# ---- design 1 ----
File: config.mk
export PLATFORM = sky130hd
export DESIGN_NAME = sd_fifo_tail_s
export DESIGN_NICKNAME = d
export VERILOG_FILES = /design/src/rtl/sd_fifo_tail_s.sv
export SDC_FILE = /design/constraint.sdc
export NUM_CORES = 1
export LEC_CHECK = 0
export ABC_AREA = 1
export CORE_MARGIN = 2
export CORE_UTILIZATION = 45
export DETAILED_ROUTE_END_ITERATION = 10
export MAX_ROUTING_LAYER = met4
export PLACE_DENSITY = 0.76
export SLEW_MARGIN = 10
export SYNTH_ARGS = -nofsm -noshare
export SYNTH_HDL_FRONTEND = slang
export SYNTH_SLANG_ARGS = --single-unit
File: constraint.sdc
create_clock -name clk -period 4.86 [get_ports clk]
set_clock_uncertainty 0.1 [all_clocks]
set_input_delay 0.972 -clock clk [delete_from_list [all_inputs] [get_ports clk]]
set_output_delay 0.972 -clock clk [all_outputs]
set_load 0.005 [all_outputs]
File: src/rtl/sd_fifo_tail_s.sv
// Read side of a split FIFO. It tracks the read pointer against the producer's write pointer,
// issues memory reads, and hands words to the consumer through a 2-entry registered output buffer.
module sd_fifo_tail_s #(
    parameter int depth = 16,
    parameter int width = 8,
    parameter int async = 0,
    parameter int asz   = $clog2(depth)
) (
    input  logic             clk,
    input  logic             reset,
    input  logic [asz:0]     wrptr_head,
    output logic [asz:0]     rdptr_tail,
    output logic [asz-1:0]   rd_addr,
    output logic             rd_en,
    input  logic [width-1:0] rd_data,
    output logic             p_srdy,
    input  logic             p_drdy,
    output logic [width-1:0] p_data,
    output logic [asz:0]     p_usage
);

    logic [asz:0]     wrptr;
    logic [asz:0]     rdptr_reg;
    logic [asz:0]     rdptr_next;
    logic [asz:0]     rdptr_tail_reg;
    logic [asz:0]     rdptr_tail_next;
    logic             inflight_reg;
    logic [1:0]       buf_cnt_reg;
    logic [1:0]       buf_cnt_next;
    logic [width-1:0] buf_reg  [2];
    logic [width-1:0] buf_next [2];
    logic             empty;
    logic             pop;
    logic [2:0]       occupancy;
    logic [2:0]       capacity;

    // Gray-to-binary: each binary bit is the XOR of all Gray bits at or above it.
    generate
        if (async != 0) begin : g_gray_in
            for (genvar gi = 0; gi <= asz; gi++) begin : g_bit
                assign wrptr[gi] = ^wrptr_head[asz:gi];
            end
        end else begin : g_bin_in
            assign wrptr = wrptr_head;
        end
    endgenerate

    assign empty     = (rdptr_reg == wrptr);
    assign p_srdy    = (buf_cnt_reg != 2'd0);
    assign pop       = p_srdy & p_drdy;
    assign occupancy = {1'b0, buf_cnt_reg} + {2'b00, inflight_reg};
    assign capacity  = 3'd2 + {2'b00, pop};

    // A read is only issued when its returning word is guaranteed a buffer slot.
    assign rd_en      = reset & ~empty & (occupancy < capacity);
    assign rd_addr    = rdptr_reg[asz-1:0];
    assign rdptr_next = rdptr_reg + {{asz{1'b0}}, rd_en};
    assign p_usage    = wrptr - rdptr_reg;
    assign p_data     = buf_reg[0];
    assign rdptr_tail = rdptr_tail_reg;

    always_comb begin
        rdptr_tail_next = rdptr_next;
        if (async != 0) begin
            rdptr_tail_next = rdptr_next ^ (rdptr_next >> 1);
        end
    end

    // buf_reg[0] is always the oldest word; a pop shifts entry 1 down.
    always_comb begin
        buf_cnt_next = buf_cnt_reg;
        buf_next[0]  = buf_reg[0];
        buf_next[1]  = buf_reg[1];
        case ({inflight_reg, pop})
            2'b10: begin
                if (buf_cnt_reg == 2'd0) begin
                    buf_next[0] = rd_data;
                end else begin
                    buf_next[1] = rd_data;
                end
                buf_cnt_next = buf_cnt_reg + 2'd1;
            end
            2'b01: begin
                buf_next[0]  = buf_reg[1];
                buf_cnt_next = buf_cnt_reg - 2'd1;
            end
            2'b11: begin
                if (buf_cnt_reg == 2'd1) begin
                    buf_next[0] = rd_data;
                end else begin
                    buf_next[0] = buf_reg[1];
                    buf_next[1] = rd_data;
                end
            end
            default: ;
        endcase
    end

    always_ff @(posedge clk) begin
        if (!reset) begin
            rdptr_reg      <= '0;
            rdptr_tail_reg <= '0;
            inflight_reg   <= 1'b0;
            buf_cnt_reg    <= 2'd0;
        end else begin
            rdptr_reg      <= rdptr_next;
            rdptr_tail_reg <= rdptr_tail_next;
            inflight_reg   <= rd_en;
            buf_cnt_reg    <= buf_cnt_next;
        end
    end

    // Buffer contents need no reset; buf_cnt_reg alone decides what is valid.
    always_ff @(posedge clk) begin
        buf_reg[0] <= buf_next[0];
        buf_reg[1] <= buf_next[1];
    end

endmodule

==> deck_impl_summary.md <==
Key Metrics from the Run

Cells and area
  • End-of-flow core utilization: 0.5908
  • Register Area: between 600 and 700 sq um
  • Fillcell total: 251
  • Nets: 219

Die
  • Initial Util: 0.4633
  • Die area: approximately 0.0036 sq mm
  • IO Count: ~40
  • Die Wd: around 60 microns

Routing
  • WL/cell: 11.33 microns
  • First DRT Iteration DRCs: 21

Min path
  • Hold path cells: 2

Setup path
  • Slowest CP cell: clkdlybuf4s50_1
  • WS Path Type: in2out
  • CP endpoint kind: primary output
  • Worst path bufs/invs: 4
  • CP endpoint: p_usage[4]
  • R2R depth: 9
  • Arrival @ worst endpoint: 2890 ps
  • Reg2Reg Capture Point: buf_reg[0][13]
  • CP max stage delay: 490 ps
  • Critical-path cell list: clkdlybuf4s50_1, inv_1, ha_1, fa_1, inv_1, nand2_1, nand2_1, nand3_1, nand2_1, clkdlybuf4s50_1

Place
  • Dpl hpwl: 2050 microns
  • DP Area: between 0.0015 and 0.002 sq mm
  • Place WS: roughly 900 ps

Logic synthesis
  • Cell type with the largest total area: edfxtp_1
  • Seq/Total Area, Yosys: 0.4604
  • Area share, top type: 0.3453
  • AND-OR/OR-AND Cells, Area Fraction: 0.02878
  • Avg Inst Size Synth: 8.806 sq um

Timing
  • Fmax: ~250 MHz
  • Final min period: between 3000 and 4000 ps

Clocking
  • Post-CTS Hold Buffers: 0
  • CTS max path bufs: 2

Power
  • PD cells: 523.2 mW/mm^2
  • Peak VDD IR: approximately 360 uV
  • Top power group: combinational cells

Flow run
  • Stage-log warning count: 29
  • Maxcap violations: 0

Outcome
  • Run status: complete, no violations

GRT
  • First-pass GRT wire length: approximately 4300 microns
[layout by cell type, fill, tap and decap left out, drive strengths merged, types with 2 or more instances in the layout]
cell            n
nand2          44
ha             13
o21ai           3
clkbuf          3
or2             2
clkdlybuf4s50  39
inv            27
nor2            8
dfxtp           8
a21oi           5
edfxtp         16
xnor2           2
nand3          14
[layer usage]
metal	vias up	routed length [microns]	track usage
met4	0	23	0.04444
met2	28	1331	0.3046
li1	547	-	-
met3	4	129	0.03930
met1	493	1020	0.1731
met5	-	0	-
[cell usage after synthesis]
library cell and n:
a21oi_1 5, nor2_1 8, edfxtp_1 16, or2_1 1
nand3_1 14, inv_1 27, fa_1 1, xnor2_1 2
ha_1 13, buf_4 12, or2_2 1, nand4_1 1
dfxtp_1 8, nand2_1 43, buf_6 1, o21ai_0 3
nand2_8 1, nand3b_1 1
[area by class of cell]
class                           count  share of cell area
Inverter                           27             0.05712
Clock buffer                        3             0.01269
Sequential cell                    24              0.3611
Clock inverter                      1             0.01693
Tap cell                           33             0.02327
Timing Repair Buffer               39              0.2200
Multi-Input combinational cell     94              0.3089
**Design 1: placement by cell class**

Bar = 20 microns.
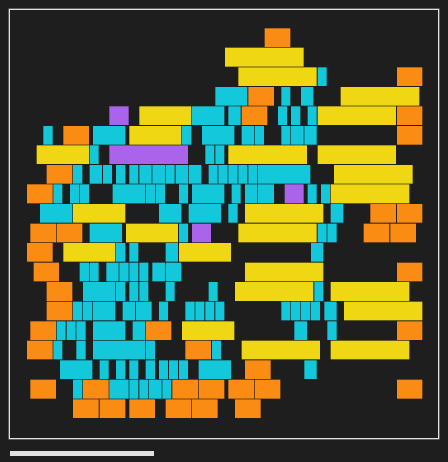
yellow -> flip-flops  # cells 24, share of their area 37%
purple -> clock drivers and dummy loads  # cells 4, share of their area 3.0%
cyan -> all other logic  # cells 121, share of their area 37%
orange -> other buffers and delay cells  # cells 39, share of their area 23%

**Design 1: routed metal, one colour a layer**

Bar = 20 microns. Only two layers are drawn.
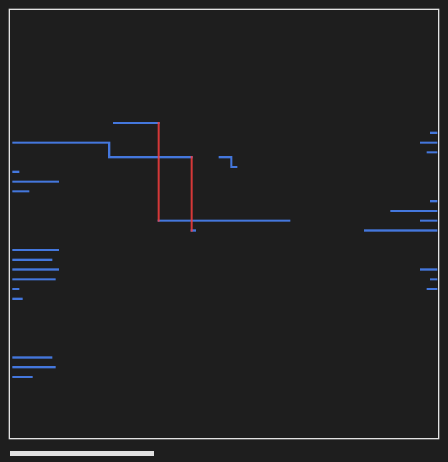
red -> met4  # wire length 23.8 microns
blue -> met3  # wire length 130 microns


# ---- design 2 ----
**Design 2: wire density map**

Bar = 20 microns. 21 x 21 tiles, from black (low) to pale yellow (high), scaled to the fullest tile. Values are wire area over tile area, all layers added.
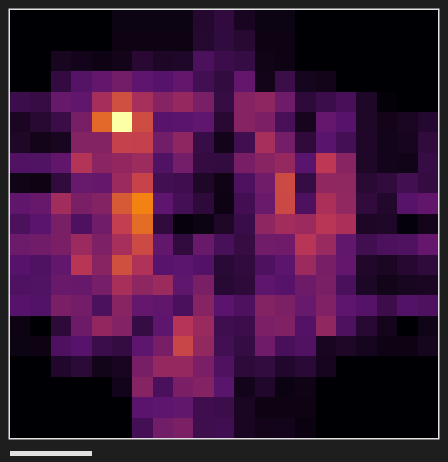
<file path="config.mk">
export PLATFORM = sky130hd
export DESIGN_NAME = hazard_control_unit
export DESIGN_NICKNAME = d
export VERILOG_FILES = /design/src/rtl/cpu_types_pkg.sv /design/src/rtl/hazard_control_unit_sat_counter.sv /design/src/rtl/hazard_control_unit.sv
export SDC_FILE = /design/constraint.sdc
export NUM_CORES = 1
export LEC_CHECK = 0
export CORE_MARGIN = 10
export CORE_UTILIZATION = 48
export DETAILED_ROUTE_END_ITERATION = 16
export PLACE_DENSITY = 0.83
export SLEW_MARGIN = 5
export SYNTH_ARGS = -nofsm -noshare
export SYNTH_HDL_FRONTEND = slang
export SYNTH_SLANG_ARGS = --single-unit
</file>
<file path="constraint.sdc">
create_clock -name CLK -period 2.2 [get_ports CLK]
set_input_delay 0.44 -clock CLK [delete_from_list [all_inputs] [get_ports CLK]]
set_output_delay 0.44 -clock CLK [all_outputs]
set_load 0.02 [all_outputs]
</file>
<file path="src/rtl/cpu_types_pkg.sv">
`default_nettype none
// ============================================================================
// Module      : cpu_types_pkg
// Description : Shared types for the 5-stage MIPS datapath.
// Revision    : 1.0  initial release
// ============================================================================
package cpu_types_pkg;

    // 5-bit architectural register index (rs / rt / rd fields)
    typedef logic [4:0] regbits_t;

    // Hazard control unit states; HALT is only left through reset
    typedef enum logic [0:0] {
        RUN  = 1'b0,
        HALT = 1'b1
    } hcu_state_t;

    // Register 0 is hard-wired to zero, so it can never carry a dependency
    localparam regbits_t c_REG_ZERO = 5'd0;

endpackage : cpu_types_pkg
`default_nettype wire

</file>
<file path="src/rtl/hazard_control_unit_sat_counter.sv">
`default_nettype none
// ============================================================================
// Module      : sat_counter
// Description : W-bit up-counter that sticks at all-ones; async reset.
// Revision    : 1.0  initial release
// ============================================================================
module sat_counter #(
    parameter int W = 32
) (
    input  logic         CLK,
    input  logic         RST,
    input  logic         inc,
    output logic [W-1:0] count
);

    localparam logic [W-1:0] c_ONE = {{(W-1){1'b0}}, 1'b1};
    localparam logic [W-1:0] c_MAX = {W{1'b1}};

    logic [W-1:0] r_count;

    // Count requested events, holding once the maximum value is reached
    always_ff @(posedge CLK or posedge RST) begin
        if (RST) begin
            r_count <= '0;
        end else if (inc && (r_count != c_MAX)) begin
            r_count <= r_count + c_ONE;
        end
    end

    assign count = r_count;

endmodule : sat_counter
`default_nettype wire

</file>
<file path="src/rtl/hazard_control_unit.sv">
`default_nettype none
// ============================================================================
// Module      : hazard_control_unit
// Description : Pipeline enable/flush control for load-use, redirect,
//               I-miss, D-miss and halt, plus stall/flush event counters.
// Revision    : 1.0  initial release
// ============================================================================
module hazard_control_unit
    import cpu_types_pkg::*;
#(
    parameter int CNT_W = 32
) (
    input  logic             CLK,
    input  logic             RST,
    input  regbits_t         id_rs,
    input  regbits_t         id_rt,
    input  logic             id_uses_rt,
    input  logic             ex_memread,
    input  regbits_t         ex_regdest,
    input  logic             ex_redirect,
    input  logic             ihit,
    input  logic             dmemreq,
    input  logic             dhit,
    input  logic             mem_halt,
    output logic             pc_en,
    output logic             ifid_en,
    output logic             idex_en,
    output logic             exmem_en,
    output logic             memwb_en,
    output logic             ifid_flush,
    output logic             idex_flush,
    output logic             memwb_flush,
    output logic             halted,
    output logic [CNT_W-1:0] stall_cnt,
    output logic [CNT_W-1:0] flush_cnt
);

    hcu_state_t r_state;
    hcu_state_t w_next_state;

    logic w_dstall;
    logic w_loaduse;
    logic w_pc_en;
    logic w_ifid_en;
    logic w_idex_en;
    logic w_exmem_en;
    logic w_memwb_en;
    logic w_ifid_flush;
    logic w_idex_flush;
    logic w_memwb_flush;
    logic w_halted;
    logic w_stall_evt;
    logic w_flush_evt;

    // Hazard detection terms
    assign w_dstall  = dmemreq & ~dhit;
    assign w_loaduse = ex_memread & (ex_regdest != c_REG_ZERO) &
                       ((ex_regdest == id_rs) | (id_uses_rt & (ex_regdest == id_rt)));

    // State register; reset discards any stall or halt in progress
    always_ff @(posedge CLK or posedge RST) begin
        if (RST) begin
            r_state <= RUN;
        end else begin
            r_state <= w_next_state;
        end
    end

    // Next-state and control outputs, highest-priority hazard first
    always_comb begin
        w_next_state  = r_state;
        w_pc_en       = 1'b0;
        w_ifid_en     = 1'b0;
        w_idex_en     = 1'b0;
        w_exmem_en    = 1'b0;
        w_memwb_en    = 1'b0;
        w_ifid_flush  = 1'b0;
        w_idex_flush  = 1'b0;
        w_memwb_flush = 1'b0;
        w_halted      = 1'b0;
        w_stall_evt   = 1'b0;
        w_flush_evt   = 1'b0;

        if (RST) begin
            // Everything held quiet while reset is asserted
            w_next_state = RUN;
        end else if (r_state == HALT) begin
            w_halted = 1'b1;
        end else begin
            w_pc_en    = 1'b1;
            w_ifid_en  = 1'b1;
            w_idex_en  = 1'b1;
            w_exmem_en = 1'b1;
            w_memwb_en = 1'b1;

            if (w_dstall) begin
                // D-miss freezes the whole pipe; a pending halt waits for dhit
                w_pc_en       = 1'b0;
                w_ifid_en     = 1'b0;
                w_idex_en     = 1'b0;
                w_exmem_en    = 1'b0;
                w_memwb_en    = 1'b0;
                w_memwb_flush = 1'b1;
            end else if (mem_halt) begin
                // Let the halt retire into WB, freeze everything upstream
                w_pc_en      = 1'b0;
                w_ifid_en    = 1'b0;
                w_idex_en    = 1'b0;
                w_exmem_en   = 1'b0;
                w_next_state = HALT;
            end else if (ex_redirect) begin
                // ID and IF hold wrong-path work; take the target even on an I-miss
                w_ifid_flush = 1'b1;
                w_idex_flush = 1'b1;
                w_flush_evt  = 1'b1;
            end else if (w_loaduse) begin
                // Hold the consumer in ID one cycle; ifid_flush stays low on an I-miss
                w_pc_en      = 1'b0;
                w_ifid_en    = 1'b0;
                w_idex_flush = 1'b1;
            end else if (!ihit) begin
                // No instruction fetched: refetch and send a bubble into ID
                w_pc_en      = 1'b0;
                w_ifid_flush = 1'b1;
            end

            w_stall_evt = ~w_pc_en;
        end
    end

    assign pc_en       = w_pc_en;
    assign ifid_en     = w_ifid_en;
    assign idex_en     = w_idex_en;
    assign exmem_en    = w_exmem_en;
    assign memwb_en    = w_memwb_en;
    assign ifid_flush  = w_ifid_flush;
    assign idex_flush  = w_idex_flush;
    assign memwb_flush = w_memwb_flush;
    assign halted      = w_halted;

    sat_counter #(
        .W     (CNT_W)
    ) u_stall_cnt (
        .CLK   (CLK),
        .RST   (RST),
        .inc   (w_stall_evt),
        .count (stall_cnt)
    );

    sat_counter #(
        .W     (CNT_W)
    ) u_flush_cnt (
        .CLK   (CLK),
        .RST   (RST),
        .inc   (w_flush_evt),
        .count (flush_cnt)
    );

endmodule : hazard_control_unit
`default_nettype wire

</file>
==> deck_impl_summary.md <==
Key Metrics from the Run

Outcome
  • Run status: finished, violations left
  • Failing checks: setup timing

Logic synthesis
  • Post-synth ARST share: 1.000
  • Post-Syn Instances: 323
  • Avg Inst Size Synth: 10.58 sq um
  • Count of library flops with an enable pin: 0

GRT
  • First-pass GRT wire length: 15770 microns
  • Vias in the first global route: 3169
  • Met2 Track Usage GR: 0.3008

Cells and area
  • Nets: roughly 480
  • Seq/total area: 0.3344

Timing
  • Post-route setup slack: -48.76 ps
  • Final period util: 1.022
  • # setup viols final: 2
  • Unrepaired setup endpoints after global routing: true

Setup path
  • R2R depth: 8
  • CP endpoint: ifid_flush
  • Worst path bufs/invs: 2

Clocking
  • Latency at later pin: 340 ps
  • Clock slew at reported path FFs: 60 ps
  • Num CTS Buffers: 9
  • PostCTS Resize Cnt: 80

Place
  • GPL Wtd Cong: 0.8681

Routing
  • First DRT Iteration DRCs: 77

Power
  • Peak VDD IR: around 670 uV
  • Top power group: sequential cells
  • Sw Ratio: 0.3047

Die
  • Initial Util: 0.4976
  • IO Count: 97
  • Die Wd: between 100 and 150 microns
## Picture notes: 'wire density map' of design 2
nearly empty tiles = 20%
mean over tiles = 0.14
densest ninth of the die = middle left

==> cells by family after synthesis <==
kind of cell	after synthesis	share of synthesized area
xor gates and xnor gates	72	0.1845
AOI/OAI and AO/OA	10	0.02489
adders and majority gates	2	0.007319
DFF	65	0.4758
muxes	2	0.006588
and+or+nand+nor	159	0.2775
buffers and inverters	13	0.02342
==> per-stage QoR <==
| step | hold slack [ps] | TNS, ps | setup WS (ps) |
|---|---|---|---|
| 6_report | 488.0 | -53.53 | -48.76 |
| 5_1_grt | 520.9 | -744.6 | -115.2 |
| 4_1_cts | 493.1 | -44.04 | -35.67 |
| 3_5_place_dp | 480.5 | -26980 | -915.5 |
| 3_3_place_gp | 474.8 | -24530 | -854.1 |
| 2_1_floorplan | 506.4 | 0 | 10.81 |
==> cells in the mapped netlist (6+ instances only) <==
library cell   n  area share
nand2_1       26       0.029
and4_1        10       0.026
and3_1        17       0.031
inv_1          6      0.0066
nor3_1         7       0.010
and2_1         7       0.013
nand3_1       22       0.032
dfrtp_1       65        0.48
nand4_1       19       0.035
xor2_1        19       0.049
nand3_2        7       0.020
nor2_1        20       0.022
xnor2_1       53        0.14

# ---- design 3 ----
## src/rtl/seq_multiplier_16.sv

```systemverilog
// Unsigned WIDTH x WIDTH radix-2 shift-and-add multiplier with a valid/ready handshake on each side.
// Latency: WIDTH+1 edges from acceptance to out_valid; one operation in flight at a time.
// Backpressure: the result holds in DONE while out_ready=0; in_ready stays low until it is taken.
module seq_multiplier_16 #(
  parameter int WIDTH = 16
) (
  input  logic                 clk,
  input  logic                 rst_n,
  input  logic                 in_valid,
  output logic                 in_ready,
  input  logic [WIDTH-1:0]     a,
  input  logic [WIDTH-1:0]     b,
  output logic                 out_valid,
  input  logic                 out_ready,
  output logic [2*WIDTH-1:0]   product
);

  // Counter must be able to hold WIDTH itself so it never wraps inside an operation.
  localparam int CW = $clog2(WIDTH + 1);
  localparam logic [CW-1:0] LAST_STEP = CW'(WIDTH - 1);

  typedef enum logic [1:0] {
    IDLE = 2'd0,
    CALC = 2'd1,
    DONE = 2'd2
  } state_t;

  state_t               state;
  state_t               state_nxt;
  logic [WIDTH-1:0]     mcand;   // captured multiplicand
  logic [2*WIDTH-1:0]   work;    // {upper accumulator, lower multiplier/result bits}
  logic [CW-1:0]        step;
  logic [WIDTH:0]       sum;     // upper half plus optional multiplicand, carry kept
  logic                 accept;
  logic                 out_fire;
  logic                 last_step;

  assign in_ready  = (state == IDLE);
  assign out_valid = (state == DONE);
  assign product   = work;

  assign accept    = in_valid & in_ready;
  assign out_fire  = out_valid & out_ready;
  assign last_step = (step == LAST_STEP);

  // One shift-and-add step: add the multiplicand when the current multiplier LSB is set.
  always_comb begin
    sum = {1'b0, work[2*WIDTH-1:WIDTH]};
    if (work[0]) begin
      sum = {1'b0, work[2*WIDTH-1:WIDTH]} + {1'b0, mcand};
    end
  end

  // Next-state decode; always runs the full WIDTH steps regardless of operand values.
  always_comb begin
    state_nxt = state;
    case (state)
      IDLE: if (accept)    state_nxt = CALC;
      CALC: if (last_step) state_nxt = DONE;
      DONE: if (out_fire)  state_nxt = IDLE;
      default:             state_nxt = IDLE;
    endcase
  end

  // State register; reset wins over everything, discarding any operation in flight.
  always_ff @(posedge clk) begin
    if (!rst_n) begin
      state <= IDLE;
    end else begin
      state <= state_nxt;
    end
  end

  // Datapath: load operands on accept, shift {carry, upper, lower} right once per CALC cycle, hold otherwise.
  always_ff @(posedge clk) begin
    if (!rst_n) begin
      mcand <= '0;
      work  <= '0;
      step  <= '0;
    end else if (accept) begin
      mcand <= a;
      work  <= {{WIDTH{1'b0}}, b};
      step  <= '0;
    end else if (state == CALC) begin
      work  <= {sum, work[WIDTH-1:1]};
      step  <= step + CW'(1);
    end
  end

endmodule
```

## config.mk

```make
export PLATFORM = sky130hd
export DESIGN_NAME = seq_multiplier_16
export DESIGN_NICKNAME = d
export VERILOG_FILES = /design/src/rtl/seq_multiplier_16.sv
export SDC_FILE = /design/constraint.sdc
export NUM_CORES = 1
export LEC_CHECK = 0
export ABC_AREA = 1
export CAP_MARGIN = 15
export CORE_UTILIZATION = 28
export CTS_CLUSTER_SIZE = 24
export DETAILED_ROUTE_END_ITERATION = 10
export GPL_TIMING_DRIVEN = 0
export PLACE_DENSITY_LB_ADDON = 0.3
export SLEW_MARGIN = 10
export SYNTH_ARGS = -nofsm -noshare
export SYNTH_HDL_FRONTEND = slang
export SYNTH_SLANG_ARGS = --single-unit
```

## constraint.sdc

```tcl
create_clock -name clk -period 1.8 [get_ports clk]
set_clock_uncertainty 0.05 [all_clocks]
set_input_delay 0.18 -clock clk [delete_from_list [all_inputs] [get_ports clk]]
set_output_delay 0.18 -clock clk [all_outputs]
set_load 0.01 [all_outputs]
```

**Design 3: routing congestion map**

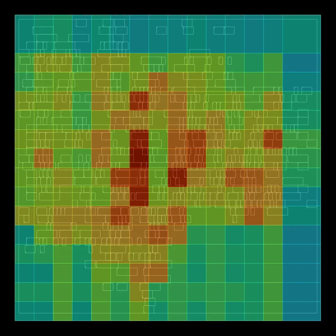
GRT Util Overall: 0.1546
layer with the highest usage: met2

==> deck_impl_summary.md <==
Key Metrics from the Run

Clocking
  • Htree depth: 2
  • CTS max path bufs: 2
  • Num CTS Buffers: 5

GRT
  • Vias in the first global route: 3193
  • Overflow after GRT: 0
  • Largest net degree at the start of global routing: 19

Place
  • Placed Cells incl. Taps: roughly 700

Cells and area
  • Register Area: around 0.0011 sq mm
  • Diode count: 0
  • Leading cell kind: combinational gates
  • Mi-comb count: between 300 and 400
  • Count of non-CTS inverters in the layout: 53
  • End-of-flow core utilization: 0.3898

Flow run
  • Maxcap violations: 0

Routing
  • Highest Signal Layer: met4
  • First DRT Iteration DRCs: 94
  • DR WL met3: 624 microns
  • DRC: 0

Power
  • Clock Power Share: 0.343
  • Top power group: sequential cells

Logic synthesis
  • Syn Nets: 540

Setup path
  • CP endpoint kind: flip-flop
  • Crit path max fanout: 3

Outcome
  • Run status: complete, no violations
[flip-flops by register name (all words and copies together), names as in the netlist]
name     count
mcand       16
state        2
product     32
step         5
[critical path, cell delays in order, from the launching register on]
cell      delay (ps)
dfxtp_2          340
ha_4             160
fa_2             350
nand2_2           80
nand2_2           60
nand3b_1         100
nand2_2          100
nand2_2          100
nand2_1           50
nand2_1           60
nand3_2           70
nand2_1           60
a21oi_1           50
[path summary, 6_finish.rpt]
path | from | to | slack (ps) | cells after the start
setup reg to reg | product[16] | product[25] | 50 | 12
hold reg to reg | product[6] | product[6] | 450 | 2
setup / recovery | product[16] | product[25] | 50 | 12
hold / removal | rst_n | mcand[5] | 170 | 3
[cell families after synthesis]
kind of cell               after synthesis  synth area share
and+or+nand+nor                        253            0.3369
adders and majority gates               19           0.07461
buffers and inverters                   71           0.09516
DFF                                     55            0.3350
xor gates and xnor gates                 7           0.01865
AOI/OAI and AO/OA                       80            0.1397
[metal layers]
| layer | up-vias | track usage |
|---|---|---|
| met1 | 1405 | 0.1838 |
| met5 | - | 0 |
| met3 | 11 | 0.04938 |
| met4 | 0 | 0.04605 |
| met2 | 85 | 0.2644 |
| li1 | 1693 | - |

# ---- design 4 ----
$ cat src/rtl/pattern_game_ctrl.sv
// Sequencer for the LED pattern-memory game: generates an LFSR pattern, replays
// the first `level` entries on the LEDs, then checks encoded button presses.
module pattern_game_ctrl #(
  parameter int MAX_LEN     = 8,
  parameter int SHOW_CYCLES = 4,
  parameter int GAP_CYCLES  = 2,
  parameter int TIMEOUT     = 16,
  localparam int LW = $clog2(MAX_LEN + 1)
) (
  input  logic          clk,
  input  logic          rst,
  input  logic          start,
  input  logic [7:0]    seed,
  input  logic          key_valid,
  input  logic [1:0]    key_code,
  output logic          input_en,
  output logic [3:0]    led,
  output logic [LW-1:0] level,
  output logic          busy,
  output logic          win,
  output logic          lose
);

  localparam int IW = $clog2(MAX_LEN);
  localparam int CW = $clog2(SHOW_CYCLES + GAP_CYCLES);
  localparam int TW = $clog2(TIMEOUT);

  typedef enum logic [2:0] {
    IDLE, GEN, SHOW_ON, SHOW_OFF, WAIT_IN, WIN, LOSE
  } state_t;

  state_t        state;
  logic [7:0]    lfsr;
  logic [IW-1:0] idx;
  logic [IW-1:0] last_idx;
  logic [IW-1:0] idx_inc;
  logic [CW-1:0] cnt;
  logic [TW-1:0] timer;
  logic          replay;
  logic [1:0]    mem [MAX_LEN];

  assign idx_inc = idx + 1'b1;

  function automatic logic [3:0] onehot(input logic [1:0] code);
    case (code)
      2'b01:   return 4'b0001;
      2'b10:   return 4'b0010;
      2'b11:   return 4'b0100;
      default: return 4'b1000;
    endcase
  endfunction

  // Pattern memory is deliberately left out of reset.
  always_ff @(posedge clk) begin
    if (!rst && state == GEN)
      mem[idx] <= lfsr[1:0];
  end

  // last_idx shadows level-1 so index comparisons stay in one width.
  always_ff @(posedge clk) begin
    if (rst) begin
      state    <= IDLE;
      led      <= 4'b0000;
      input_en <= 1'b0;
      level    <= '0;
      busy     <= 1'b0;
      win      <= 1'b0;
      lose     <= 1'b0;
      lfsr     <= 8'h01;
      idx      <= '0;
      last_idx <= '0;
      cnt      <= '0;
      timer    <= '0;
      replay   <= 1'b0;
    end else begin
      case (state)
        IDLE, WIN, LOSE: begin
          if (start) begin
            state    <= GEN;
            lfsr     <= (seed == 8'h00) ? 8'h01 : seed;
            idx      <= '0;
            last_idx <= '0;
            level    <= LW'(1);
            busy     <= 1'b1;
            win      <= 1'b0;
            lose     <= 1'b0;
            led      <= 4'b0000;
            input_en <= 1'b0;
            replay   <= 1'b0;
          end
        end
        GEN: begin
          lfsr <= {lfsr[6:0], lfsr[7] ^ lfsr[5] ^ lfsr[4] ^ lfsr[3]};
          if (idx == IW'(MAX_LEN - 1)) begin
            state <= SHOW_ON;
            idx   <= '0;
            cnt   <= '0;
            led   <= onehot(mem[0]);
          end else begin
            idx <= idx_inc;
          end
        end
        SHOW_ON: begin
          if (cnt == CW'(SHOW_CYCLES - 1)) begin
            state <= SHOW_OFF;
            cnt   <= '0;
            led   <= 4'b0000;
          end else begin
            cnt <= cnt + 1'b1;
          end
        end
        // After a level-up the gap is followed by a replay from entry 0.
        SHOW_OFF: begin
          if (cnt == CW'(GAP_CYCLES - 1)) begin
            cnt <= '0;
            if (replay) begin
              replay <= 1'b0;
              idx    <= '0;
              state  <= SHOW_ON;
              led    <= onehot(mem[0]);
            end else if (idx == last_idx) begin
              state    <= WAIT_IN;
              idx      <= '0;
              timer    <= '0;
              input_en <= 1'b1;
            end else begin
              idx   <= idx_inc;
              state <= SHOW_ON;
              led   <= onehot(mem[idx_inc]);
            end
          end else begin
            cnt <= cnt + 1'b1;
          end
        end
        WAIT_IN: begin
          if (key_valid) begin
            if (key_code != mem[idx]) begin
              state    <= LOSE;
              lose     <= 1'b1;
              busy     <= 1'b0;
              input_en <= 1'b0;
            end else if (idx != last_idx) begin
              idx   <= idx_inc;
              timer <= '0;
            end else if (last_idx == IW'(MAX_LEN - 1)) begin
              state    <= WIN;
              win      <= 1'b1;
              busy     <= 1'b0;
              input_en <= 1'b0;
            end else begin
              state    <= SHOW_OFF;
              level    <= level + 1'b1;
              last_idx <= last_idx + 1'b1;
              idx      <= '0;
              cnt      <= '0;
              replay   <= 1'b1;
              input_en <= 1'b0;
            end
          end else if (timer == TW'(TIMEOUT - 1)) begin
            state    <= LOSE;
            lose     <= 1'b1;
            busy     <= 1'b0;
            input_en <= 1'b0;
          end else begin
            timer <= timer + 1'b1;
          end
        end
        default: state <= IDLE;
      endcase
    end
  end

endmodule

$ cat config.mk
export PLATFORM = sky130hd
export DESIGN_NAME = pattern_game_ctrl
export DESIGN_NICKNAME = d
export VERILOG_FILES = /design/src/rtl/pattern_game_ctrl.sv
export SDC_FILE = /design/constraint.sdc
export NUM_CORES = 1
export LEC_CHECK = 0
export ABC_AREA = 1
export CAP_MARGIN = 30
export CORE_ASPECT_RATIO = 0.9
export CORE_MARGIN = 4
export CORE_UTILIZATION = 50
export CTS_CLUSTER_SIZE = 8
export DETAILED_ROUTE_END_ITERATION = 8
export GPL_ROUTABILITY_DRIVEN = 0
export PLACE_DENSITY = 0.67
export SYNTH_ARGS = -nofsm -noshare
export SYNTH_HDL_FRONTEND = slang
export SYNTH_SLANG_ARGS = --single-unit
export TNS_END_PERCENT = 50
$ cat constraint.sdc
create_clock -name clk -period 3.9 [get_ports clk]
set_input_delay 0.39 -clock clk [delete_from_list [all_inputs] [get_ports clk]]
set_output_delay 0.39 -clock clk [all_outputs]
set_load 0.01 [all_outputs]
**Design 4: routing congestion map**

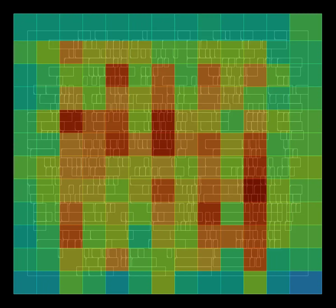
met1 Use GR: 0.2820
met3 usage: 0.03156
layer with the highest usage: met2
met2 Track Usage GR: 0.3142
end-of-flow core utilization: 0.5877

**Design 4: placement by cell class**

Bar = 20 microns.
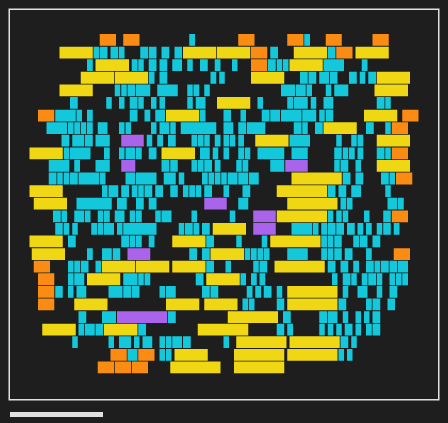
purple -> clock drivers and dummy loads  # cells 8, share of their area 3.4%
cyan -> all other logic  # cells 372, share of their area 53%
yellow -> flip-flops  # cells 56, share of their area 36%
orange -> other buffers and delay cells  # cells 25, share of their area 7.1%

**Design 4: selected gate families**

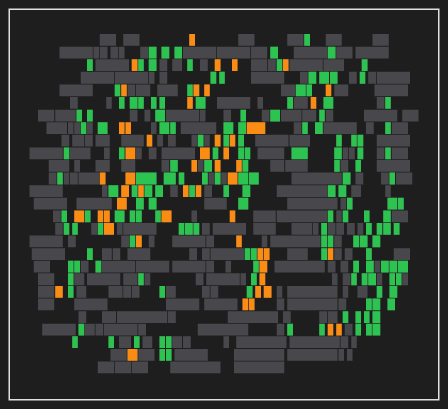
orange -> NOR gates  # cells 52, most used nor2_1
green -> NAND gates  # cells 165, most used nand2_1, where spread over the die

-- power by group through the flow --
stage | clock, mW | combinational [mW] | sequential, mW
6_report | 0.402 | 1.12 | 0.878
5_1_grt | 0.427 | 1.28 | 0.900
4_1_cts | 0.408 | 1.12 | 0.879
3_5_place_dp | 0 | 1.12 | 0.891
3_3_place_gp | 0 | 1.10 | 0.889
2_1_floorplan | 0 | 0.880 | 0.844
-- cells in the final DEF (no fill, tap or decap), drive strengths merged, types with 11 or more instances in the layout --
cell type / count
nand2: 120
inv: 48
ha: 11
edfxtp: 16
nand3: 37
nor2: 45
a21oi: 39
clkdlybuf4s50: 25
o21ai: 33
dfxtp: 40
-- flip-flops by register name, indices dropped and copies added, names as in the netlist, 3 cells and up, named ones only --
signal / cells
led: 4
cnt: 3
state: 3
mem: 16
level: 4
idx: 3
lfsr: 8
last_idx: 3
timer: 4
-- final cells by class --
type | count | area [sq um] | share of cell area
repair buffers | 25 | 250.2 | 0.06887
inverters | 48 | 182.7 | 0.05028
clock buffers | 6 | 82.58 | 0.02273
flip-flops and latches | 56 | 1281 | 0.3526
multi-input cells | 324 | 1689 | 0.4649
clock inverters | 2 | 38.79 | 0.01067
well taps | 87 | 108.9 | 0.02996
==> deck_impl_summary.md <==
Key Metrics from the Run

Clocking
  • Latency at later pin: 310 ps
  • Num CTS Buffers: 5
  • CTS max path bufs: 2
  • CTS tree: built
  • Post-CTS setup buffer count: 0

Logic synthesis
  • Seq/Total Area, Yosys: 0.3994
  • Yosys cell types: 38
  • Area share, top type: 0.2496
  • Cell type with the largest total area: dfxtp_1
  • Adder-Cell Fraction of Synth Area: 0.04914
  • Synth Register Bits: 56

Routing
  • DR vias/cell: 5.281
  • Routed Antenna Nets: 0
  • DR vias: between 2000 and 3000
  • DR WL met3: 395 microns
  • DR WL met2: 3264 microns
  • First DRT Iteration DRCs: 172
  • Highest Signal Layer: met4

Setup path
  • Critical-path cell list: inv_2, nand2_1, nor2_1, inv_2, nor2_1, nand2_1, nor3_1
  • Crit path from: state[1]
  • Crit path max fanout: 14
  • Worst r2r src: state[1]
  • Required time of the critical path: 3880 ps
  • Arrival @ worst endpoint: between 2000 and 2500 ps

Place
  • DP Area: 0.003512 sq mm
  • Dpl hpwl: about 5600 microns

Min path
  • Hold path cells: 2
  • Hold path endpoint: win
  • Min-delay src: win

Power
  • PD cells: 660.7 mW/mm^2

Cells and area
  • P&R area growth vs syn: 13.26%
  • Share of cells above drive strength 1: 0.09328
  • Diode count: 0

Outcome
  • Run status: complete, no violations

Timing
  • Clock Skews: 11.03 ps

GRT
  • Largest net degree at the start of global routing: 21
  • Overflow after GRT: 0

Flow run
  • Maxcap violations: 0

Die
  • Die area: 0.007764 sq mm

# ---- design 5 ----
<file path="src/rtl/params_pkg.sv">
// params_pkg: shared widths, source count, arbiter state encoding and helpers.
package params_pkg;
  localparam int DATA_WIDTH = 32;
  localparam int NUM_SRC = 4;
  typedef enum logic {IDLE, XFER} state_e;
  function automatic logic [15:0] sat_inc(input logic [15:0] v);
    return (v == 16'hFFFF) ? v : v + 16'd1;
  endfunction
endpackage

</file>
<file path="src/rtl/rr_priority_encoder.sv">
// rr_priority_encoder: picks the first requester at or after rr_ptr, wrapping.
module rr_priority_encoder #(
  parameter int N = 4,
  parameter int IW = $clog2(N)
) (
  input  logic [N-1:0]  req,
  input  logic [IW-1:0] rr_ptr,
  output logic [IW-1:0] winner,
  output logic          any_valid
);
  logic [IW-1:0] idx;
  always_comb begin
    winner = '0;
    idx = '0;
    any_valid = |req;
    // Scan from the farthest offset down so the nearest requester wins last.
    for (int k = N - 1; k >= 0; k--) begin
      idx = IW'((int'(rr_ptr) + k) % N);
      if (req[idx]) winner = idx;
    end
  end
endmodule

</file>
<file path="src/rtl/axis_rr_arbiter.sv">
// axis_rr_arbiter: packet-atomic round-robin merge of NUM_SRC AXI4-Stream sources.
module axis_rr_arbiter #(
  parameter int DATA_WIDTH = params_pkg::DATA_WIDTH,
  parameter int NUM_SRC = params_pkg::NUM_SRC,
  localparam int IW = $clog2(NUM_SRC)
) (
  input  logic                          axi_aclk,
  input  logic                          axi_resetn,
  input  logic [NUM_SRC*DATA_WIDTH-1:0] s_axis_tdata,
  input  logic [NUM_SRC*4-1:0]          s_axis_tkeep,
  input  logic [NUM_SRC-1:0]            s_axis_tvalid,
  input  logic [NUM_SRC-1:0]            s_axis_tlast,
  output logic [NUM_SRC-1:0]            s_axis_tready,
  output logic [DATA_WIDTH-1:0]         m_axis_tdata,
  output logic [3:0]                    m_axis_tkeep,
  output logic                          m_axis_tvalid,
  output logic                          m_axis_tlast,
  input  logic                          m_axis_tready,
  output logic [IW-1:0]                 grant_id,
  output logic                          busy,
  output logic [15:0]                   pkt_beats
);
  import params_pkg::*;
  state_e state_q, state_d;
  logic [IW-1:0] grant_q, grant_d, rr_ptr_q, rr_ptr_d, win;
  logic [15:0] cnt_q, cnt_d, pkt_beats_q, pkt_beats_d;
  logic any, xfer, beat;
  rr_priority_encoder #(.N(NUM_SRC)) u_pe (
    .req(s_axis_tvalid),
    .rr_ptr(rr_ptr_q),
    .winner(win),
    .any_valid(any)
  );
  assign xfer = state_q == XFER;
  assign grant_id = grant_q;
  assign busy = xfer;
  assign pkt_beats = pkt_beats_q;
  always_comb begin
    m_axis_tdata = s_axis_tdata[grant_q*DATA_WIDTH +: DATA_WIDTH];
    m_axis_tkeep = s_axis_tkeep[grant_q*4 +: 4];
    m_axis_tvalid = xfer && s_axis_tvalid[grant_q];
    m_axis_tlast = xfer && s_axis_tlast[grant_q];
    s_axis_tready = xfer ? NUM_SRC'(m_axis_tready) << grant_q : '0;
    beat = m_axis_tvalid && m_axis_tready;
    state_d = state_q;
    grant_d = grant_q;
    rr_ptr_d = rr_ptr_q;
    cnt_d = cnt_q;
    pkt_beats_d = pkt_beats_q;
    // IDLE spends exactly one cycle registering the winner before XFER.
    if (!xfer && any) begin
      state_d = XFER;
      grant_d = win;
      cnt_d = '0;
    end
    if (beat) begin
      cnt_d = sat_inc(cnt_q);
      if (m_axis_tlast) begin
        state_d = IDLE;
        rr_ptr_d = (grant_q == IW'(NUM_SRC - 1)) ? '0 : grant_q + 1'b1;
        pkt_beats_d = sat_inc(cnt_q);
        cnt_d = '0;
      end
    end
  end
  always_ff @(posedge axi_aclk or negedge axi_resetn) begin
    if (!axi_resetn) begin
      state_q <= IDLE;
      grant_q <= '0;
      rr_ptr_q <= '0;
      cnt_q <= '0;
      pkt_beats_q <= '0;
    end else begin
      state_q <= state_d;
      grant_q <= grant_d;
      rr_ptr_q <= rr_ptr_d;
      cnt_q <= cnt_d;
      pkt_beats_q <= pkt_beats_d;
    end
  end
endmodule

</file>
<file path="config.mk">
export PLATFORM = sky130hd
export DESIGN_NAME = axis_rr_arbiter
export DESIGN_NICKNAME = d
export VERILOG_FILES = /design/src/rtl/params_pkg.sv /design/src/rtl/rr_priority_encoder.sv /design/src/rtl/axis_rr_arbiter.sv
export SDC_FILE = /design/constraint.sdc
export NUM_CORES = 1
export LEC_CHECK = 0
export ABC_AREA = 1
export CAP_MARGIN = 30
export CORE_ASPECT_RATIO = 0.9
export CORE_MARGIN = 2
export CORE_UTILIZATION = 40
export CTS_BUF_LIST = sky130_fd_sc_hd__clkbuf_8
export DETAILED_ROUTE_END_ITERATION = 7
export PLACE_DENSITY_LB_ADDON = 0.12
export SLEW_MARGIN = 20
export SYNTH_ARGS = -nofsm -noshare
export SYNTH_HDL_FRONTEND = slang
export SYNTH_HIERARCHICAL = 1
export SYNTH_SLANG_ARGS = --single-unit
export TNS_END_PERCENT = 100
</file>
<file path="constraint.sdc">
create_clock -name axi_aclk -period 3.1 [get_ports axi_aclk]
set_input_delay 0.62 -clock axi_aclk [delete_from_list [all_inputs] [get_ports axi_aclk]]
set_output_delay 0.62 -clock axi_aclk [all_outputs]
set_load 0.02 [all_outputs]
</file>
==> deck_impl_summary.md <==
Key Metrics from the Run

Outcome
  • Run status: complete, no violations

Routing
  • DR vias: 4405
  • Highest Signal Layer: met4
  • Drt pass-1 iters: 6
  • DR vias/cell: 5.282

Min path
  • Min-delay src: pkt_beats[6]
  • Worst min-delay path class: reg2reg

Power
  • Overall Power: around 4.1 mW
  • P_seq: between 600 and 700 uW
  • Combinational Power Share: 0.753
  • Clk. pwr: 402 uW

Die
  • IO Count: 216
  • Initial Util: 0.4176

Cells and area
  • Fillcell total: between 600 and 700
  • Combinational Area: between 0.002 and 0.0025 sq mm
  • Combinational share of cell area: 0.3654
  • Share of cells above drive strength 1: 0.04201
  • Nets: approximately 900
  • Mi-comb count: 443

Timing
  • Post-route setup slack: between 200 and 300 ps
  • Final Hold Violating Endpoints: 0
  • Minimum hold slack: 478.6 ps
  • Fmax: 354.2 MHz

Logic synthesis
  • # Cells Yosys: roughly 540
  • Ranking of synthesized cells by area: dfrtp_1 29%, nand2_1 19%, o21ai_0 11%
  • Ys Warns: 6
  • Area share, top type: 0.2910
  • Post-Syn Instances: 540

Setup path
  • Crit path from: grant_id[1]
  • Crit path max fanout: 42
  • CP endpoint kind: primary output

Clocking
  • TritonCTS Sinks: 37

GRT
  • GRT Util Overall: 0.2779
  • Met2 Track Usage GR: 0.4851
placed cells by master, fill, tap and decap left out, drive strengths merged:
| master | count |
|---|---|
| clkdlybuf4s50 | 215 |
| nand2 | 164 |
| nor2 | 98 |
| o21ai | 78 |
| nand3 | 45 |
| dfrtp | 37 |
| o22ai | 36 |
| inv | 29 |
| buf | 7 |
| nand4 | 6 |
| clkbuf | 5 |
| nor3 | 4 |
| or2 | 4 |
| a21oi | 3 |
| xnor2 | 2 |
| ha | 2 |
| nand3b | 1 |
| clkinv | 1 |
| bufinv | 1 |
state kept, by name, summed over array words and instances (netlist names):
register   flops
pkt_beats     16
rr_ptr_q       2
busy           1
grant_id       2
cnt_q         16
kinds of logic after synthesis:
family,count (synthesis),synth area share
flip-flops,37,0.2910
XOR/XNOR,2,0.005506
buffers and inverters,60,0.07511
adder cells (fa/ha/maj),2,0.007863
AND/OR/NAND/NOR,322,0.4212
AND-OR/OR-AND,117,0.1994
worst max-delay path, stage by stage, from the launching register on:
cell and delay (ps):
dfrtp_1 340, buf_4 360, o21ai_1 140, o21ai_2 240, nand2_1 150, inv_1 80, clkdlybuf4s50_1 590
**Design 5: routed metal, one colour a layer**

Bar = 20 microns. Only two layers are drawn.
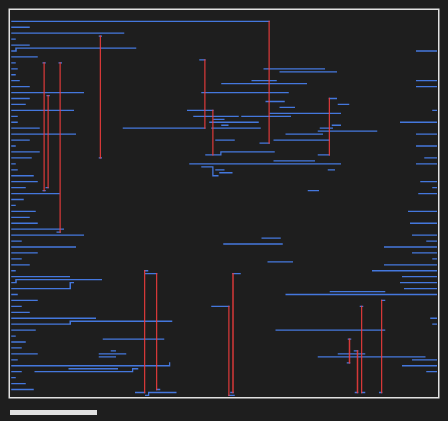
red -> met4  # wire length 341 microns
blue -> met3  # wire length 1150 microns

**Design 5: routing congestion map**

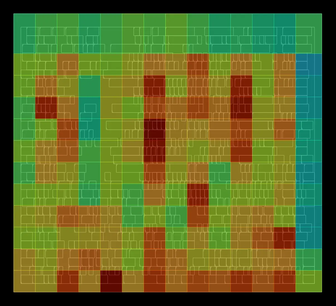
met3 usage: 0.06556
met1 Use GR: 0.3458


# ---- design 6 ----
==> config.mk <==
export PLATFORM = sky130hd
export DESIGN_NAME = dmem_arbiter
export DESIGN_NICKNAME = d
export VERILOG_FILES = /design/src/rtl/dmem_arbiter.sv
export SDC_FILE = /design/constraint.sdc
export NUM_CORES = 1
export LEC_CHECK = 0
export CAP_MARGIN = 20
export CORE_MARGIN = 2
export CORE_UTILIZATION = 35
export CTS_BUF_LIST = sky130_fd_sc_hd__clkbuf_2
export DETAILED_ROUTE_END_ITERATION = 10
export GPL_TIMING_DRIVEN = 0
export HOLD_SLACK_MARGIN = 0.02
export PLACE_DENSITY = 0.88
export SLEW_MARGIN = 20
export SYNTH_ARGS = -nofsm -noshare
export SYNTH_HDL_FRONTEND = slang
export SYNTH_SLANG_ARGS = --single-unit
==> constraint.sdc <==
create_clock -name clk -period 3.9 [get_ports clk]
set_input_delay 0.78 -clock clk [delete_from_list [all_inputs] [get_ports clk]]
set_output_delay 0.78 -clock clk [all_outputs]
set_load 0.02 [all_outputs]
==> src/rtl/dmem_arbiter.sv <==
// Two-port request/ack arbiter that shares a single-port synchronous-read RAM.
// Define ARB_ROUND_ROBIN_EN for round-robin priority; the default build uses fixed port-0 priority.
module dmem_arbiter #(
  parameter int DATA_W = 16,
  parameter int ADDR_W = 7
) (
  input  logic              clk,
  input  logic              rst,
  input  logic              req0,
  input  logic              req1,
  input  logic              we0,
  input  logic              we1,
  input  logic [ADDR_W-1:0] addr0,
  input  logic [ADDR_W-1:0] addr1,
  input  logic [DATA_W-1:0] wdata0,
  input  logic [DATA_W-1:0] wdata1,
  output logic              ack0,
  output logic              ack1,
  output logic [DATA_W-1:0] rdata0,
  output logic [DATA_W-1:0] rdata1,
  output logic              busy,
  output logic              owner,
  output logic              ram_en,
  output logic              ram_we,
  output logic [ADDR_W-1:0] ram_addr,
  output logic [DATA_W-1:0] ram_wdata,
  input  logic [DATA_W-1:0] ram_rdata
);
  typedef enum logic [1:0] {S_IDLE, S_ACCESS, S_RESP} state_t;

  state_t            state_q;
  logic              owner_q, ram_en_q, ram_we_q;
  logic [ADDR_W-1:0] ram_addr_q;
  logic [DATA_W-1:0] ram_wdata_q;
`ifdef ARB_ROUND_ROBIN_EN
  logic              lg_q;
`endif

  logic              gnt_vld_d, gnt_port_d;
  logic              sel_we;
  logic [ADDR_W-1:0] sel_addr;
  logic [DATA_W-1:0] sel_wdata;
  logic              resp;

  // In RESP the owner is masked: it is being acked and may still hold req.
  always_comb begin
    gnt_vld_d  = 1'b0;
    gnt_port_d = 1'b0;
    case (state_q)
      S_IDLE: begin
        if (req0 && req1) begin
          gnt_vld_d = 1'b1;
`ifdef ARB_ROUND_ROBIN_EN
          gnt_port_d = ~lg_q;
`else
          gnt_port_d = 1'b0;
`endif
        end else if (req0) begin
          gnt_vld_d  = 1'b1;
          gnt_port_d = 1'b0;
        end else if (req1) begin
          gnt_vld_d  = 1'b1;
          gnt_port_d = 1'b1;
        end
      end
      S_RESP: begin
        gnt_vld_d  = owner_q ? req0 : req1;
        gnt_port_d = ~owner_q;
      end
      default: ;
    endcase
  end

  assign sel_we    = gnt_port_d ? we1    : we0;
  assign sel_addr  = gnt_port_d ? addr1  : addr0;
  assign sel_wdata = gnt_port_d ? wdata1 : wdata0;

  always_ff @(posedge clk or negedge rst) begin
    if (!rst) begin
      state_q     <= S_IDLE;
      owner_q     <= 1'b0;
      ram_en_q    <= 1'b0;
      ram_we_q    <= 1'b0;
      ram_addr_q  <= '0;
      ram_wdata_q <= '0;
`ifdef ARB_ROUND_ROBIN_EN
      lg_q        <= 1'b1;
`endif
    end else if (gnt_vld_d) begin
      state_q     <= S_ACCESS;
      owner_q     <= gnt_port_d;
      ram_en_q    <= 1'b1;
      ram_we_q    <= sel_we;
      ram_addr_q  <= sel_addr;
      ram_wdata_q <= sel_wdata;
`ifdef ARB_ROUND_ROBIN_EN
      lg_q        <= gnt_port_d;
`endif
    end else begin
      state_q  <= (state_q == S_ACCESS) ? S_RESP : S_IDLE;
      ram_en_q <= 1'b0;
      ram_we_q <= 1'b0;
    end
  end

  assign resp      = (state_q == S_RESP);
  assign ack0      = resp & ~owner_q;
  assign ack1      = resp &  owner_q;
  assign rdata0    = ack0 ? ram_rdata : '0;
  assign rdata1    = ack1 ? ram_rdata : '0;
  assign busy      = (state_q != S_IDLE);
  assign owner     = owner_q;
  assign ram_en    = ram_en_q;
  assign ram_we    = ram_we_q;
  assign ram_addr  = ram_addr_q;
  assign ram_wdata = ram_wdata_q;
endmodule

**Design 6: sequential cells coloured by netlist name**

Bar = 20 microns. Other sequential cells in the stronger grey, the rest of the logic in the fainter grey.
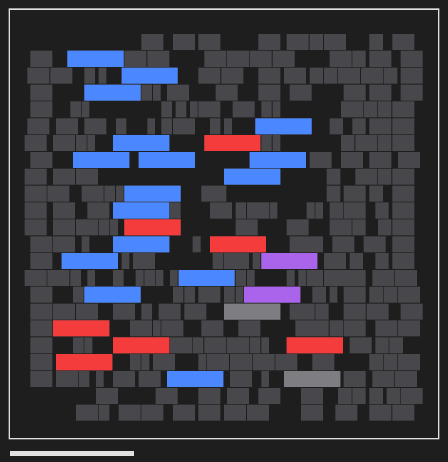
red -> `ram_addr`  # sequential cells 7
blue -> `ram_wdata`  # sequential cells 16
purple -> `state_q`  # sequential cells 2
not coloured = 2

==> deck_impl_summary.md <==
Key Metrics from the Run

Cells and area
  • Fillcell total: ~340
  • Diode count: 0
  • ClkCell Share: 0.007045
  • Finished Layout Cells: 335

Timing
  • Fmax: 305.9 MHz
  • Clock Skews: 27.22 ps

Setup path
  • Top cell family by delay on the critical path: buffers and inverters

Logic synthesis
  • Synth Register Bits: 27
  • Cell Area, Synth: 0.001483 sq mm
  • Seq/Total Area, Yosys: 0.4557

GRT
  • GRT Util Overall: 0.1901
  • Vias in the first global route: around 1600

Outcome
  • Run status: complete, no violations

Routing
  • DR vias: 1567
  • First DRT Iteration DRCs: 17

Die
  • Num rows: 23
  • IO Count: 129
## final timing paths
kind | endpoint | cells after the start | from | slack (ps)
worst max register to register | ram_wdata[10] | 5 | owner | 2260
worst max-delay path | rdata1[7] | 6 | state_q[0] | 630
worst min register to register | ram_wdata[7] | 2 | ram_wdata[7] | 510
worst min-delay path | ram_addr[5] | 1 | rst | 370
max in group asynchronous | ram_addr[6] | 1 | rst | 3110
min in group clk | ram_wdata[7] | 2 | ram_wdata[7] | 510
## through the flow
step | worst slack (ps) | util
finish | 630.9 | 0.7053
detailed placement | 1063 | 0.7003
CTS | 591.6 | 0.7053
global placement | 1089 | 0.7016
global route | 447.6 | 0.7053
floorplan | 1541 | -
## cell families (layout without fill, tap and decap cells)
kind of cell / after synthesis / in the layout / share of synthesized area
simple gates: 64 / 64 / 0.2439
flops: 27 / 27 / 0.4557
compound gates: 26 / 26 / 0.09620
mux: 24 / 24 / 0.1620
buf+inv: 12 / 144 / 0.04219
## per-layer routing
layer  track usage  vias up
met5             0        -
met3       0.05263        6
met4       0.05882        0
met1        0.2228      701
met2        0.3355       83
li1              -      777
## registers in the layout, summed over array words and instances, names as in the netlist
register   cells
state_q        2
owner          1
ram_addr       7
ram_wdata     16
ram_we         1

# ---- design 7 ----
**Design 7: routing congestion map**

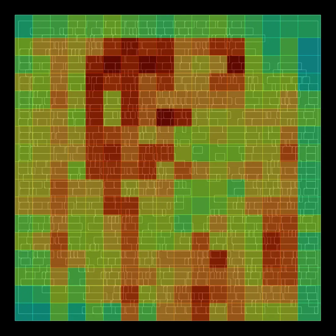
**Design 7: routed metal, one colour a layer**

Bar = 20 microns. Only two layers are drawn.
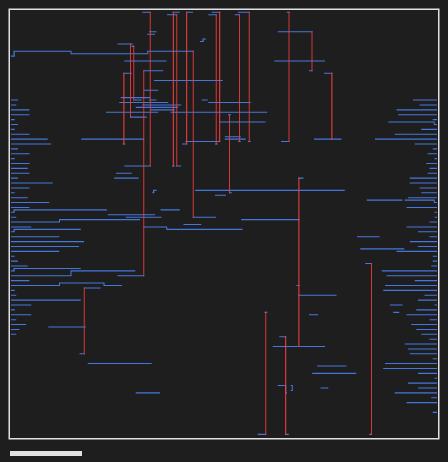
`config.mk`:
```
export PLATFORM = sky130hd
export DESIGN_NAME = lsu_wb
export DESIGN_NICKNAME = d
export VERILOG_FILES = /design/src/rtl/lsu_wb_pkg.sv /design/src/rtl/lsu_align.sv /design/src/rtl/lsu_wb.sv
export SDC_FILE = /design/constraint.sdc
export NUM_CORES = 1
export LEC_CHECK = 0
export CAP_MARGIN = 20
export CORE_UTILIZATION = 51
export CTS_CLUSTER_SIZE = 20
export DETAILED_ROUTE_END_ITERATION = 10
export PLACE_DENSITY = 0.95
export SLEW_MARGIN = 40
export SYNTH_ARGS = -nofsm -noshare
export SYNTH_HDL_FRONTEND = slang
export SYNTH_HIERARCHICAL = 1
export SYNTH_SLANG_ARGS = --single-unit
```
`constraint.sdc`:
```
create_clock -name clk -period 3.8 [get_ports clk]
set_input_delay 0.76 -clock clk [delete_from_list [all_inputs] [get_ports clk]]
set_output_delay 0.76 -clock clk [all_outputs]
set_load 0.01 [all_outputs]
```
`src/rtl/lsu_wb_pkg.sv`:
```
// Shared definitions for the load/store write-back stage: widths, register
// x0, memory size codes, FSM encoding, the latched-op record and the
// misalignment rule.
package lsu_wb_pkg;

    localparam int XLEN          = 32;
    localparam int REG_IDX_WIDTH = 5;

    localparam logic [REG_IDX_WIDTH-1:0] REG_X0 = '0;

    localparam logic [1:0] MEM_B = 2'd0;
    localparam logic [1:0] MEM_H = 2'd1;
    localparam logic [1:0] MEM_W = 2'd2;

    typedef enum logic [1:0] {
        ST_IDLE = 2'd0,
        ST_REQ  = 2'd1,
        ST_WAIT = 2'd2
    } lsu_state_e;

    // What must survive from accept until the bus response returns.
    typedef struct packed {
        logic [1:0]               addr_lo;
        logic [1:0]               size;
        logic                     is_unsigned;
        logic                     rd_en;
        logic [REG_IDX_WIDTH-1:0] rd_idx;
        logic                     we;
    } lsu_op_t;

    // Halves need an even address, words a 4-byte aligned one; bytes never fault.
    function automatic logic is_misaligned(input logic [1:0] size, input logic [1:0] addr_lo);
        logic mis;
        case (size)
            MEM_B:   mis = 1'b0;
            MEM_H:   mis = addr_lo[0];
            default: mis = (addr_lo != 2'b00);
        endcase
        return mis;
    endfunction

endpackage

```
`src/rtl/lsu_align.sv`:
```
// Byte-lane alignment for the LSU: store byte enables and lane replication,
// load lane extraction with sign or zero extension. Purely combinational.
module lsu_align
    import lsu_wb_pkg::*;
(
    input  logic [1:0]      size_i,
    input  logic            unsigned_i,
    input  logic [1:0]      addr_lo_i,
    input  logic [XLEN-1:0] wdata_i,
    input  logic [XLEN-1:0] rdata_i,
    output logic [3:0]      be_o,
    output logic [XLEN-1:0] wdata_o,
    output logic [XLEN-1:0] rdata_o
);

    logic [7:0]  lane_b;
    logic [15:0] lane_h;
    logic        sext;

    // Store side: enables follow the addressed lanes, data is replicated so every lane carries it.
    always_comb begin
        be_o    = 4'b1111;
        wdata_o = wdata_i;
        case (size_i)
            MEM_B: begin
                be_o    = 4'b0001 << addr_lo_i;
                wdata_o = {4{wdata_i[7:0]}};
            end
            MEM_H: begin
                be_o    = addr_lo_i[1] ? 4'b1100 : 4'b0011;
                wdata_o = {2{wdata_i[15:0]}};
            end
            default: ;
        endcase
    end

    // Load side: pick the addressed lane, then extend from its MSB unless unsigned.
    always_comb begin
        case (addr_lo_i)
            2'd0:    lane_b = rdata_i[7:0];
            2'd1:    lane_b = rdata_i[15:8];
            2'd2:    lane_b = rdata_i[23:16];
            default: lane_b = rdata_i[31:24];
        endcase
        lane_h = addr_lo_i[1] ? rdata_i[31:16] : rdata_i[15:0];
        sext   = 1'b0;
        case (size_i)
            MEM_B: begin
                sext    = ~unsigned_i & lane_b[7];
                rdata_o = {{(XLEN-8){sext}}, lane_b};
            end
            MEM_H: begin
                sext    = ~unsigned_i & lane_h[15];
                rdata_o = {{(XLEN-16){sext}}, lane_h};
            end
            default: rdata_o = rdata_i;
        endcase
    end

endmodule

```
`src/rtl/lsu_wb.sv`:
```
// Memory-access / write-back stage. ALU results go straight to the register
// write port; loads and stores run one req/gnt/rvalid bus transaction at a
// time and block the execute handshake until the response arrives.
module lsu_wb
    import lsu_wb_pkg::*;
#(
    parameter int XLEN          = 32,
    parameter int REG_IDX_WIDTH = 5
) (
    input  logic                     clk,
    input  logic                     rst_n,
    input  logic                     ex_valid_i,
    output logic                     ex_ready_o,
    input  logic                     ex_rd_en_i,
    input  logic [REG_IDX_WIDTH-1:0] ex_rd_idx_i,
    input  logic [XLEN-1:0]          ex_result_i,
    input  logic                     ex_mem_ren_i,
    input  logic                     ex_mem_wen_i,
    input  logic [1:0]               ex_mem_size_i,
    input  logic                     ex_mem_unsigned_i,
    input  logic [XLEN-1:0]          ex_mem_wdata_i,
    output logic                     mem_req_o,
    input  logic                     mem_gnt_i,
    output logic                     mem_we_o,
    output logic [XLEN-1:0]          mem_addr_o,
    output logic [3:0]               mem_be_o,
    output logic [XLEN-1:0]          mem_wdata_o,
    input  logic                     mem_rvalid_i,
    input  logic [XLEN-1:0]          mem_rdata_i,
    output logic                     rd_en_o,
    output logic [REG_IDX_WIDTH-1:0] rd_idx_o,
    output logic [XLEN-1:0]          rd_wdata_o,
    output logic                     misalign_o
);

    lsu_state_e               state_q, state_d;
    lsu_op_t                  op_q, op_d;
    logic                     mem_req_q, mem_req_d;
    logic                     mem_we_q, mem_we_d;
    logic [XLEN-1:0]          mem_addr_q, mem_addr_d;
    logic [3:0]               mem_be_q, mem_be_d;
    logic [XLEN-1:0]          mem_wdata_q, mem_wdata_d;
    logic                     rd_en_q, rd_en_d;
    logic [REG_IDX_WIDTH-1:0] rd_idx_q, rd_idx_d;
    logic [XLEN-1:0]          rd_wdata_q, rd_wdata_d;
    logic                     misalign_q, misalign_d;

    logic                     accept;
    logic                     is_mem;
    logic                     misaligned;
    logic [1:0]               al_size;
    logic                     al_unsigned;
    logic [1:0]               al_addr_lo;
    logic [3:0]               al_be;
    logic [XLEN-1:0]          al_wdata;
    logic [XLEN-1:0]          al_rdata;

    assign ex_ready_o = (state_q == ST_IDLE);
    assign accept     = ex_valid_i & ex_ready_o;
    assign is_mem     = ex_mem_ren_i | ex_mem_wen_i;
    assign misaligned = is_misaligned(ex_mem_size_i, ex_result_i[1:0]);

    // One aligner serves both directions: the incoming op while idle, the latched op once in flight.
    always_comb begin
        if (state_q == ST_IDLE) begin
            al_size     = ex_mem_size_i;
            al_unsigned = ex_mem_unsigned_i;
            al_addr_lo  = ex_result_i[1:0];
        end else begin
            al_size     = op_q.size;
            al_unsigned = op_q.is_unsigned;
            al_addr_lo  = op_q.addr_lo;
        end
    end

    lsu_align u_align (
        .size_i     (al_size),
        .unsigned_i (al_unsigned),
        .addr_lo_i  (al_addr_lo),
        .wdata_i    (ex_mem_wdata_i),
        .rdata_i    (mem_rdata_i),
        .be_o       (al_be),
        .wdata_o    (al_wdata),
        .rdata_o    (al_rdata)
    );

    // Next-state: accept/dispatch in IDLE, hold the bus until granted, then wait for the response.
    always_comb begin
        state_d     = state_q;
        op_d        = op_q;
        mem_req_d   = mem_req_q;
        mem_we_d    = mem_we_q;
        mem_addr_d  = mem_addr_q;
        mem_be_d    = mem_be_q;
        mem_wdata_d = mem_wdata_q;
        rd_en_d     = 1'b0;
        rd_idx_d    = rd_idx_q;
        rd_wdata_d  = rd_wdata_q;
        misalign_d  = 1'b0;

        case (state_q)
            ST_IDLE: begin
                if (accept) begin
                    if (!is_mem) begin
                        rd_en_d    = ex_rd_en_i & (ex_rd_idx_i != REG_X0);
                        rd_idx_d   = ex_rd_idx_i;
                        rd_wdata_d = ex_result_i;
                    end else if (misaligned) begin
                        misalign_d = 1'b1;
                    end else begin
                        op_d.addr_lo     = ex_result_i[1:0];
                        op_d.size        = ex_mem_size_i;
                        op_d.is_unsigned = ex_mem_unsigned_i;
                        op_d.rd_en       = ex_rd_en_i;
                        op_d.rd_idx      = ex_rd_idx_i;
                        op_d.we          = ex_mem_wen_i;
                        mem_req_d        = 1'b1;
                        mem_we_d         = ex_mem_wen_i;
                        mem_addr_d       = {ex_result_i[XLEN-1:2], 2'b00};
                        // Reads present no byte enables and no data.
                        mem_be_d         = ex_mem_wen_i ? al_be : 4'b0000;
                        mem_wdata_d      = ex_mem_wen_i ? al_wdata : '0;
                        state_d          = ST_REQ;
                    end
                end
            end
            ST_REQ: begin
                if (mem_gnt_i) begin
                    mem_req_d   = 1'b0;
                    mem_we_d    = 1'b0;
                    mem_addr_d  = '0;
                    mem_be_d    = 4'b0000;
                    mem_wdata_d = '0;
                    state_d     = ST_WAIT;
                end
            end
            ST_WAIT: begin
                if (mem_rvalid_i) begin
                    if (!op_q.we) begin
                        rd_en_d    = op_q.rd_en & (op_q.rd_idx != REG_X0);
                        rd_idx_d   = op_q.rd_idx;
                        rd_wdata_d = al_rdata;
                    end
                    op_d    = '0;
                    state_d = ST_IDLE;
                end
            end
            default: state_d = ST_IDLE;
        endcase
    end

    // State and registered outputs; reset aborts any transaction in flight.
    always_ff @(posedge clk or negedge rst_n) begin
        if (!rst_n) begin
            state_q     <= ST_IDLE;
            op_q        <= '0;
            mem_req_q   <= 1'b0;
            mem_we_q    <= 1'b0;
            mem_addr_q  <= '0;
            mem_be_q    <= 4'b0000;
            mem_wdata_q <= '0;
            rd_en_q     <= 1'b0;
            rd_idx_q    <= '0;
            rd_wdata_q  <= '0;
            misalign_q  <= 1'b0;
        end else begin
            state_q     <= state_d;
            op_q        <= op_d;
            mem_req_q   <= mem_req_d;
            mem_we_q    <= mem_we_d;
            mem_addr_q  <= mem_addr_d;
            mem_be_q    <= mem_be_d;
            mem_wdata_q <= mem_wdata_d;
            rd_en_q     <= rd_en_d;
            rd_idx_q    <= rd_idx_d;
            rd_wdata_q  <= rd_wdata_d;
            misalign_q  <= misalign_d;
        end
    end

    assign mem_req_o   = mem_req_q;
    assign mem_we_o    = mem_we_q;
    assign mem_addr_o  = mem_addr_q;
    assign mem_be_o    = mem_be_q;
    assign mem_wdata_o = mem_wdata_q;
    assign rd_en_o     = rd_en_q;
    assign rd_idx_o    = rd_idx_q;
    assign rd_wdata_o  = rd_wdata_q;
    assign misalign_o  = misalign_q;

endmodule
```
==> deck_impl_summary.md <==
Key Metrics from the Run

Routing
  • WL final: 19520 microns
  • WL/cell: between 15 and 20 microns

Clocking
  • PostCTS Resize Cnt: 0
  • CTS max path bufs: 2
  • Post-CTS Hold Buffers: 0
  • TritonCTS Sinks: 121
  • Htree depth: 4

Setup path
  • Critical path's most frequent cell: mux2_2
  • CP endpoint kind: flip-flop
  • Crit path max fanout: 16
  • Crit path from: state_q[0]
  • R2R depth: 7
  • Top cell family by delay on the critical path: multiplexers

Logic synthesis
  • Post-Syn Instances: 671
  • Top non-seq family: multiplexers
  • # Cells Yosys: between 600 and 700
  • Top cells by count: 134 x nand2_1, 121 x dfrtp_1, 91 x mux2i_1
  • Yosys xor share: 0
  • Ranking of synthesized cells by area: dfrtp_1 43%, mux2i_1 13%, mux2_2 11%
  • Area share, top type: 0.4316

Timing
  • Clock Skews: a little over 6 ps
  • # setup viols final: 0

GRT
  • Largest net degree at the start of global routing: ~53
  • Overflow after GRT: 0
  • First-pass GRT wire length: 30940 microns

Cells and area
  • Diode count: 0
  • Signal buf overhead: 0.2346
  • Number of clock buffers in the layout: 23
  • Top Layout Cells: 218 x clkdlybuf4s50_1, 134 x nand2_1, 121 x dfrtp_1, 91 x mux2i_1, 66 x mux2_2
  • ClkCell Share: 0.06495
  • Most frequent logic cell in the layout: clkdlybuf4s50_1
  • Count of non-CTS inverters in the layout: approximately 55
  • Nets: 979
  • End-of-flow core utilization: 0.7360
  • P&R area growth vs syn: 40.04%

Place
  • Placed Cells incl. Taps: 1024

Die
  • Core Area: between 0.01 and 0.015 sq mm
  • Initial Util: 0.5256
  • Die area: 0.01423 sq mm
  • IO Count: 222

Power
  • Peak VDD IR: 450.8 uV
  • PD cells: 677.4 mW/mm^2

Outcome
  • Run status: complete, no violations
## Picture notes: 'routing congestion map' of design 7
met1 Use GR: 0.3588
layer with the highest usage: met2
met2 Track Usage GR: 0.4542
GRT Util Overall: 0.2835

## Picture notes: 'routed metal, one colour a layer' of design 7
red -> met4  # wire length 728 microns
blue -> met3  # wire length 1390 microns

## through the flow
step	cell area (sq um)	power, mW	hold WS (ps)
floorplan	7019	3.572	464.4
global placement	9186	4.814	492.7
global route	9824	6.979	360.8
CTS	9824	6.677	333.0
detailed placement	9186	4.898	494.5
finish	9824	6.655	324.9
## worst register-to-register path: stages (launching register included)
cell and delay [ps]:
dfrtp_1 490, nor2_4 280, mux2_2 580, nor2b_1 300, o21ai_1 240, a221o_1 390, mux2_2 270, mux2_4 250
## state kept, by name (all words and copies together) (netlist names)
register and flops:
mem_addr_o 30, mem_be_o 4, rd_en_o 1, mem_req_o 1, rd_idx_o 5, state_q 2, mem_we_o 1, mem_wdata_o 32
op_q 12, rd_wdata_o 32, misalign_o 1
## layer usage
| metal | share of wire | routed length, microns | GRT usage |
|---|---|---|---|
| met1 | 0.42 | 8162 | 0.3588 |
| met2 | 0.47 | 9240 | 0.4542 |
| met3 | 0.071 | 1391 | 0.06753 |
| met4 | 0.037 | 727 | 0.1392 |
| met5 | 0 | 0 | 0 |
## power breakdown
part           internal (mW)  switching [mW]
logic                   1.59            1.24
clock network           1.18           0.567
registers               1.78           0.301

# ---- design 8 ----
**Design 8: selected gate families**

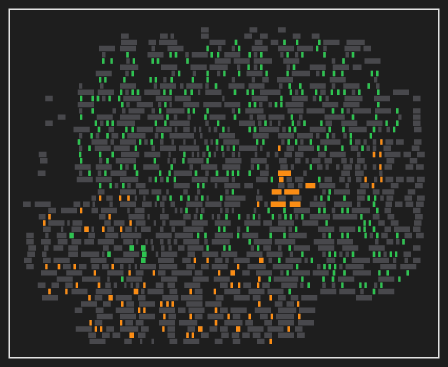
**Design 8: routed metal, one colour a layer**

Bar = 50 microns. Only two layers are drawn.
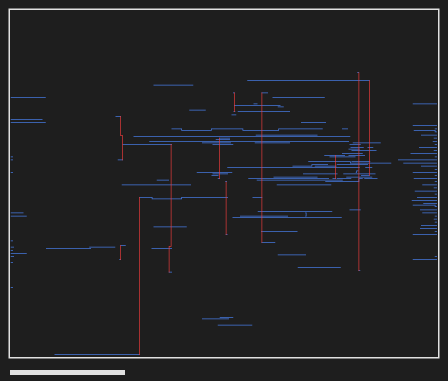
**src/rtl/dmem_resp_queue.sv**
```systemverilog
// In-order tracker pairing dmem response beats with outstanding load/store requests for writeback.
// Define DMEM_RESP_RAW_EN to add the wb_raw_rdata and wb_outstanding outputs.
module dmem_resp_queue #(
    parameter int DATA_W = 32,
    parameter int DEPTH  = 4
) (
    input  logic                          clk,
    input  logic                          rst,
    input  logic                          req_valid,
    output logic                          req_ready,
    input  logic                          req_is_load,
    input  logic [2:0]                    req_funct3,
    input  logic [$clog2(DATA_W/8)-1:0]   req_addr_lo,
    input  logic [4:0]                    req_rd_addr,
    input  logic                          req_regf_we,
    input  logic                          dmem_resp,
    input  logic [DATA_W-1:0]             dmem_rdata,
    output logic                          wb_valid,
    input  logic                          wb_ready,
    output logic                          wb_regf_we,
    output logic [4:0]                    wb_rd_addr,
    output logic [DATA_W-1:0]             wb_data,
    output logic                          busy,
    output logic                          resp_err
`ifdef DMEM_RESP_RAW_EN
    ,
    output logic [DATA_W-1:0]             wb_raw_rdata,
    output logic [$clog2(DEPTH):0]        wb_outstanding
`endif
);

    localparam int OFF_W = $clog2(DATA_W/8);
    localparam int IDX_W = $clog2(DEPTH);
    localparam int PTR_W = IDX_W + 1;

    typedef struct packed {
        logic              is_load;
        logic [2:0]        funct3;
        logic [OFF_W-1:0]  addr_lo;
        logic [4:0]        rd;
        logic              regf_we;
        logic [DATA_W-1:0] data;
        logic              done;
    } entry_t;

    entry_t           mem_q [DEPTH];
    entry_t           mem_d [DEPTH];
    logic [PTR_W-1:0] wr_ptr_q, wr_ptr_d;
    logic [PTR_W-1:0] resp_ptr_q, resp_ptr_d;
    logic [PTR_W-1:0] rd_ptr_q, rd_ptr_d;
    logic             resp_err_q, resp_err_d;

    logic             full;
    logic             push;
    logic             resp_hit;
    logic             pop;
    entry_t           head;
    logic [7:0]       byte_v;
    logic [15:0]      half_v;
    logic [31:0]      word_v;
    logic [DATA_W-1:0] ext;
    logic             load_ok;

    always_comb begin
        full     = (PTR_W'(wr_ptr_q - rd_ptr_q) == PTR_W'(DEPTH));
        head     = mem_q[rd_ptr_q[IDX_W-1:0]];
        wb_valid = head.done && (rd_ptr_q != wr_ptr_q);
        push     = req_valid && !full;
        resp_hit = dmem_resp && (resp_ptr_q != wr_ptr_q);
        pop      = wb_valid && wb_ready;
    end

    // Pop, response and enqueue always target distinct slots, so their order here is immaterial.
    always_comb begin
        mem_d      = mem_q;
        wr_ptr_d   = wr_ptr_q;
        resp_ptr_d = resp_ptr_q;
        rd_ptr_d   = rd_ptr_q;
        resp_err_d = resp_err_q;
        if (pop) begin
            mem_d[rd_ptr_q[IDX_W-1:0]].done = 1'b0;
            rd_ptr_d = rd_ptr_q + PTR_W'(1);
        end
        if (resp_hit) begin
            mem_d[resp_ptr_q[IDX_W-1:0]].data = dmem_rdata;
            mem_d[resp_ptr_q[IDX_W-1:0]].done = 1'b1;
            resp_ptr_d = resp_ptr_q + PTR_W'(1);
        end else if (dmem_resp) begin
            resp_err_d = 1'b1;
        end
        if (push) begin
            mem_d[wr_ptr_q[IDX_W-1:0]] = '{
                is_load: req_is_load,
                funct3:  req_funct3,
                addr_lo: req_addr_lo,
                rd:      req_rd_addr,
                regf_we: req_regf_we,
                data:    '0,
                done:    1'b0
            };
            wr_ptr_d = wr_ptr_q + PTR_W'(1);
        end
    end

    always_ff @(posedge clk) begin
        if (rst) begin
            wr_ptr_q   <= '0;
            resp_ptr_q <= '0;
            rd_ptr_q   <= '0;
            resp_err_q <= 1'b0;
            for (int unsigned i = 0; i < DEPTH; i++) begin
                mem_q[i] <= '0;
            end
        end else begin
            wr_ptr_q   <= wr_ptr_d;
            resp_ptr_q <= resp_ptr_d;
            rd_ptr_q   <= rd_ptr_d;
            resp_err_q <= resp_err_d;
            mem_q      <= mem_d;
        end
    end

    // Lane selection from the head byte offset; halves and words ignore the low offset bits.
    always_comb begin
        byte_v = 8'(head.data >> {head.addr_lo, 3'b000});
        half_v = 16'(head.data >> {head.addr_lo[OFF_W-1:1], 4'b0000});
        if (DATA_W == 64) begin
            word_v = 32'(head.data >> {head.addr_lo[OFF_W-1], 5'b00000});
        end else begin
            word_v = head.data[31:0];
        end
        ext     = '0;
        load_ok = 1'b1;
        case (head.funct3)
            3'b000:  ext = DATA_W'($signed(byte_v));
            3'b100:  ext = DATA_W'(byte_v);
            3'b001:  ext = DATA_W'($signed(half_v));
            3'b101:  ext = DATA_W'(half_v);
            3'b010:  ext = DATA_W'($signed(word_v));
            3'b110: begin
                if (DATA_W == 64) ext = DATA_W'(word_v);
                else              load_ok = 1'b0;
            end
            3'b011: begin
                if (DATA_W == 64) ext = head.data;
                else              load_ok = 1'b0;
            end
            default: load_ok = 1'b0;
        endcase
    end

    always_comb begin
        req_ready  = !full;
        busy       = (wr_ptr_q != rd_ptr_q);
        resp_err   = resp_err_q;
        wb_regf_we = wb_valid && head.is_load && head.regf_we && load_ok;
        wb_rd_addr = wb_valid ? head.rd : '0;
        wb_data    = (wb_valid && head.is_load && load_ok) ? ext : '0;
    end

`ifdef DMEM_RESP_RAW_EN
    always_comb begin
        wb_raw_rdata   = wb_valid ? head.data : '0;
        wb_outstanding = PTR_W'(wr_ptr_q - rd_ptr_q);
    end
`endif

endmodule

```
**config.mk**
```make
export PLATFORM = sky130hd
export DESIGN_NAME = dmem_resp_queue
export DESIGN_NICKNAME = d
export VERILOG_FILES = /design/src/rtl/dmem_resp_queue.sv
export SDC_FILE = /design/constraint.sdc
export NUM_CORES = 1
export LEC_CHECK = 0
export CELL_PAD_IN_SITES_DETAIL_PLACEMENT = 1
export CELL_PAD_IN_SITES_GLOBAL_PLACEMENT = 2
export CORE_ASPECT_RATIO = 0.8
export CORE_MARGIN = 5
export CORE_UTILIZATION = 35
export CTS_CLUSTER_DIAMETER = 30
export DETAILED_ROUTE_END_ITERATION = 8
export GPL_TIMING_DRIVEN = 0
export PLACE_DENSITY = 0.9
export SLEW_MARGIN = 20
export SYNTH_ARGS = -nofsm -noshare
export SYNTH_HDL_FRONTEND = slang
export SYNTH_SLANG_ARGS = --single-unit
```
**constraint.sdc**
```tcl
create_clock -name clk -period 5.3 [get_ports clk]
set_input_delay 1.06 -clock clk [delete_from_list [all_inputs] [get_ports clk]]
set_output_delay 1.06 -clock clk [all_outputs]
set_load 0.005 [all_outputs]
```
==> deck_impl_summary.md <==
Key Metrics from the Run

Routing
  • Drt pass-1 iters: 5
  • WL final: 29710 microns

Cells and area
  • Share of cells above drive strength 1: 0.1243
  • Post-route cell area: roughly 0.011 sq mm
  • Finished Layout Cells: 1412
  • Nets: about 1100
  • P&R area growth vs syn: 22.12%

Timing
  • Fin. max-slew vios: 0
  • Final period util: 0.9281
  • Max-slew headroom: 0.4039
  • Clock Skews: between 10 and 15 ps

Power
  • Clk. pwr: approximately 1.4 mW
  • Clock Power Share: 0.400

Die
  • IO Count: 91
  • Die Wd: 186.9 microns
  • Num rows: around 51

Min path
  • Hold path cells: 2
  • Worst min-delay path class: reg2reg

GRT
  • Largest net degree at the start of global routing: 20
  • GRT Util Overall: 0.2120

Flow run
  • Maxcap violations: 0

Clocking
  • CTS max path bufs: 2
  • Htree depth: 4

Setup path
  • Worst reg2reg setup slack: 1730 ps
  • Top cell family by delay on the critical path: buffers and inverters

Logic synthesis
  • Post-Syn Instances: about 1000
  • Count of library flops with an enable pin: 0
  • Synth Register Bits: 190

Outcome
  • Run status: complete, no violations
About 'selected gate families' of design 8:
orange -> NOR gates  # cells 83, most used nor2_1
green -> NAND gates  # cells 285, most used nand2_1

About 'routed metal, one colour a layer' of design 8:
blue -> met3  # wire length 1610 microns
red -> met4  # wire length 404 microns

## flip-flops by register name, indices dropped and copies added (netlist names)
signal,cells
mem_q,180
rd_ptr_q,3
wr_ptr_q,3
resp_err,1
resp_ptr_q,3
## through the flow
step	total power [mW]	setup TNS [ps]
global placement	2.122	-31460
global route	3.659	0
detailed placement	2.143	-22510
floorplan	1.902	0
CTS	3.541	0
finish	3.531	0
## metal layers
layer	GRT usage	up-vias	wire length (microns)
li1	-	3534	-
met1	0.2956	3727	14030
met2	0.3430	218	13670
met3	0.04329	27	1605
met4	0.04915	0	403
met5	0	-	0
## path summary, 6_finish.rpt
path / start / to
min: mem_q[104] / mem_q[104]
max: rd_ptr_q[1] / wb_data[30]
min reg2reg: mem_q[104] / mem_q[104]
max reg2reg: rd_ptr_q[1] / mem_q[116]
## synthesized netlist by cell type (all sizes together), types with 5 or more instances
cell type,n
ha,14
o211ai,5
o21ai,7
mux2,8
mux2i,52
clkbuf,48
a22oi,7
nand2,280
nor2,68
a21oi,160
a222oi,7
dfxtp,190
xnor2,9
nor2b,10
buf,25
inv,13
mux4,45

# ---- design 9 ----
**Design 9: sequential cells coloured by netlist name**

Bar = 50 microns. Other sequential cells in the stronger grey, the rest of the logic in the fainter grey.
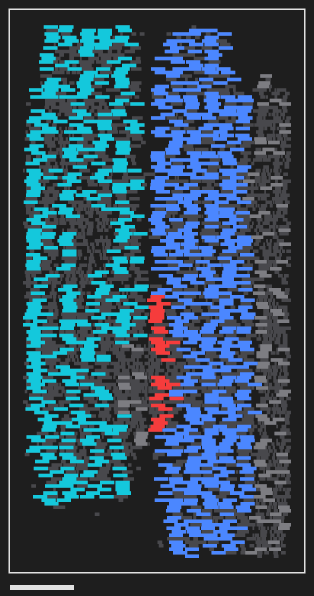
**Design 9: routed metal, one colour a layer**

Bar = 50 microns. Only two layers are drawn.
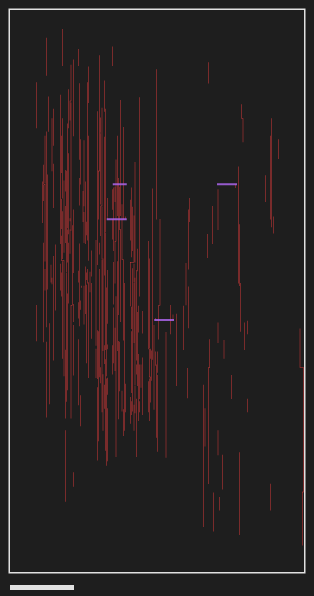
==> src/rtl/btb_pkg.sv <==
// Shared types and helpers for the parametrised branch target buffer.
// Counter helpers take the counter width as an argument so one package serves every instance.
package btb_pkg;

    localparam int DEFAULT_COUNTER_BITS = 2;
    localparam int unsigned DEFAULT_CTR_INIT = 2 ** (DEFAULT_COUNTER_BITS - 1);
    localparam int unsigned DEFAULT_CTR_MAX  = 2 ** DEFAULT_COUNTER_BITS - 1;

    function automatic int clog2(input int unsigned value);
        int r;
        r = 0;
        while ((64'd1 << r) < 64'(value)) begin
            r = r + 1;
        end
        return r;
    endfunction

    function automatic int unsigned ctr_init(input int bits);
        return 32'd1 << (bits - 1);
    endfunction

    function automatic int unsigned ctr_max(input int bits);
        return 32'((64'd1 << bits) - 64'd1);
    endfunction

    // Saturating up/down step of a direction counter of the given width.
    function automatic logic [31:0] sat_update(input logic [31:0] counter, input logic taken,
                                               input int bits);
        logic [31:0] max_v;
        max_v = ctr_max(bits);
        if (taken) begin
            return (counter >= max_v) ? max_v : counter + 32'd1;
        end
        return (counter == 32'd0) ? 32'd0 : counter - 32'd1;
    endfunction

endpackage

==> src/rtl/btb_perf_counter.sv <==
// Saturating event counter with synchronous clear; clear beats increment.
module btb_perf_counter
    import btb_pkg::*;
#(
    parameter int WIDTH = 32
) (
    input  logic             clk,
    input  logic             rst,
    input  logic             clear,
    input  logic             inc,
    output logic [WIDTH-1:0] count
);

    always_ff @(posedge clk or negedge rst) begin
        if (!rst) begin
            count <= '0;
        end else if (clear) begin
            count <= '0;
        end else if (inc && (count != '1)) begin
            count <= count + WIDTH'(1);
        end
    end

endmodule

==> src/rtl/btb_param.sv <==
// Direct-mapped branch target buffer with saturating direction counters,
// zero-latency lookup, single-cycle flush and saturating performance counters.
module btb_param
    import btb_pkg::*;
#(
    parameter int XLEN         = 32,
    parameter int ENTRIES      = 16,
    parameter int COUNTER_BITS = 2,
    parameter int PERF_WIDTH   = 32
) (
    input  logic                  clk,
    input  logic                  rst,
    input  logic                  flush,
    input  logic                  lookup_en,
    input  logic [XLEN-1:0]       pc,
    output logic [XLEN-1:0]       target_pc,
    output logic                  valid,
    output logic                  predicted_taken,
    input  logic                  update,
    input  logic [XLEN-1:0]       update_pc,
    input  logic                  update_taken,
    input  logic [XLEN-1:0]       update_target,
    input  logic                  mispredicted,
    input  logic                  perf_clear,
    output logic [PERF_WIDTH-1:0] perf_lookups,
    output logic [PERF_WIDTH-1:0] perf_hits,
    output logic [PERF_WIDTH-1:0] perf_mispredicts
);

    localparam int IDX   = clog2(ENTRIES);
    localparam int TAG_W = XLEN - IDX - 2;
    localparam logic [COUNTER_BITS-1:0] CTR_INIT = COUNTER_BITS'(ctr_init(COUNTER_BITS));

    logic [ENTRIES-1:0]      valid_q;
    logic [TAG_W-1:0]        tag_q    [ENTRIES];
    logic [XLEN-1:0]         target_q [ENTRIES];
    logic [COUNTER_BITS-1:0] ctr_q    [ENTRIES];

    logic [IDX-1:0]          lk_idx;
    logic [TAG_W-1:0]        lk_tag;
    logic [IDX-1:0]          up_idx;
    logic [TAG_W-1:0]        up_tag;
    logic                    lk_hit;
    logic                    up_hit;
    logic [COUNTER_BITS-1:0] ctr_next;
    logic [31:0]             ctr_wide;
    logic                    unused_bits;

    assign lk_idx = pc[IDX+1:2];
    assign lk_tag = pc[XLEN-1:IDX+2];
    assign up_idx = update_pc[IDX+1:2];
    assign up_tag = update_pc[XLEN-1:IDX+2];
    assign unused_bits = ^{pc[1:0], update_pc[1:0], ctr_wide};

    assign lk_hit = valid_q[lk_idx] && (tag_q[lk_idx] == lk_tag);
    assign up_hit = valid_q[up_idx] && (tag_q[up_idx] == up_tag);

    assign valid           = lk_hit;
    assign target_pc       = lk_hit ? target_q[lk_idx] : '0;
    assign predicted_taken = lk_hit & ctr_q[lk_idx][COUNTER_BITS-1];

    assign ctr_wide = sat_update(32'(ctr_q[up_idx]), update_taken, COUNTER_BITS);
    assign ctr_next = ctr_wide[COUNTER_BITS-1:0];

    always_ff @(posedge clk or negedge rst) begin
        if (!rst) begin
            valid_q <= '0;
        end else if (flush) begin
            valid_q <= '0;
        end else if (update && update_taken && !up_hit) begin
            valid_q[up_idx] <= 1'b1;
        end
    end

    // Payload flops carry no reset; a write landing during reset or flush stays invisible
    // because the matching valid bit is cleared on the same edge.
    always_ff @(posedge clk) begin
        if (update && !flush) begin
            if (up_hit) begin
                ctr_q[up_idx] <= ctr_next;
                if (update_taken) begin
                    target_q[up_idx] <= update_target;
                end
            end else if (update_taken) begin
                tag_q[up_idx]    <= up_tag;
                target_q[up_idx] <= update_target;
                ctr_q[up_idx]    <= CTR_INIT;
            end
        end
    end

    btb_perf_counter #(.WIDTH(PERF_WIDTH)) u_perf_lookups (
        .clk   (clk),
        .rst   (rst),
        .clear (perf_clear),
        .inc   (lookup_en),
        .count (perf_lookups)
    );

    btb_perf_counter #(.WIDTH(PERF_WIDTH)) u_perf_hits (
        .clk   (clk),
        .rst   (rst),
        .clear (perf_clear),
        .inc   (lookup_en & lk_hit),
        .count (perf_hits)
    );

    btb_perf_counter #(.WIDTH(PERF_WIDTH)) u_perf_mispredicts (
        .clk   (clk),
        .rst   (rst),
        .clear (perf_clear),
        .inc   (update & mispredicted),
        .count (perf_mispredicts)
    );

endmodule
==> config.mk <==
export PLATFORM = sky130hd
export DESIGN_NAME = btb_param
export DESIGN_NICKNAME = d
export VERILOG_FILES = /design/src/rtl/btb_pkg.sv /design/src/rtl/btb_perf_counter.sv /design/src/rtl/btb_param.sv
export SDC_FILE = /design/constraint.sdc
export NUM_CORES = 1
export LEC_CHECK = 0
export ABC_CLOCK_PERIOD_IN_PS = 12100
export CAP_MARGIN = 25
export CORE_ASPECT_RATIO = 2
export CORE_MARGIN = 10
export CORE_UTILIZATION = 55
export DETAILED_ROUTE_END_ITERATION = 10
export GPL_ROUTABILITY_DRIVEN = 0
export GPL_TIMING_DRIVEN = 0
export PLACE_DENSITY = 0.74
export SYNTH_ARGS = -nofsm -noshare
export SYNTH_HDL_FRONTEND = slang
export SYNTH_SLANG_ARGS = --single-unit
==> constraint.sdc <==
create_clock -name clk -period 12.1 [get_ports clk]
set_input_delay 3.025 -clock clk [delete_from_list [all_inputs] [get_ports clk]]
set_output_delay 3.025 -clock clk [all_outputs]
set_load 0.03 [all_outputs]
==> deck_impl_summary.md <==
Key Metrics from the Run

Setup path
  • Startpoint Class: input port

Timing
  • Clock Skews: 38.02 ps

Logic synthesis
  • AND-OR/OR-AND Cells, Area Fraction: 0.01876
  • Dominant register cell: edfxtp_1
  • Synth Register Bits: ~1100
  • Top non-seq family: multiplexers
  • Adder-Cell Fraction of Synth Area: 0.0007884
  • Ys Warns: 0
  • Yosys xor share: 0.02116

Die
  • Initial Util: 0.5538
  • IO Count: 234

Power
  • Peak VDD IR: 131.1 uV

Outcome
  • Run status: complete, no violations

Clocking
  • TritonCTS Sinks: 1072

Cells and area
  • Non-CTS buffers: 443
  • Mi-comb count: 1306
  • Seq/total area: 0.5690
  • ClkCell Share: 0.05598

GRT
  • GRT Util Overall: 0.2787
  • First-pass GRT wire length: 201000 microns

Min path
  • Hold path cells: 2
About 'sequential cells coloured by netlist name' of design 9:
blue -> `target_q`  # sequential cells 512
red -> `ctr_q`  # sequential cells 32, where centre
cyan -> `tag_q`  # sequential cells 416
not coloured = 112

About 'routed metal, one colour a layer' of design 9:
purple -> met5  # wire length 50.6 microns
red -> met4  # wire length 10400 microns

## worst max-delay path: cells and delay by family
| kind | cells | cell delay (ps) |
|---|---|---|
| AND/OR/NAND/NOR | 4 | 1020 |
| AND-OR/OR-AND | 2 | 960 |
| buffers and inverters | 8 | 3930 |
## report_power, final
group / internal [mW] / leakage, nW / total (mW) / switching [mW]
Clock: 1.70 / 1.51 / 3.07 / 1.38
Combinational: 0.240 / 6.57 / 0.577 / 0.337
Sequential: 4.06 / 10.2 / 4.07 / 0.00993
## worst max-delay path by stage
stage | end | slack, ps | cells after the start
floorplan | target_pc[10] | 3130 | 13
global placement | tag_q[3][24] | -190 | 10
detailed placement | target_pc[30] | -50 | 13
CTS | target_pc[30] | 480 | 14
global route | target_pc[30] | 80 | 14
finish | target_pc[30] | 80 | 14
## stage by stage
step / instance area, sq um / hold WS [ps]
after floorplan: 47610 / 511.0
after global placement: 51270 / 533.0
after detailed placement: 52320 / 546.3
after CTS: 55440 / 555.7
after global routing: 55580 / 579.7
final: 55590 / 560.0
## per-layer routing
metal  GRT usage  up-vias  wire length [microns]
met2      0.4992     1738                  73670
met4      0.1747        8                  10360
li1            -    11300                      -
met5           0        -                     50
met3     0.06034      515                  11400
met1      0.2934    14350                  43450

# ---- design 10 ----
**Design 10: routing congestion map**

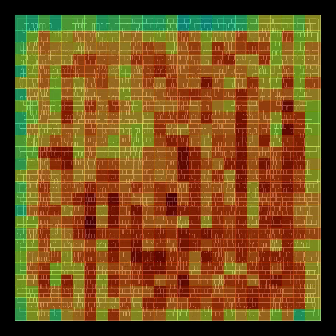
### src/rtl/muldiv_iter_if.sv
// Execute-stage to muldiv_iter connection: start/done handshake, operands, results, hi write port.
// No latency of its own; carries registered outputs from the unit.
// Requester holds off start while busy; the unit drops start seen while busy.
interface muldiv_iter_if #(
  parameter int RV = 32
);
  logic          start;
  logic          div;
  logic          sgn;
  logic [RV-1:0] a;
  logic [RV-1:0] b;
  logic          kill;
  logic          hi_we;
  logic [RV-1:0] hi_wdata;
  logic          busy;
  logic          done;
  logic [RV-1:0] lo;
  logic [RV-1:0] hi;

  // Execute stage side
  modport master (
    output start, div, sgn, a, b, kill, hi_we, hi_wdata,
    input  busy, done, lo, hi
  );

  // Multiply/divide unit side
  modport slave (
    input  start, div, sgn, a, b, kill, hi_we, hi_wdata,
    output busy, done, lo, hi
  );
endinterface

### src/rtl/muldiv_iter.sv
// Iterative multiply/divide, BPC bits per cycle; optional signed support under MULDIV_SIGNED_EN.
// Latency: done at RV/BPC cycles after start (one more for signed ops), independent of operands.
// start is accepted only when not busy (IDLE or DONE); start while busy is dropped, kill aborts.
module muldiv_iter #(
  parameter int RV  = 32,
  parameter int BPC = 1
) (
  input logic           clk,
  input logic           reset,
  muldiv_iter_if.slave  bus
);

  localparam int ITER = RV / BPC;
  localparam int CW   = (ITER > 1) ? $clog2(ITER) : 1;

`ifdef MULDIV_SIGNED_EN
  typedef enum logic [1:0] {IDLE = 2'd0, RUN = 2'd1, DONE = 2'd2, FIX = 2'd3} state_t;
`else
  typedef enum logic [1:0] {IDLE = 2'd0, RUN = 2'd1, DONE = 2'd2} state_t;
`endif

  state_t          state;
  logic [CW-1:0]   cnt;
  logic            op_div;
  // mul: {hi,lo} accumulator; div: {remainder, dividend/quotient shift register}
  logic [2*RV-1:0] acc;
  // mul: multiplicand; div: divisor
  logic [RV-1:0]   opb;
  // mul: multiplier, consumed MSB first
  logic [RV-1:0]   mpl;
  logic            busy_q;
  logic            done_q;
  logic [RV-1:0]   lo_q;
  logic [RV-1:0]   hi_q;

  logic            idle_like;
  logic            accept;
  logic            hi_wr;
  logic [RV-1:0]   a_mag;
  logic [RV-1:0]   b_mag;
  logic [2*RV-1:0] acc_n;
  logic [RV-1:0]   mpl_n;
  logic [RV:0]     rem_sh;
  logic [RV-1:0]   q_sh;

`ifdef MULDIV_SIGNED_EN
  logic            op_sgn;
  logic            neg_p;   // product / quotient negative
  logic            neg_r;   // remainder negative (follows dividend)
  logic            dz;      // divide by zero: quotient stays all ones
  logic            a_neg;
  logic            b_neg;
  logic [2*RV-1:0] prod_fix;
  logic [RV-1:0]   fix_lo;
  logic [RV-1:0]   fix_hi;
`else
  logic            sgn_unused;
  assign sgn_unused = bus.sgn;
`endif

  // DONE behaves like IDLE for acceptance; kill beats start, start beats hi_we.
  assign idle_like = (state == IDLE) || (state == DONE);
  assign accept    = idle_like && bus.start && !bus.kill;
  assign hi_wr     = idle_like && bus.hi_we && !accept;

  assign bus.busy = busy_q;
  assign bus.done = done_q;
  assign bus.lo   = lo_q;
  assign bus.hi   = hi_q;

  // Operand magnitudes at launch (raw operands when signed support is absent or sgn=0)
  always_comb begin
    a_mag = bus.a;
    b_mag = bus.b;
`ifdef MULDIV_SIGNED_EN
    a_neg = bus.sgn && bus.a[RV-1];
    b_neg = bus.sgn && bus.b[RV-1];
    if (a_neg) a_mag = -bus.a;
    if (b_neg) b_mag = -bus.b;
`endif
  end

  // One iteration cycle: BPC shift-add or restoring steps from registered state only
  always_comb begin
    acc_n  = acc;
    mpl_n  = mpl;
    rem_sh = '0;
    q_sh   = '0;
    for (int k = 0; k < BPC; k++) begin
      if (op_div) begin
        rem_sh = {acc_n[2*RV-1:RV], acc_n[RV-1]};
        q_sh   = {acc_n[RV-2:0], 1'b0};
        if (rem_sh >= {1'b0, opb}) begin
          rem_sh  = rem_sh - {1'b0, opb};
          q_sh[0] = 1'b1;
        end
        acc_n = {rem_sh[RV-1:0], q_sh};
      end else begin
        acc_n = {acc_n[2*RV-2:0], 1'b0} +
                (mpl_n[RV-1] ? {{RV{1'b0}}, opb} : {2*RV{1'b0}});
        mpl_n = {mpl_n[RV-2:0], 1'b0};
      end
    end
  end

`ifdef MULDIV_SIGNED_EN
  // Sign correction of the unsigned magnitude result
  always_comb begin
    prod_fix = neg_p ? -acc : acc;
    fix_lo   = prod_fix[RV-1:0];
    fix_hi   = prod_fix[2*RV-1:RV];
    if (op_div) begin
      fix_lo = dz ? {RV{1'b1}} : (neg_p ? -acc[RV-1:0] : acc[RV-1:0]);
      fix_hi = neg_r ? -acc[2*RV-1:RV] : acc[2*RV-1:RV];
    end
  end
`endif

  // Control FSM, datapath registers and registered outputs
  always_ff @(posedge clk) begin
    if (reset) begin
      state  <= IDLE;
      cnt    <= '0;
      op_div <= 1'b0;
      acc    <= '0;
      opb    <= '0;
      mpl    <= '0;
      busy_q <= 1'b0;
      done_q <= 1'b0;
      lo_q   <= '0;
      hi_q   <= '0;
`ifdef MULDIV_SIGNED_EN
      op_sgn <= 1'b0;
      neg_p  <= 1'b0;
      neg_r  <= 1'b0;
      dz     <= 1'b0;
`endif
    end else begin
      done_q <= 1'b0;
      if (hi_wr) hi_q <= bus.hi_wdata;
      case (state)
        IDLE, DONE: begin
          if (accept) begin
            state  <= RUN;
            busy_q <= 1'b1;
            cnt    <= CW'(ITER - 1);
            op_div <= bus.div;
            opb    <= bus.div ? b_mag : a_mag;
            mpl    <= b_mag;
            acc    <= bus.div ? {{RV{1'b0}}, a_mag} : {2*RV{1'b0}};
`ifdef MULDIV_SIGNED_EN
            op_sgn <= bus.sgn;
            neg_p  <= a_neg ^ b_neg;
            neg_r  <= a_neg;
            dz     <= (bus.b == '0);
`endif
          end else begin
            state  <= IDLE;
            busy_q <= 1'b0;
          end
        end
        RUN: begin
          if (bus.kill) begin
            state  <= IDLE;
            busy_q <= 1'b0;
          end else begin
            acc <= acc_n;
            mpl <= mpl_n;
            cnt <= cnt - 1'b1;
            if (cnt == '0) begin
`ifdef MULDIV_SIGNED_EN
              if (op_sgn) begin
                state <= FIX;
              end else begin
                state  <= DONE;
                busy_q <= 1'b0;
                done_q <= 1'b1;
                lo_q   <= acc_n[RV-1:0];
                hi_q   <= acc_n[2*RV-1:RV];
              end
`else
              state  <= DONE;
              busy_q <= 1'b0;
              done_q <= 1'b1;
              lo_q   <= acc_n[RV-1:0];
              hi_q   <= acc_n[2*RV-1:RV];
`endif
            end
          end
        end
`ifdef MULDIV_SIGNED_EN
        FIX: begin
          if (bus.kill) begin
            state  <= IDLE;
            busy_q <= 1'b0;
          end else begin
            state  <= DONE;
            busy_q <= 1'b0;
            done_q <= 1'b1;
            lo_q   <= fix_lo;
            hi_q   <= fix_hi;
          end
        end
`endif
        default: begin
          state  <= IDLE;
          busy_q <= 1'b0;
        end
      endcase
    end
  end

endmodule

### src/flat_wrapper.sv
// flat-port wrapper written by rule: the top's interface ports become plain ports
module muldiv_iter_flat 
#(
  parameter int RV  = 32,
  parameter int BPC = 1
)
  (clk, reset, bus_start, bus_div, bus_sgn, bus_a, bus_b, bus_kill, bus_hi_we, bus_hi_wdata, bus_busy, bus_done, bus_lo, bus_hi);
  muldiv_iter_if #(.RV(RV)) bus_i ();
  input logic clk;
  input logic reset;
  input wire logic [$bits(bus_i.start)-1:0] bus_start;
  input wire logic [$bits(bus_i.div)-1:0] bus_div;
  input wire logic [$bits(bus_i.sgn)-1:0] bus_sgn;
  input wire logic [$bits(bus_i.a)-1:0] bus_a;
  input wire logic [$bits(bus_i.b)-1:0] bus_b;
  input wire logic [$bits(bus_i.kill)-1:0] bus_kill;
  input wire logic [$bits(bus_i.hi_we)-1:0] bus_hi_we;
  input wire logic [$bits(bus_i.hi_wdata)-1:0] bus_hi_wdata;
  output wire logic [$bits(bus_i.busy)-1:0] bus_busy;
  output wire logic [$bits(bus_i.done)-1:0] bus_done;
  output wire logic [$bits(bus_i.lo)-1:0] bus_lo;
  output wire logic [$bits(bus_i.hi)-1:0] bus_hi;
  assign bus_i.start = bus_start;
  assign bus_i.div = bus_div;
  assign bus_i.sgn = bus_sgn;
  assign bus_i.a = bus_a;
  assign bus_i.b = bus_b;
  assign bus_i.kill = bus_kill;
  assign bus_i.hi_we = bus_hi_we;
  assign bus_i.hi_wdata = bus_hi_wdata;
  assign bus_busy = bus_i.busy;
  assign bus_done = bus_i.done;
  assign bus_lo = bus_i.lo;
  assign bus_hi = bus_i.hi;
  muldiv_iter #(.RV(RV), .BPC(BPC)) u_core (.clk(clk), .reset(reset), .bus(bus_i));
endmodule
### config.mk
export PLATFORM = sky130hd
export DESIGN_NAME = muldiv_iter_flat
export DESIGN_NICKNAME = d
export VERILOG_FILES = /design/src/rtl/muldiv_iter_if.sv /design/src/rtl/muldiv_iter.sv /design/src/flat_wrapper.sv
export SDC_FILE = /design/constraint.sdc
export NUM_CORES = 1
export LEC_CHECK = 0
export ABC_AREA = 1
export ABC_CLOCK_PERIOD_IN_PS = 2600
export CORE_UTILIZATION = 50
export CTS_CLUSTER_DIAMETER = 40
export DETAILED_ROUTE_END_ITERATION = 7
export HOLD_SLACK_MARGIN = 0.12
export PLACE_DENSITY = 0.83
export SYNTH_ARGS = -nofsm -noshare
export SYNTH_HDL_FRONTEND = slang
export SYNTH_SLANG_ARGS = --single-unit
### constraint.sdc
create_clock -name clk -period 2.6 [get_ports clk]
set_input_delay 0.52 -clock clk [delete_from_list [all_inputs] [get_ports clk]]
set_output_delay 0.52 -clock clk [all_outputs]
set_load 0.01 [all_outputs]
==> deck_impl_summary.md <==
Key Metrics from the Run

Outcome
  • Run status: finished, violations left
  • Failing checks: setup timing

Cells and area
  • Register Area: roughly 0.0040 sq mm
  • Diode count: 0
  • Leading cell kind: combinational gates
  • Fillcell total: between 2000 and 2500
  • Combinational share of cell area: 0.5140

GRT
  • Antenna violations before repair: 0
  • Layer with the highest usage: met2

Die
  • Die Wd: about 180 microns
  • Num rows: 65
  • Core Area: 0.03164 sq mm

Logic synthesis
  • Top non-seq family: simple AND/OR/NAND/NOR gates
  • Ys Warns: 0
  • Avg Inst Size Synth: 5.660 sq um

Power
  • PD cells: 434.9 mW/mm^2
  • Combinational Power Share: 0.230
  • Internal power: 7.073 mW
  • Peak VDD IR: 490.7 uV

Setup path
  • Critical path's most frequent cell: nand3_1
  • Reg2Reg Capture Point: u_core.acc[25]
  • CP endpoint kind: flip-flop
  • WS Path Type: reg2reg
  • Startpoint Class: flip-flop
  • CP endpoint: u_core.acc[25]

Place
  • DP Area: 0.02014 sq mm

Flow run
  • Stage-log warning count: 30

Routing
  • DR WL met3: between 9000 and 10000 microns
  • First DRT Iteration DRCs: 2984
  • WL final: 74260 microns

Timing
  • # setup viols final: 10
  • Post-route setup slack: -118.0 ps
  • Minimum hold slack: roughly 480 ps

Min path
  • Min-delay src: u_core.bus.lo[1]

Clocking
  • CTS max path bufs: 3
Notes on 'routing congestion map' of design 10 above:
end-of-flow core utilization: 0.7559
met3 usage: 0.09848

timing repair:
action | in CTS | in global routing
gates cloned | 0 | 4
pin swaps | 8 | 146
buffers inserted | 1 | 20
endpoints found under the setup margin | 99 | 105
gates resized | 70 | 581
hold buffers | 0 | 0
synthesized netlist by cell type, drive strengths merged (8+ instances only):
| master | n |
|---|---|
| ha | 64 |
| nand3b | 14 |
| nand3 | 222 |
| nor2 | 148 |
| and2 | 8 |
| nor3 | 19 |
| nand4 | 52 |
| inv | 434 |
| buf | 28 |
| clkbuf | 92 |
| or2 | 21 |
| a211oi | 9 |
| o21ai | 152 |
| a31oi | 99 |
| dfxtp | 201 |
| a21oi | 118 |
| xor2 | 17 |
| nand2 | 1128 |
worst register-to-register path: cells and delay by family, from the launching register on:
kind	cells	cell delay [ps]
AND/OR/NAND/NOR	9	1120
buffers and inverters	4	490
flip-flops	1	450
adder cells (fa/ha/maj)	1	230
AND-OR/OR-AND	2	280
cells by family after synthesis:
| logic type | after synthesis |
|---|---|
| and+or+nand+nor | 1618 |
| xor gates and xnor gates | 21 |
| AOI/OAI and AO/OA | 392 |
| DFF | 201 |
| muxes | 1 |
| adders and majority gates | 66 |
| buffers and inverters | 556 |

# ---- design 11 ----
**Design 11: routed metal, one colour a layer**

Bar = 50 microns. Only two layers are drawn.
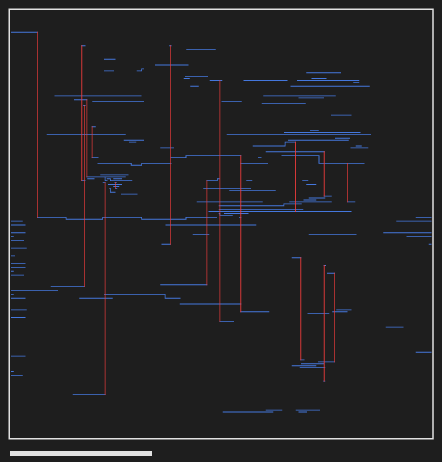
**Design 11: routing congestion map**

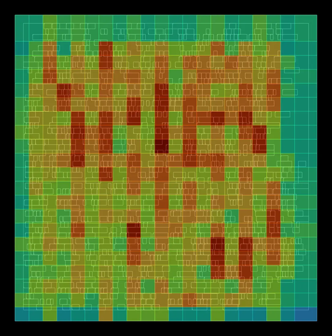
--- src/rtl/adc_stim_gen.sv ---
// Simulation stimulus source for the RX ADC input: DC/square/sawtooth/triangle
// samples with glitch-free config commit. Define ADC_STIM_NOISE_EN to add LFSR noise.
module adc_stim_gen #(
  parameter int WIDTH      = 12,
  parameter int PERIOD_W   = 16,
  parameter int NOISE_BITS = 3
) (
  input  logic                       clk_i,
  input  logic                       rstn_i,
  input  logic                       en_i,
  input  logic [1:0]                 mode_i,
  input  logic [PERIOD_W-1:0]        period_i,
  input  logic signed [WIDTH-1:0]    amp_i,
  input  logic signed [WIDTH-1:0]    offset_i,
  input  logic                       cfg_load_i,
  output logic signed [WIDTH-1:0]    adc_o,
  output logic                       valid_o,
  output logic                       wrap_o
);

  // Output handshake: valid_o is a pure strobe with no ready; adc_o carries a
  // new sample exactly in cycles where valid_o is high and holds otherwise.

  localparam int AW = WIDTH + PERIOD_W + 1;

  typedef enum logic [1:0] {
    MODE_DC     = 2'd0,
    MODE_SQUARE = 2'd1,
    MODE_SAW    = 2'd2,
    MODE_TRI    = 2'd3
  } mode_e;

  typedef struct packed {
    mode_e                    mode;
    logic [PERIOD_W-1:0]      period;
    logic signed [WIDTH-1:0]  amp;
    logic signed [WIDTH-1:0]  offset;
  } cfg_t;

  localparam logic signed [11:0]   AMP_RST = 12'sh111;
  localparam cfg_t                 CFG_RST = '{mode:   MODE_SQUARE,
                                               period: PERIOD_W'(8),
                                               amp:    WIDTH'(AMP_RST),
                                               offset: '0};
  localparam logic signed [AW-1:0] SAT_MAX = AW'((2 ** (WIDTH - 1)) - 1);
  localparam logic signed [AW-1:0] SAT_MIN = -SAT_MAX - AW'(1);

  cfg_t                    act_q, pend_q, cfg_in, cfg_new;
  logic                    pend_vld_q;
  logic [PERIOD_W-1:0]     k_q, half;
  logic signed [AW-1:0]    acc_q, acc_step, amp_x, off_x, base, noisy;
  logic signed [WIDTH-1:0] sample_sat;
  logic signed [NOISE_BITS-1:0] noise;
  logic                    k_last, do_commit;

`ifdef ADC_STIM_NOISE_EN
  // Fibonacci LFSR, taps 16,14,13,11
  logic [15:0] lfsr_q;

  always_ff @(posedge clk_i) begin
    if (!rstn_i) begin
      lfsr_q <= 16'hACE1;
    end else if (en_i) begin
      lfsr_q <= {lfsr_q[14:0], lfsr_q[15] ^ lfsr_q[13] ^ lfsr_q[12] ^ lfsr_q[10]};
    end
  end

  assign noise = lfsr_q[NOISE_BITS-1:0];
`else
  assign noise = '0;
`endif

  always_comb begin
    cfg_in        = '0;
    cfg_in.mode   = mode_e'(mode_i);
    cfg_in.period = (period_i < PERIOD_W'(2)) ? PERIOD_W'(2) : period_i;
    cfg_in.amp    = amp_i;
    cfg_in.offset = offset_i;

    half      = act_q.period >> 1;
    k_last    = (k_q == act_q.period - PERIOD_W'(1));
    do_commit = (pend_vld_q || cfg_load_i) && (!en_i || k_last);
    cfg_new   = cfg_load_i ? cfg_in : pend_q;

    amp_x = AW'(act_q.amp);
    off_x = AW'(act_q.offset);

    base = off_x;
    case (act_q.mode)
      MODE_DC:     base = off_x;
      MODE_SQUARE: base = (k_q < half) ? off_x + amp_x : off_x;
      MODE_SAW,
      MODE_TRI:    base = acc_q;
      default:     base = off_x;
    endcase

    // Triangle descends from the midpoint onward; sawtooth always ascends
    acc_step = ((act_q.mode == MODE_TRI) && (k_q >= half)) ? acc_q - amp_x : acc_q + amp_x;

    noisy = base + AW'(noise);
    if (noisy > SAT_MAX) begin
      sample_sat = SAT_MAX[WIDTH-1:0];
    end else if (noisy < SAT_MIN) begin
      sample_sat = SAT_MIN[WIDTH-1:0];
    end else begin
      sample_sat = noisy[WIDTH-1:0];
    end
  end

  always_ff @(posedge clk_i) begin
    if (!rstn_i) begin
      act_q      <= CFG_RST;
      pend_q     <= CFG_RST;
      pend_vld_q <= 1'b0;
      k_q        <= '0;
      acc_q      <= '0;
      adc_o      <= '0;
      valid_o    <= 1'b0;
      wrap_o     <= 1'b0;
    end else begin
      valid_o <= en_i;
      wrap_o  <= en_i && (k_q == '0);
      if (en_i) begin
        adc_o <= sample_sat;
      end
      if (do_commit) begin
        act_q      <= cfg_new;
        pend_vld_q <= 1'b0;
        k_q        <= '0;
        acc_q      <= AW'(cfg_new.offset);
      end else begin
        if (cfg_load_i) begin
          pend_q     <= cfg_in;
          pend_vld_q <= 1'b1;
        end
        if (en_i) begin
          if (k_last) begin
            k_q   <= '0;
            acc_q <= off_x;
          end else begin
            k_q   <= k_q + PERIOD_W'(1);
            acc_q <= acc_step;
          end
        end
      end
    end
  end

endmodule

--- config.mk ---
export PLATFORM = sky130hd
export DESIGN_NAME = adc_stim_gen
export DESIGN_NICKNAME = d
export VERILOG_FILES = /design/src/rtl/adc_stim_gen.sv
export SDC_FILE = /design/constraint.sdc
export NUM_CORES = 1
export LEC_CHECK = 0
export CAP_MARGIN = 5
export CORE_AREA = 4 4 145 147
export DETAILED_ROUTE_END_ITERATION = 6
export DIE_AREA = 0 0 149 151
export PLACE_DENSITY_LB_ADDON = 0.05
export SETUP_SLACK_MARGIN = 0.02
export SYNTH_ARGS = -nofsm -noshare
export SYNTH_HDL_FRONTEND = slang
export SYNTH_SLANG_ARGS = --single-unit
export TNS_END_PERCENT = 20
--- constraint.sdc ---
create_clock -name clk_i -period 9.95 [get_ports clk_i]
set_clock_uncertainty 0.15 [all_clocks]
set_input_delay 0.995 -clock clk_i [delete_from_list [all_inputs] [get_ports clk_i]]
set_output_delay 0.995 -clock clk_i [all_outputs]
set_load 0.05 [all_outputs]
==> deck_impl_summary.md <==
Key Metrics from the Run

Routing
  • WL/cell: 18.65 microns
  • First DRT Iteration DRCs: between 600 and 700

Setup path
  • Worst path bufs/invs: 1
  • Startpoint Class: flip-flop
  • CP endpoint: acc_q[26]
  • CP max stage delay: 790 ps
  • R2R depth: 17
  • Worst path depth: 17
  • CP endpoint kind: flip-flop
  • Worst r2r src: act_q[35]
  • Reg2Reg Capture Point: acc_q[26]
  • Crit path max fanout: 19

Logic synthesis
  • Top non-seq family: AND-OR/OR-AND gates
  • Yosys cell types: 74
  • # Cells Yosys: between 1000 and 1500
  • Seq/Total Area, Yosys: 0.2964
  • Cell type with the largest total area: dfxtp_1
  • Ranking of synthesized cells by area: dfxtp_1 30%, ha_1 7.8%, nand2_1 4.7%
  • Avg Inst Size Synth: 8.019 sq um
  • Post-Syn Instances: between 1000 and 1500
  • Cell Area, Synth: approximately 0.0097 sq mm

GRT
  • Overflow after GRT: 0

Die
  • Core Area: 0.01991 sq mm
  • Num rows: 52

Power
  • Top power group: sequential cells
  • P_seq: 677 uW
  • P_sw: 661.6 uW
  • Internal power: ~1.2 mW
  • Clock Power Share: 0.368

Timing
  • Final min period: 5292 ps
  • Minimum hold slack: 314.1 ps
  • Worst Max-Slew Pin Slew: 993.2 ps
  • Final Hold Violating Endpoints: 0

Outcome
  • Run status: complete, no violations

Min path
  • Worst min-delay path class: reg2reg
  • Hold path cells: 2

Clocking
  • PostCTS Resize Cnt: 0
  • CTS tree: built
  • Root Driver: clkbuf_16

Place
  • Port bufs: approximately 60

Cells and area
  • Post-route cell area: 0.01103 sq mm
## Picture notes: 'routed metal, one colour a layer' of design 11
red -> met4  # wire length 700 microns
blue -> met3  # wire length 1290 microns

## Picture notes: 'routing congestion map' of design 11
met3 usage: 0.03680
layer with the highest usage: met2
GRT Util Overall: 0.2520

## synth_stat cells, types with 19 or more instances
cell      count
xor2_1       37
dfxtp_1     144
nand4_1      25
nor2_1      103
inv_1        45
nor3_1       26
nand3_1      61
a211oi_2     22
ha_1         61
a21oi_1      69
nand2_1     123
mux2i_1      40
nor4_1       19
xnor2_1      35
a211oi_1     27
clkbuf_1     54
o21ai_0      87
## per-layer routing
| metal | vias to the layer above | track usage | share of wire |
|---|---|---|---|
| met4 | 0 | 0.08284 | 0.025 |
| met2 | 222 | 0.3953 | 0.45 |
| li1 | 4481 | - | - |
| met3 | 37 | 0.03680 | 0.046 |
| met1 | 4239 | 0.3571 | 0.48 |
| met5 | - | 0 | 0 |
## registers in the layout, indices dropped and copies added, names as in the netlist
register and flops:
act_q 42, pend_q 42, acc_q 29, k_q 16, adc_o 12, pend_vld_q 1, valid_o 1, wrap_o 1
## area by class of cell
class,instances,area [sq um]
Fill cell,1928,8875
Multi-Input combinational cell,946,6326
Sequential cell,144,2883
Timing Repair Buffer,73,688.2
Clock buffer,17,425.4
Tap cell,270,337.8
Clock inverter,15,201.4
Inverter,46,172.7

# ---- design 12 ----
**Design 12: placement by cell class**

Bar = 50 microns.
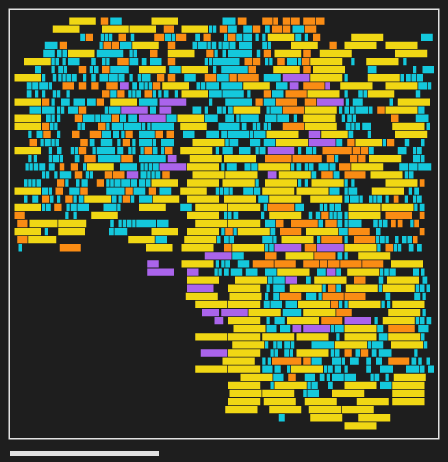
**Design 12: sequential cells coloured by netlist name**

Bar = 50 microns. Other sequential cells in the stronger grey, the rest of the logic in the fainter grey.
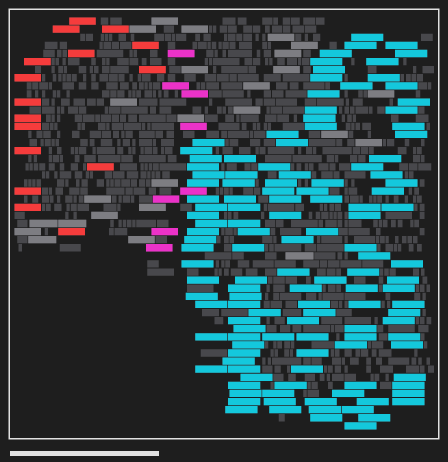
==> config.mk <==
export PLATFORM = sky130hd
export DESIGN_NAME = satellite_uart_rx
export DESIGN_NICKNAME = d
export VERILOG_FILES = /design/src/rtl/satellite_uart_rx.sv
export SDC_FILE = /design/constraint.sdc
export NUM_CORES = 1
export LEC_CHECK = 0
export ABC_AREA = 1
export CORE_MARGIN = 1
export CORE_UTILIZATION = 40
export CTS_BUF_LIST = sky130_fd_sc_hd__clkbuf_16
export DETAILED_ROUTE_END_ITERATION = 7
export HOLD_SLACK_MARGIN = 0.08
export PLACE_DENSITY = 0.61
export SYNTH_ARGS = -nofsm -noshare
export SYNTH_HDL_FRONTEND = slang
export SYNTH_SLANG_ARGS = --single-unit
==> constraint.sdc <==
create_clock -name s_axi_aclk -period 1.85 [get_ports s_axi_aclk]
set_clock_uncertainty 0.15 [all_clocks]
set_input_delay 0.37 -clock s_axi_aclk [delete_from_list [all_inputs] [get_ports s_axi_aclk]]
set_output_delay 0.37 -clock s_axi_aclk [all_outputs]
set_load 0.005 [all_outputs]
==> src/rtl/satellite_uart_rx.sv <==
// 8N1 UART receiver with mid-bit sampling that feeds a small AXI-Stream FIFO.
// Bad stop bits pulse frame_err; bytes arriving at a full FIFO are dropped and flagged.
module satellite_uart_rx #(
    parameter int CLK_DIV    = 868,
    parameter int FIFO_DEPTH = 16
) (
    input  logic                        s_axi_aclk,
    input  logic                        s_axi_aresetn,
    input  logic                        satellite_uart_0_rxd,
    output logic [7:0]                  m_axis_tdata,
    output logic                        m_axis_tvalid,
    input  logic                        m_axis_tready,
    output logic                        frame_err,
    output logic                        overflow,
    input  logic                        overflow_clr,
    output logic [$clog2(FIFO_DEPTH):0] fifo_level
);
    localparam int PTR_W = $clog2(FIFO_DEPTH);
    localparam int LVL_W = PTR_W + 1;

    localparam logic [15:0]      BIT_RELOAD  = 16'(CLK_DIV - 1);
    localparam logic [15:0]      HALF_RELOAD = 16'(CLK_DIV / 2 - 1);
    localparam logic [LVL_W-1:0] FULL_LEVEL  = LVL_W'(FIFO_DEPTH);

    typedef enum logic [1:0] {
        IDLE,
        START,
        DATA,
        STOP
    } state_e;

    // Reset asserts immediately but releases only after two clean clock edges.
    logic [1:0] rst_sync_q;
    logic       rst_n;

    // NOTE: sequential state uses non-blocking (<=) so every flop samples pre-edge values.
    always_ff @(posedge s_axi_aclk or negedge s_axi_aresetn) begin
        if (!s_axi_aresetn) begin
            rst_sync_q <= 2'b00;
        end else begin
            rst_sync_q <= {rst_sync_q[0], 1'b1};
        end
    end

    assign rst_n = rst_sync_q[1];

    logic [1:0] rxd_sync_q;
    logic       rxd_s;

    always_ff @(posedge s_axi_aclk or negedge rst_n) begin
        if (!rst_n) begin
            rxd_sync_q <= 2'b11;
        end else begin
            rxd_sync_q <= {rxd_sync_q[0], satellite_uart_0_rxd};
        end
    end

    assign rxd_s = rxd_sync_q[1];

    // Receive state machine
    state_e      state_q,     state_d;
    logic [15:0] cnt_q,       cnt_d;
    logic [2:0]  bit_idx_q,   bit_idx_d;
    logic [7:0]  shift_q,     shift_d;
    logic        wait_high_q, wait_high_d;
    logic        frame_err_q;
    logic        byte_done;
    logic        stop_bad;

    always_ff @(posedge s_axi_aclk or negedge rst_n) begin
        if (!rst_n) begin
            state_q     <= IDLE;
            cnt_q       <= '0;
            bit_idx_q   <= '0;
            shift_q     <= '0;
            wait_high_q <= 1'b0;
            frame_err_q <= 1'b0;
        end else begin
            state_q     <= state_d;
            cnt_q       <= cnt_d;
            bit_idx_q   <= bit_idx_d;
            shift_q     <= shift_d;
            wait_high_q <= wait_high_d;
            frame_err_q <= stop_bad;
        end
    end

    // NOTE: every signal driven here gets a default first, so no path can infer a latch.
    always_comb begin
        state_d     = state_q;
        cnt_d       = cnt_q;
        bit_idx_d   = bit_idx_q;
        shift_d     = shift_q;
        wait_high_d = wait_high_q;
        byte_done   = 1'b0;
        stop_bad    = 1'b0;

        case (state_q)
            IDLE: begin
                // After a framing error the line must be seen high before a new start bit counts.
                if (wait_high_q) begin
                    if (rxd_s) begin
                        wait_high_d = 1'b0;
                    end
                end else if (!rxd_s) begin
                    cnt_d   = HALF_RELOAD;
                    state_d = START;
                end
            end
            START: begin
                if (cnt_q != 16'd0) begin
                    cnt_d = cnt_q - 16'd1;
                end else if (rxd_s) begin
                    state_d = IDLE;
                end else begin
                    cnt_d     = BIT_RELOAD;
                    bit_idx_d = 3'd0;
                    state_d   = DATA;
                end
            end
            DATA: begin
                if (cnt_q != 16'd0) begin
                    cnt_d = cnt_q - 16'd1;
                end else begin
                    shift_d   = {rxd_s, shift_q[7:1]};
                    cnt_d     = BIT_RELOAD;
                    bit_idx_d = bit_idx_q + 3'd1;
                    if (bit_idx_q == 3'd7) begin
                        state_d = STOP;
                    end
                end
            end
            STOP: begin
                if (cnt_q != 16'd0) begin
                    cnt_d = cnt_q - 16'd1;
                end else begin
                    state_d = IDLE;
                    if (rxd_s) begin
                        byte_done = 1'b1;
                    end else begin
                        stop_bad    = 1'b1;
                        wait_high_d = 1'b1;
                    end
                end
            end
            default: state_d = IDLE;
        endcase
    end

    // Receive FIFO
    logic [7:0]       mem_q [FIFO_DEPTH];
    logic [PTR_W-1:0] wr_ptr_q;
    logic [PTR_W-1:0] rd_ptr_q;
    logic [LVL_W-1:0] level_q, level_d;
    logic             overflow_q;
    logic             fifo_full;
    logic             do_read;
    logic             do_write;
    logic             drop;

    assign fifo_full = (level_q == FULL_LEVEL);
    assign do_read   = m_axis_tvalid & m_axis_tready;
    assign do_write  = byte_done & (~fifo_full | do_read);
    assign drop      = byte_done & fifo_full & ~do_read;

    // NOTE: storage is not reset; the level counter alone decides which entries are valid.
    always_ff @(posedge s_axi_aclk) begin
        if (do_write) begin
            mem_q[wr_ptr_q] <= shift_q;
        end
    end

    always_comb begin
        level_d = level_q;
        if (do_write && !do_read) begin
            level_d = level_q + LVL_W'(1);
        end else if (!do_write && do_read) begin
            level_d = level_q - LVL_W'(1);
        end
    end

    always_ff @(posedge s_axi_aclk or negedge rst_n) begin
        if (!rst_n) begin
            wr_ptr_q   <= '0;
            rd_ptr_q   <= '0;
            level_q    <= '0;
            overflow_q <= 1'b0;
        end else begin
            level_q <= level_d;
            if (do_write) begin
                wr_ptr_q <= wr_ptr_q + PTR_W'(1);
            end
            if (do_read) begin
                rd_ptr_q <= rd_ptr_q + PTR_W'(1);
            end
            if (drop) begin
                overflow_q <= 1'b1;
            end else if (overflow_clr) begin
                overflow_q <= 1'b0;
            end
        end
    end

    assign m_axis_tvalid = (level_q != '0);
    assign m_axis_tdata  = m_axis_tvalid ? mem_q[rd_ptr_q] : 8'h00;
    assign fifo_level    = level_q;
    assign overflow      = overflow_q;
    assign frame_err     = frame_err_q;

endmodule
==> deck_impl_summary.md <==
Key Metrics from the Run

Clocking
  • Clock slew at reported path FFs: approximately 70 ps
  • CTS tree: built

Routing
  • WL/cell: between 15 and 20 microns
  • DR WL met3: 742 microns
  • DR vias/cell: between 5 and 6
  • Drt pass-1 iters: 5

GRT
  • Met2 Track Usage GR: 0.3523
  • Met3 usage: 0.03299
  • Met1 Use GR: 0.2509

Die
  • Initial Util: 0.4106
  • Die area: 0.02068 sq mm
  • Num rows: 51

Place
  • Dpl hpwl: 13030 microns
  • DP Area: 0.009545 sq mm

Timing
  • Final period util: 1.389
  • Final Hold Violating Endpoints: 0
  • Post-route setup slack: -720.5 ps
  • Final min period: 2570 ps
  • # setup viols final: 146

Outcome
  • Run status: finished, violations left
  • Failing checks: setup timing

Logic synthesis
  • Ranking of synthesized cells by area: edfxtp_1 48%, dfrtp_1 15%, nand2_1 10%
  • Ys Warns: 0
  • Avg Inst Size Synth: 10.35 sq um
  • Chip Area, Yosys: between 0.008 and 0.009 sq mm

Flow run
  • Stage-log warning count: 36
  • Maxcap violations: 0

Power
  • Peak VDD IR: 755.6 uV
  • Overall Power: 16.04 mW

Setup path
  • Reg2Reg Capture Point: fifo_level[4]
  • CP endpoint: m_axis_tdata[5]
  • Required time of the critical path: 1330 ps
## Picture notes: 'placement by cell class' of design 12
purple -> clock drivers and dummy loads  # cells 32, share of their area 5.2%
cyan -> all other logic  # cells 572, share of their area 33%
orange -> other buffers and delay cells  # cells 163, share of their area 16%
yellow -> flip-flops  # cells 177, share of their area 46%

## Picture notes: 'sequential cells coloured by netlist name' of design 12
red -> `cnt_q`  # sequential cells 16, where upper left
magenta -> `shift_q`  # sequential cells 8
cyan -> `mem_q`  # sequential cells 128

-- sequential cells by signal, indices dropped and copies added, names as in the netlist, named ones only --
signal / flops
state_q: 1
rst_sync_q: 2
rxd_sync_q: 2
cnt_q: 16
shift_q: 8
bit_idx_q: 3
fifo_level: 5
wr_ptr_q: 4
rd_ptr_q: 4
mem_q: 128
overflow: 1
wait_high_q: 1
frame_err: 1
-- logic make-up after synthesis --
family / count (synthesis) / share of synthesized area
and+or+nand+nor: 405 / 0.2243
adders and majority gates: 18 / 0.02893
xor gates and xnor gates: 14 / 0.01524
buffers and inverters: 79 / 0.03904
DFF: 177 / 0.6306
AOI/OAI and AO/OA: 76 / 0.05164
muxes: 7 / 0.009800
other: 1 / 0.0004662
-- power breakdown --
group	switching (mW)	total, mW	internal (mW)
logic	4.23	7.94	3.71
clock network	1.67	3.48	1.81
registers	0.194	4.62	4.42
-- repair_timing --
action / CTS / global route
hold endpoints to repair: 2 / 0
buffers inserted: 24 / 11
endpoints found under the setup margin: 176 / 168
pin swaps: 48 / 44
hold buffers: 1 / 0
resized: 137 / 104
gates cloned: 6 / 5


==> layout pictures side by side <==
Routing congestion map.
shot_01.png
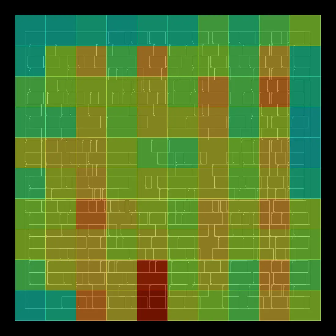
shot_02.png
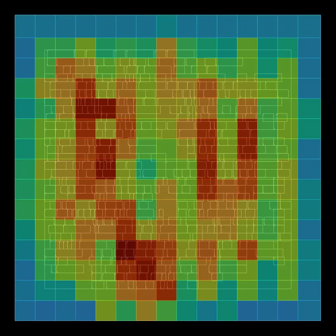
shot_03.png
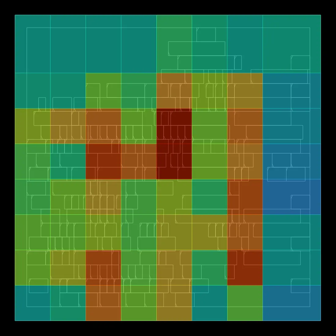
shot_04.png
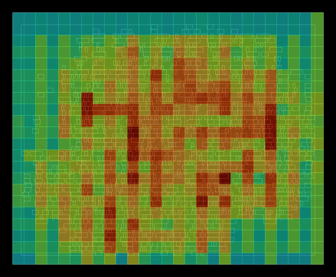
shot_05.png
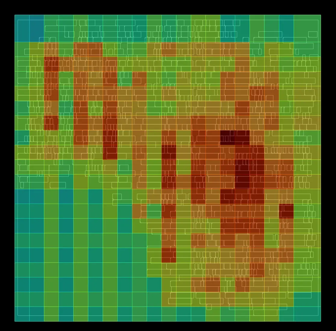
shot_06.png
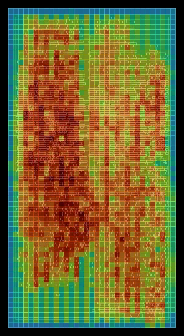
- lowest utilization: shot_04.png
- highest track usage: shot_06.png
For design 6, see shot_01.png.
For design 2, see shot_02.png.
For design 12, see shot_05.png.
For design 1, see shot_03.png.
For design 9, see shot_06.png.
For design 8, see shot_04.png.


==> notes/layouts.md <==
Pictures saved along the way, in no particular order.

Sequential cells coloured by netlist name.
Plate I
Bar = 20 microns. Other sequential cells in the stronger grey, the rest of the logic in the fainter grey.
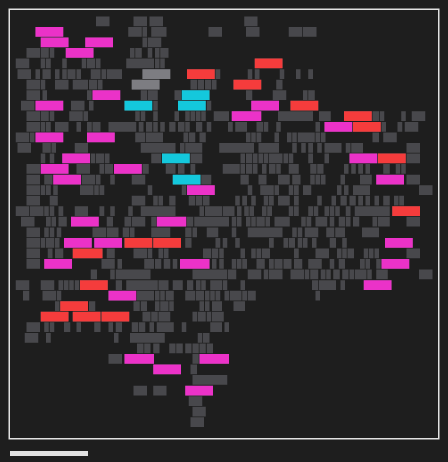
Plate II
Bar = 20 microns. Other sequential cells in the stronger grey, the rest of the logic in the fainter grey.
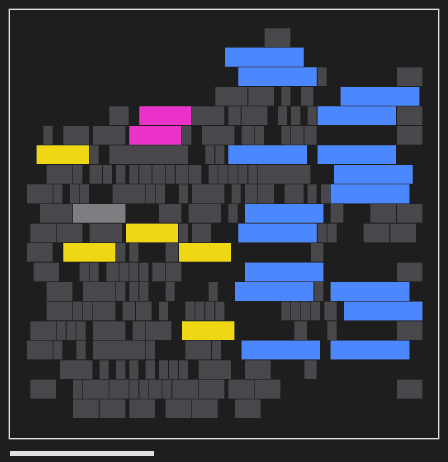
Plate III
Bar = 20 microns. Other sequential cells in the stronger grey, the rest of the logic in the fainter grey.
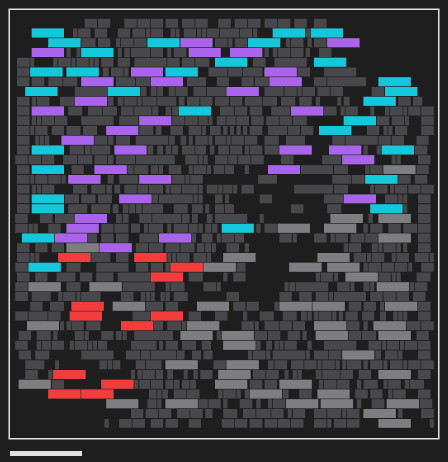
Plate IV
Bar = 20 microns. Other sequential cells in the stronger grey, the rest of the logic in the fainter grey.
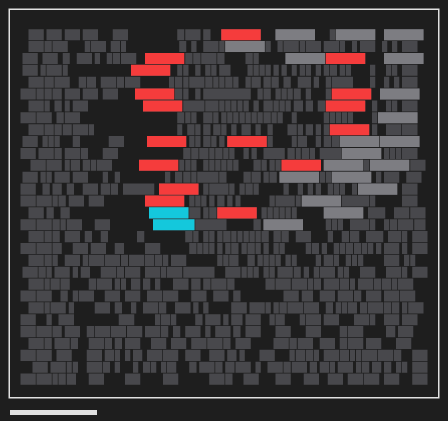
Plate V
Bar = 50 microns. Other sequential cells in the stronger grey, the rest of the logic in the fainter grey.
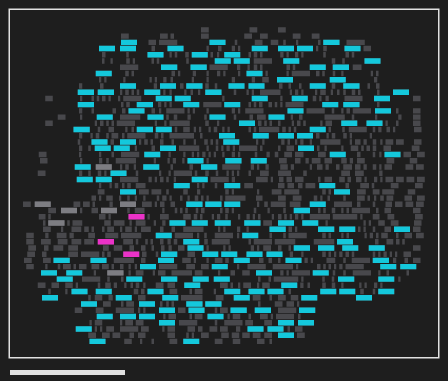
Plate VI
Bar = 50 microns. Other sequential cells in the stronger grey, the rest of the logic in the fainter grey.
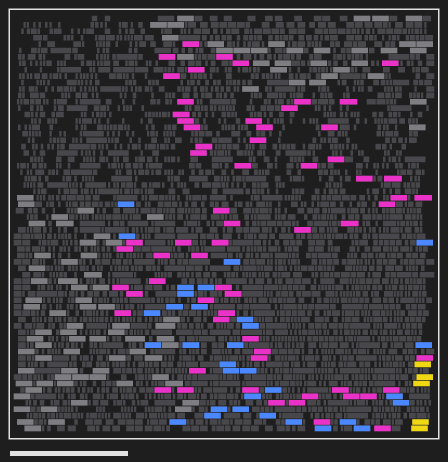
Of these, fewest cells: Plate II
Of these, most cells: Plate VI
Plate II: design 1
Plate V: design 8
Plate III: design 7
Plate IV: design 5
Plate VI: design 10
Plate I: design 3

Key to Plate I:
red -> `mcand`  # sequential cells 16
magenta -> `product`  # sequential cells 32, where spread over the die
cyan -> `step`  # sequential cells 5, where top centre

Power is estimated from default activity; no workload was simulated.
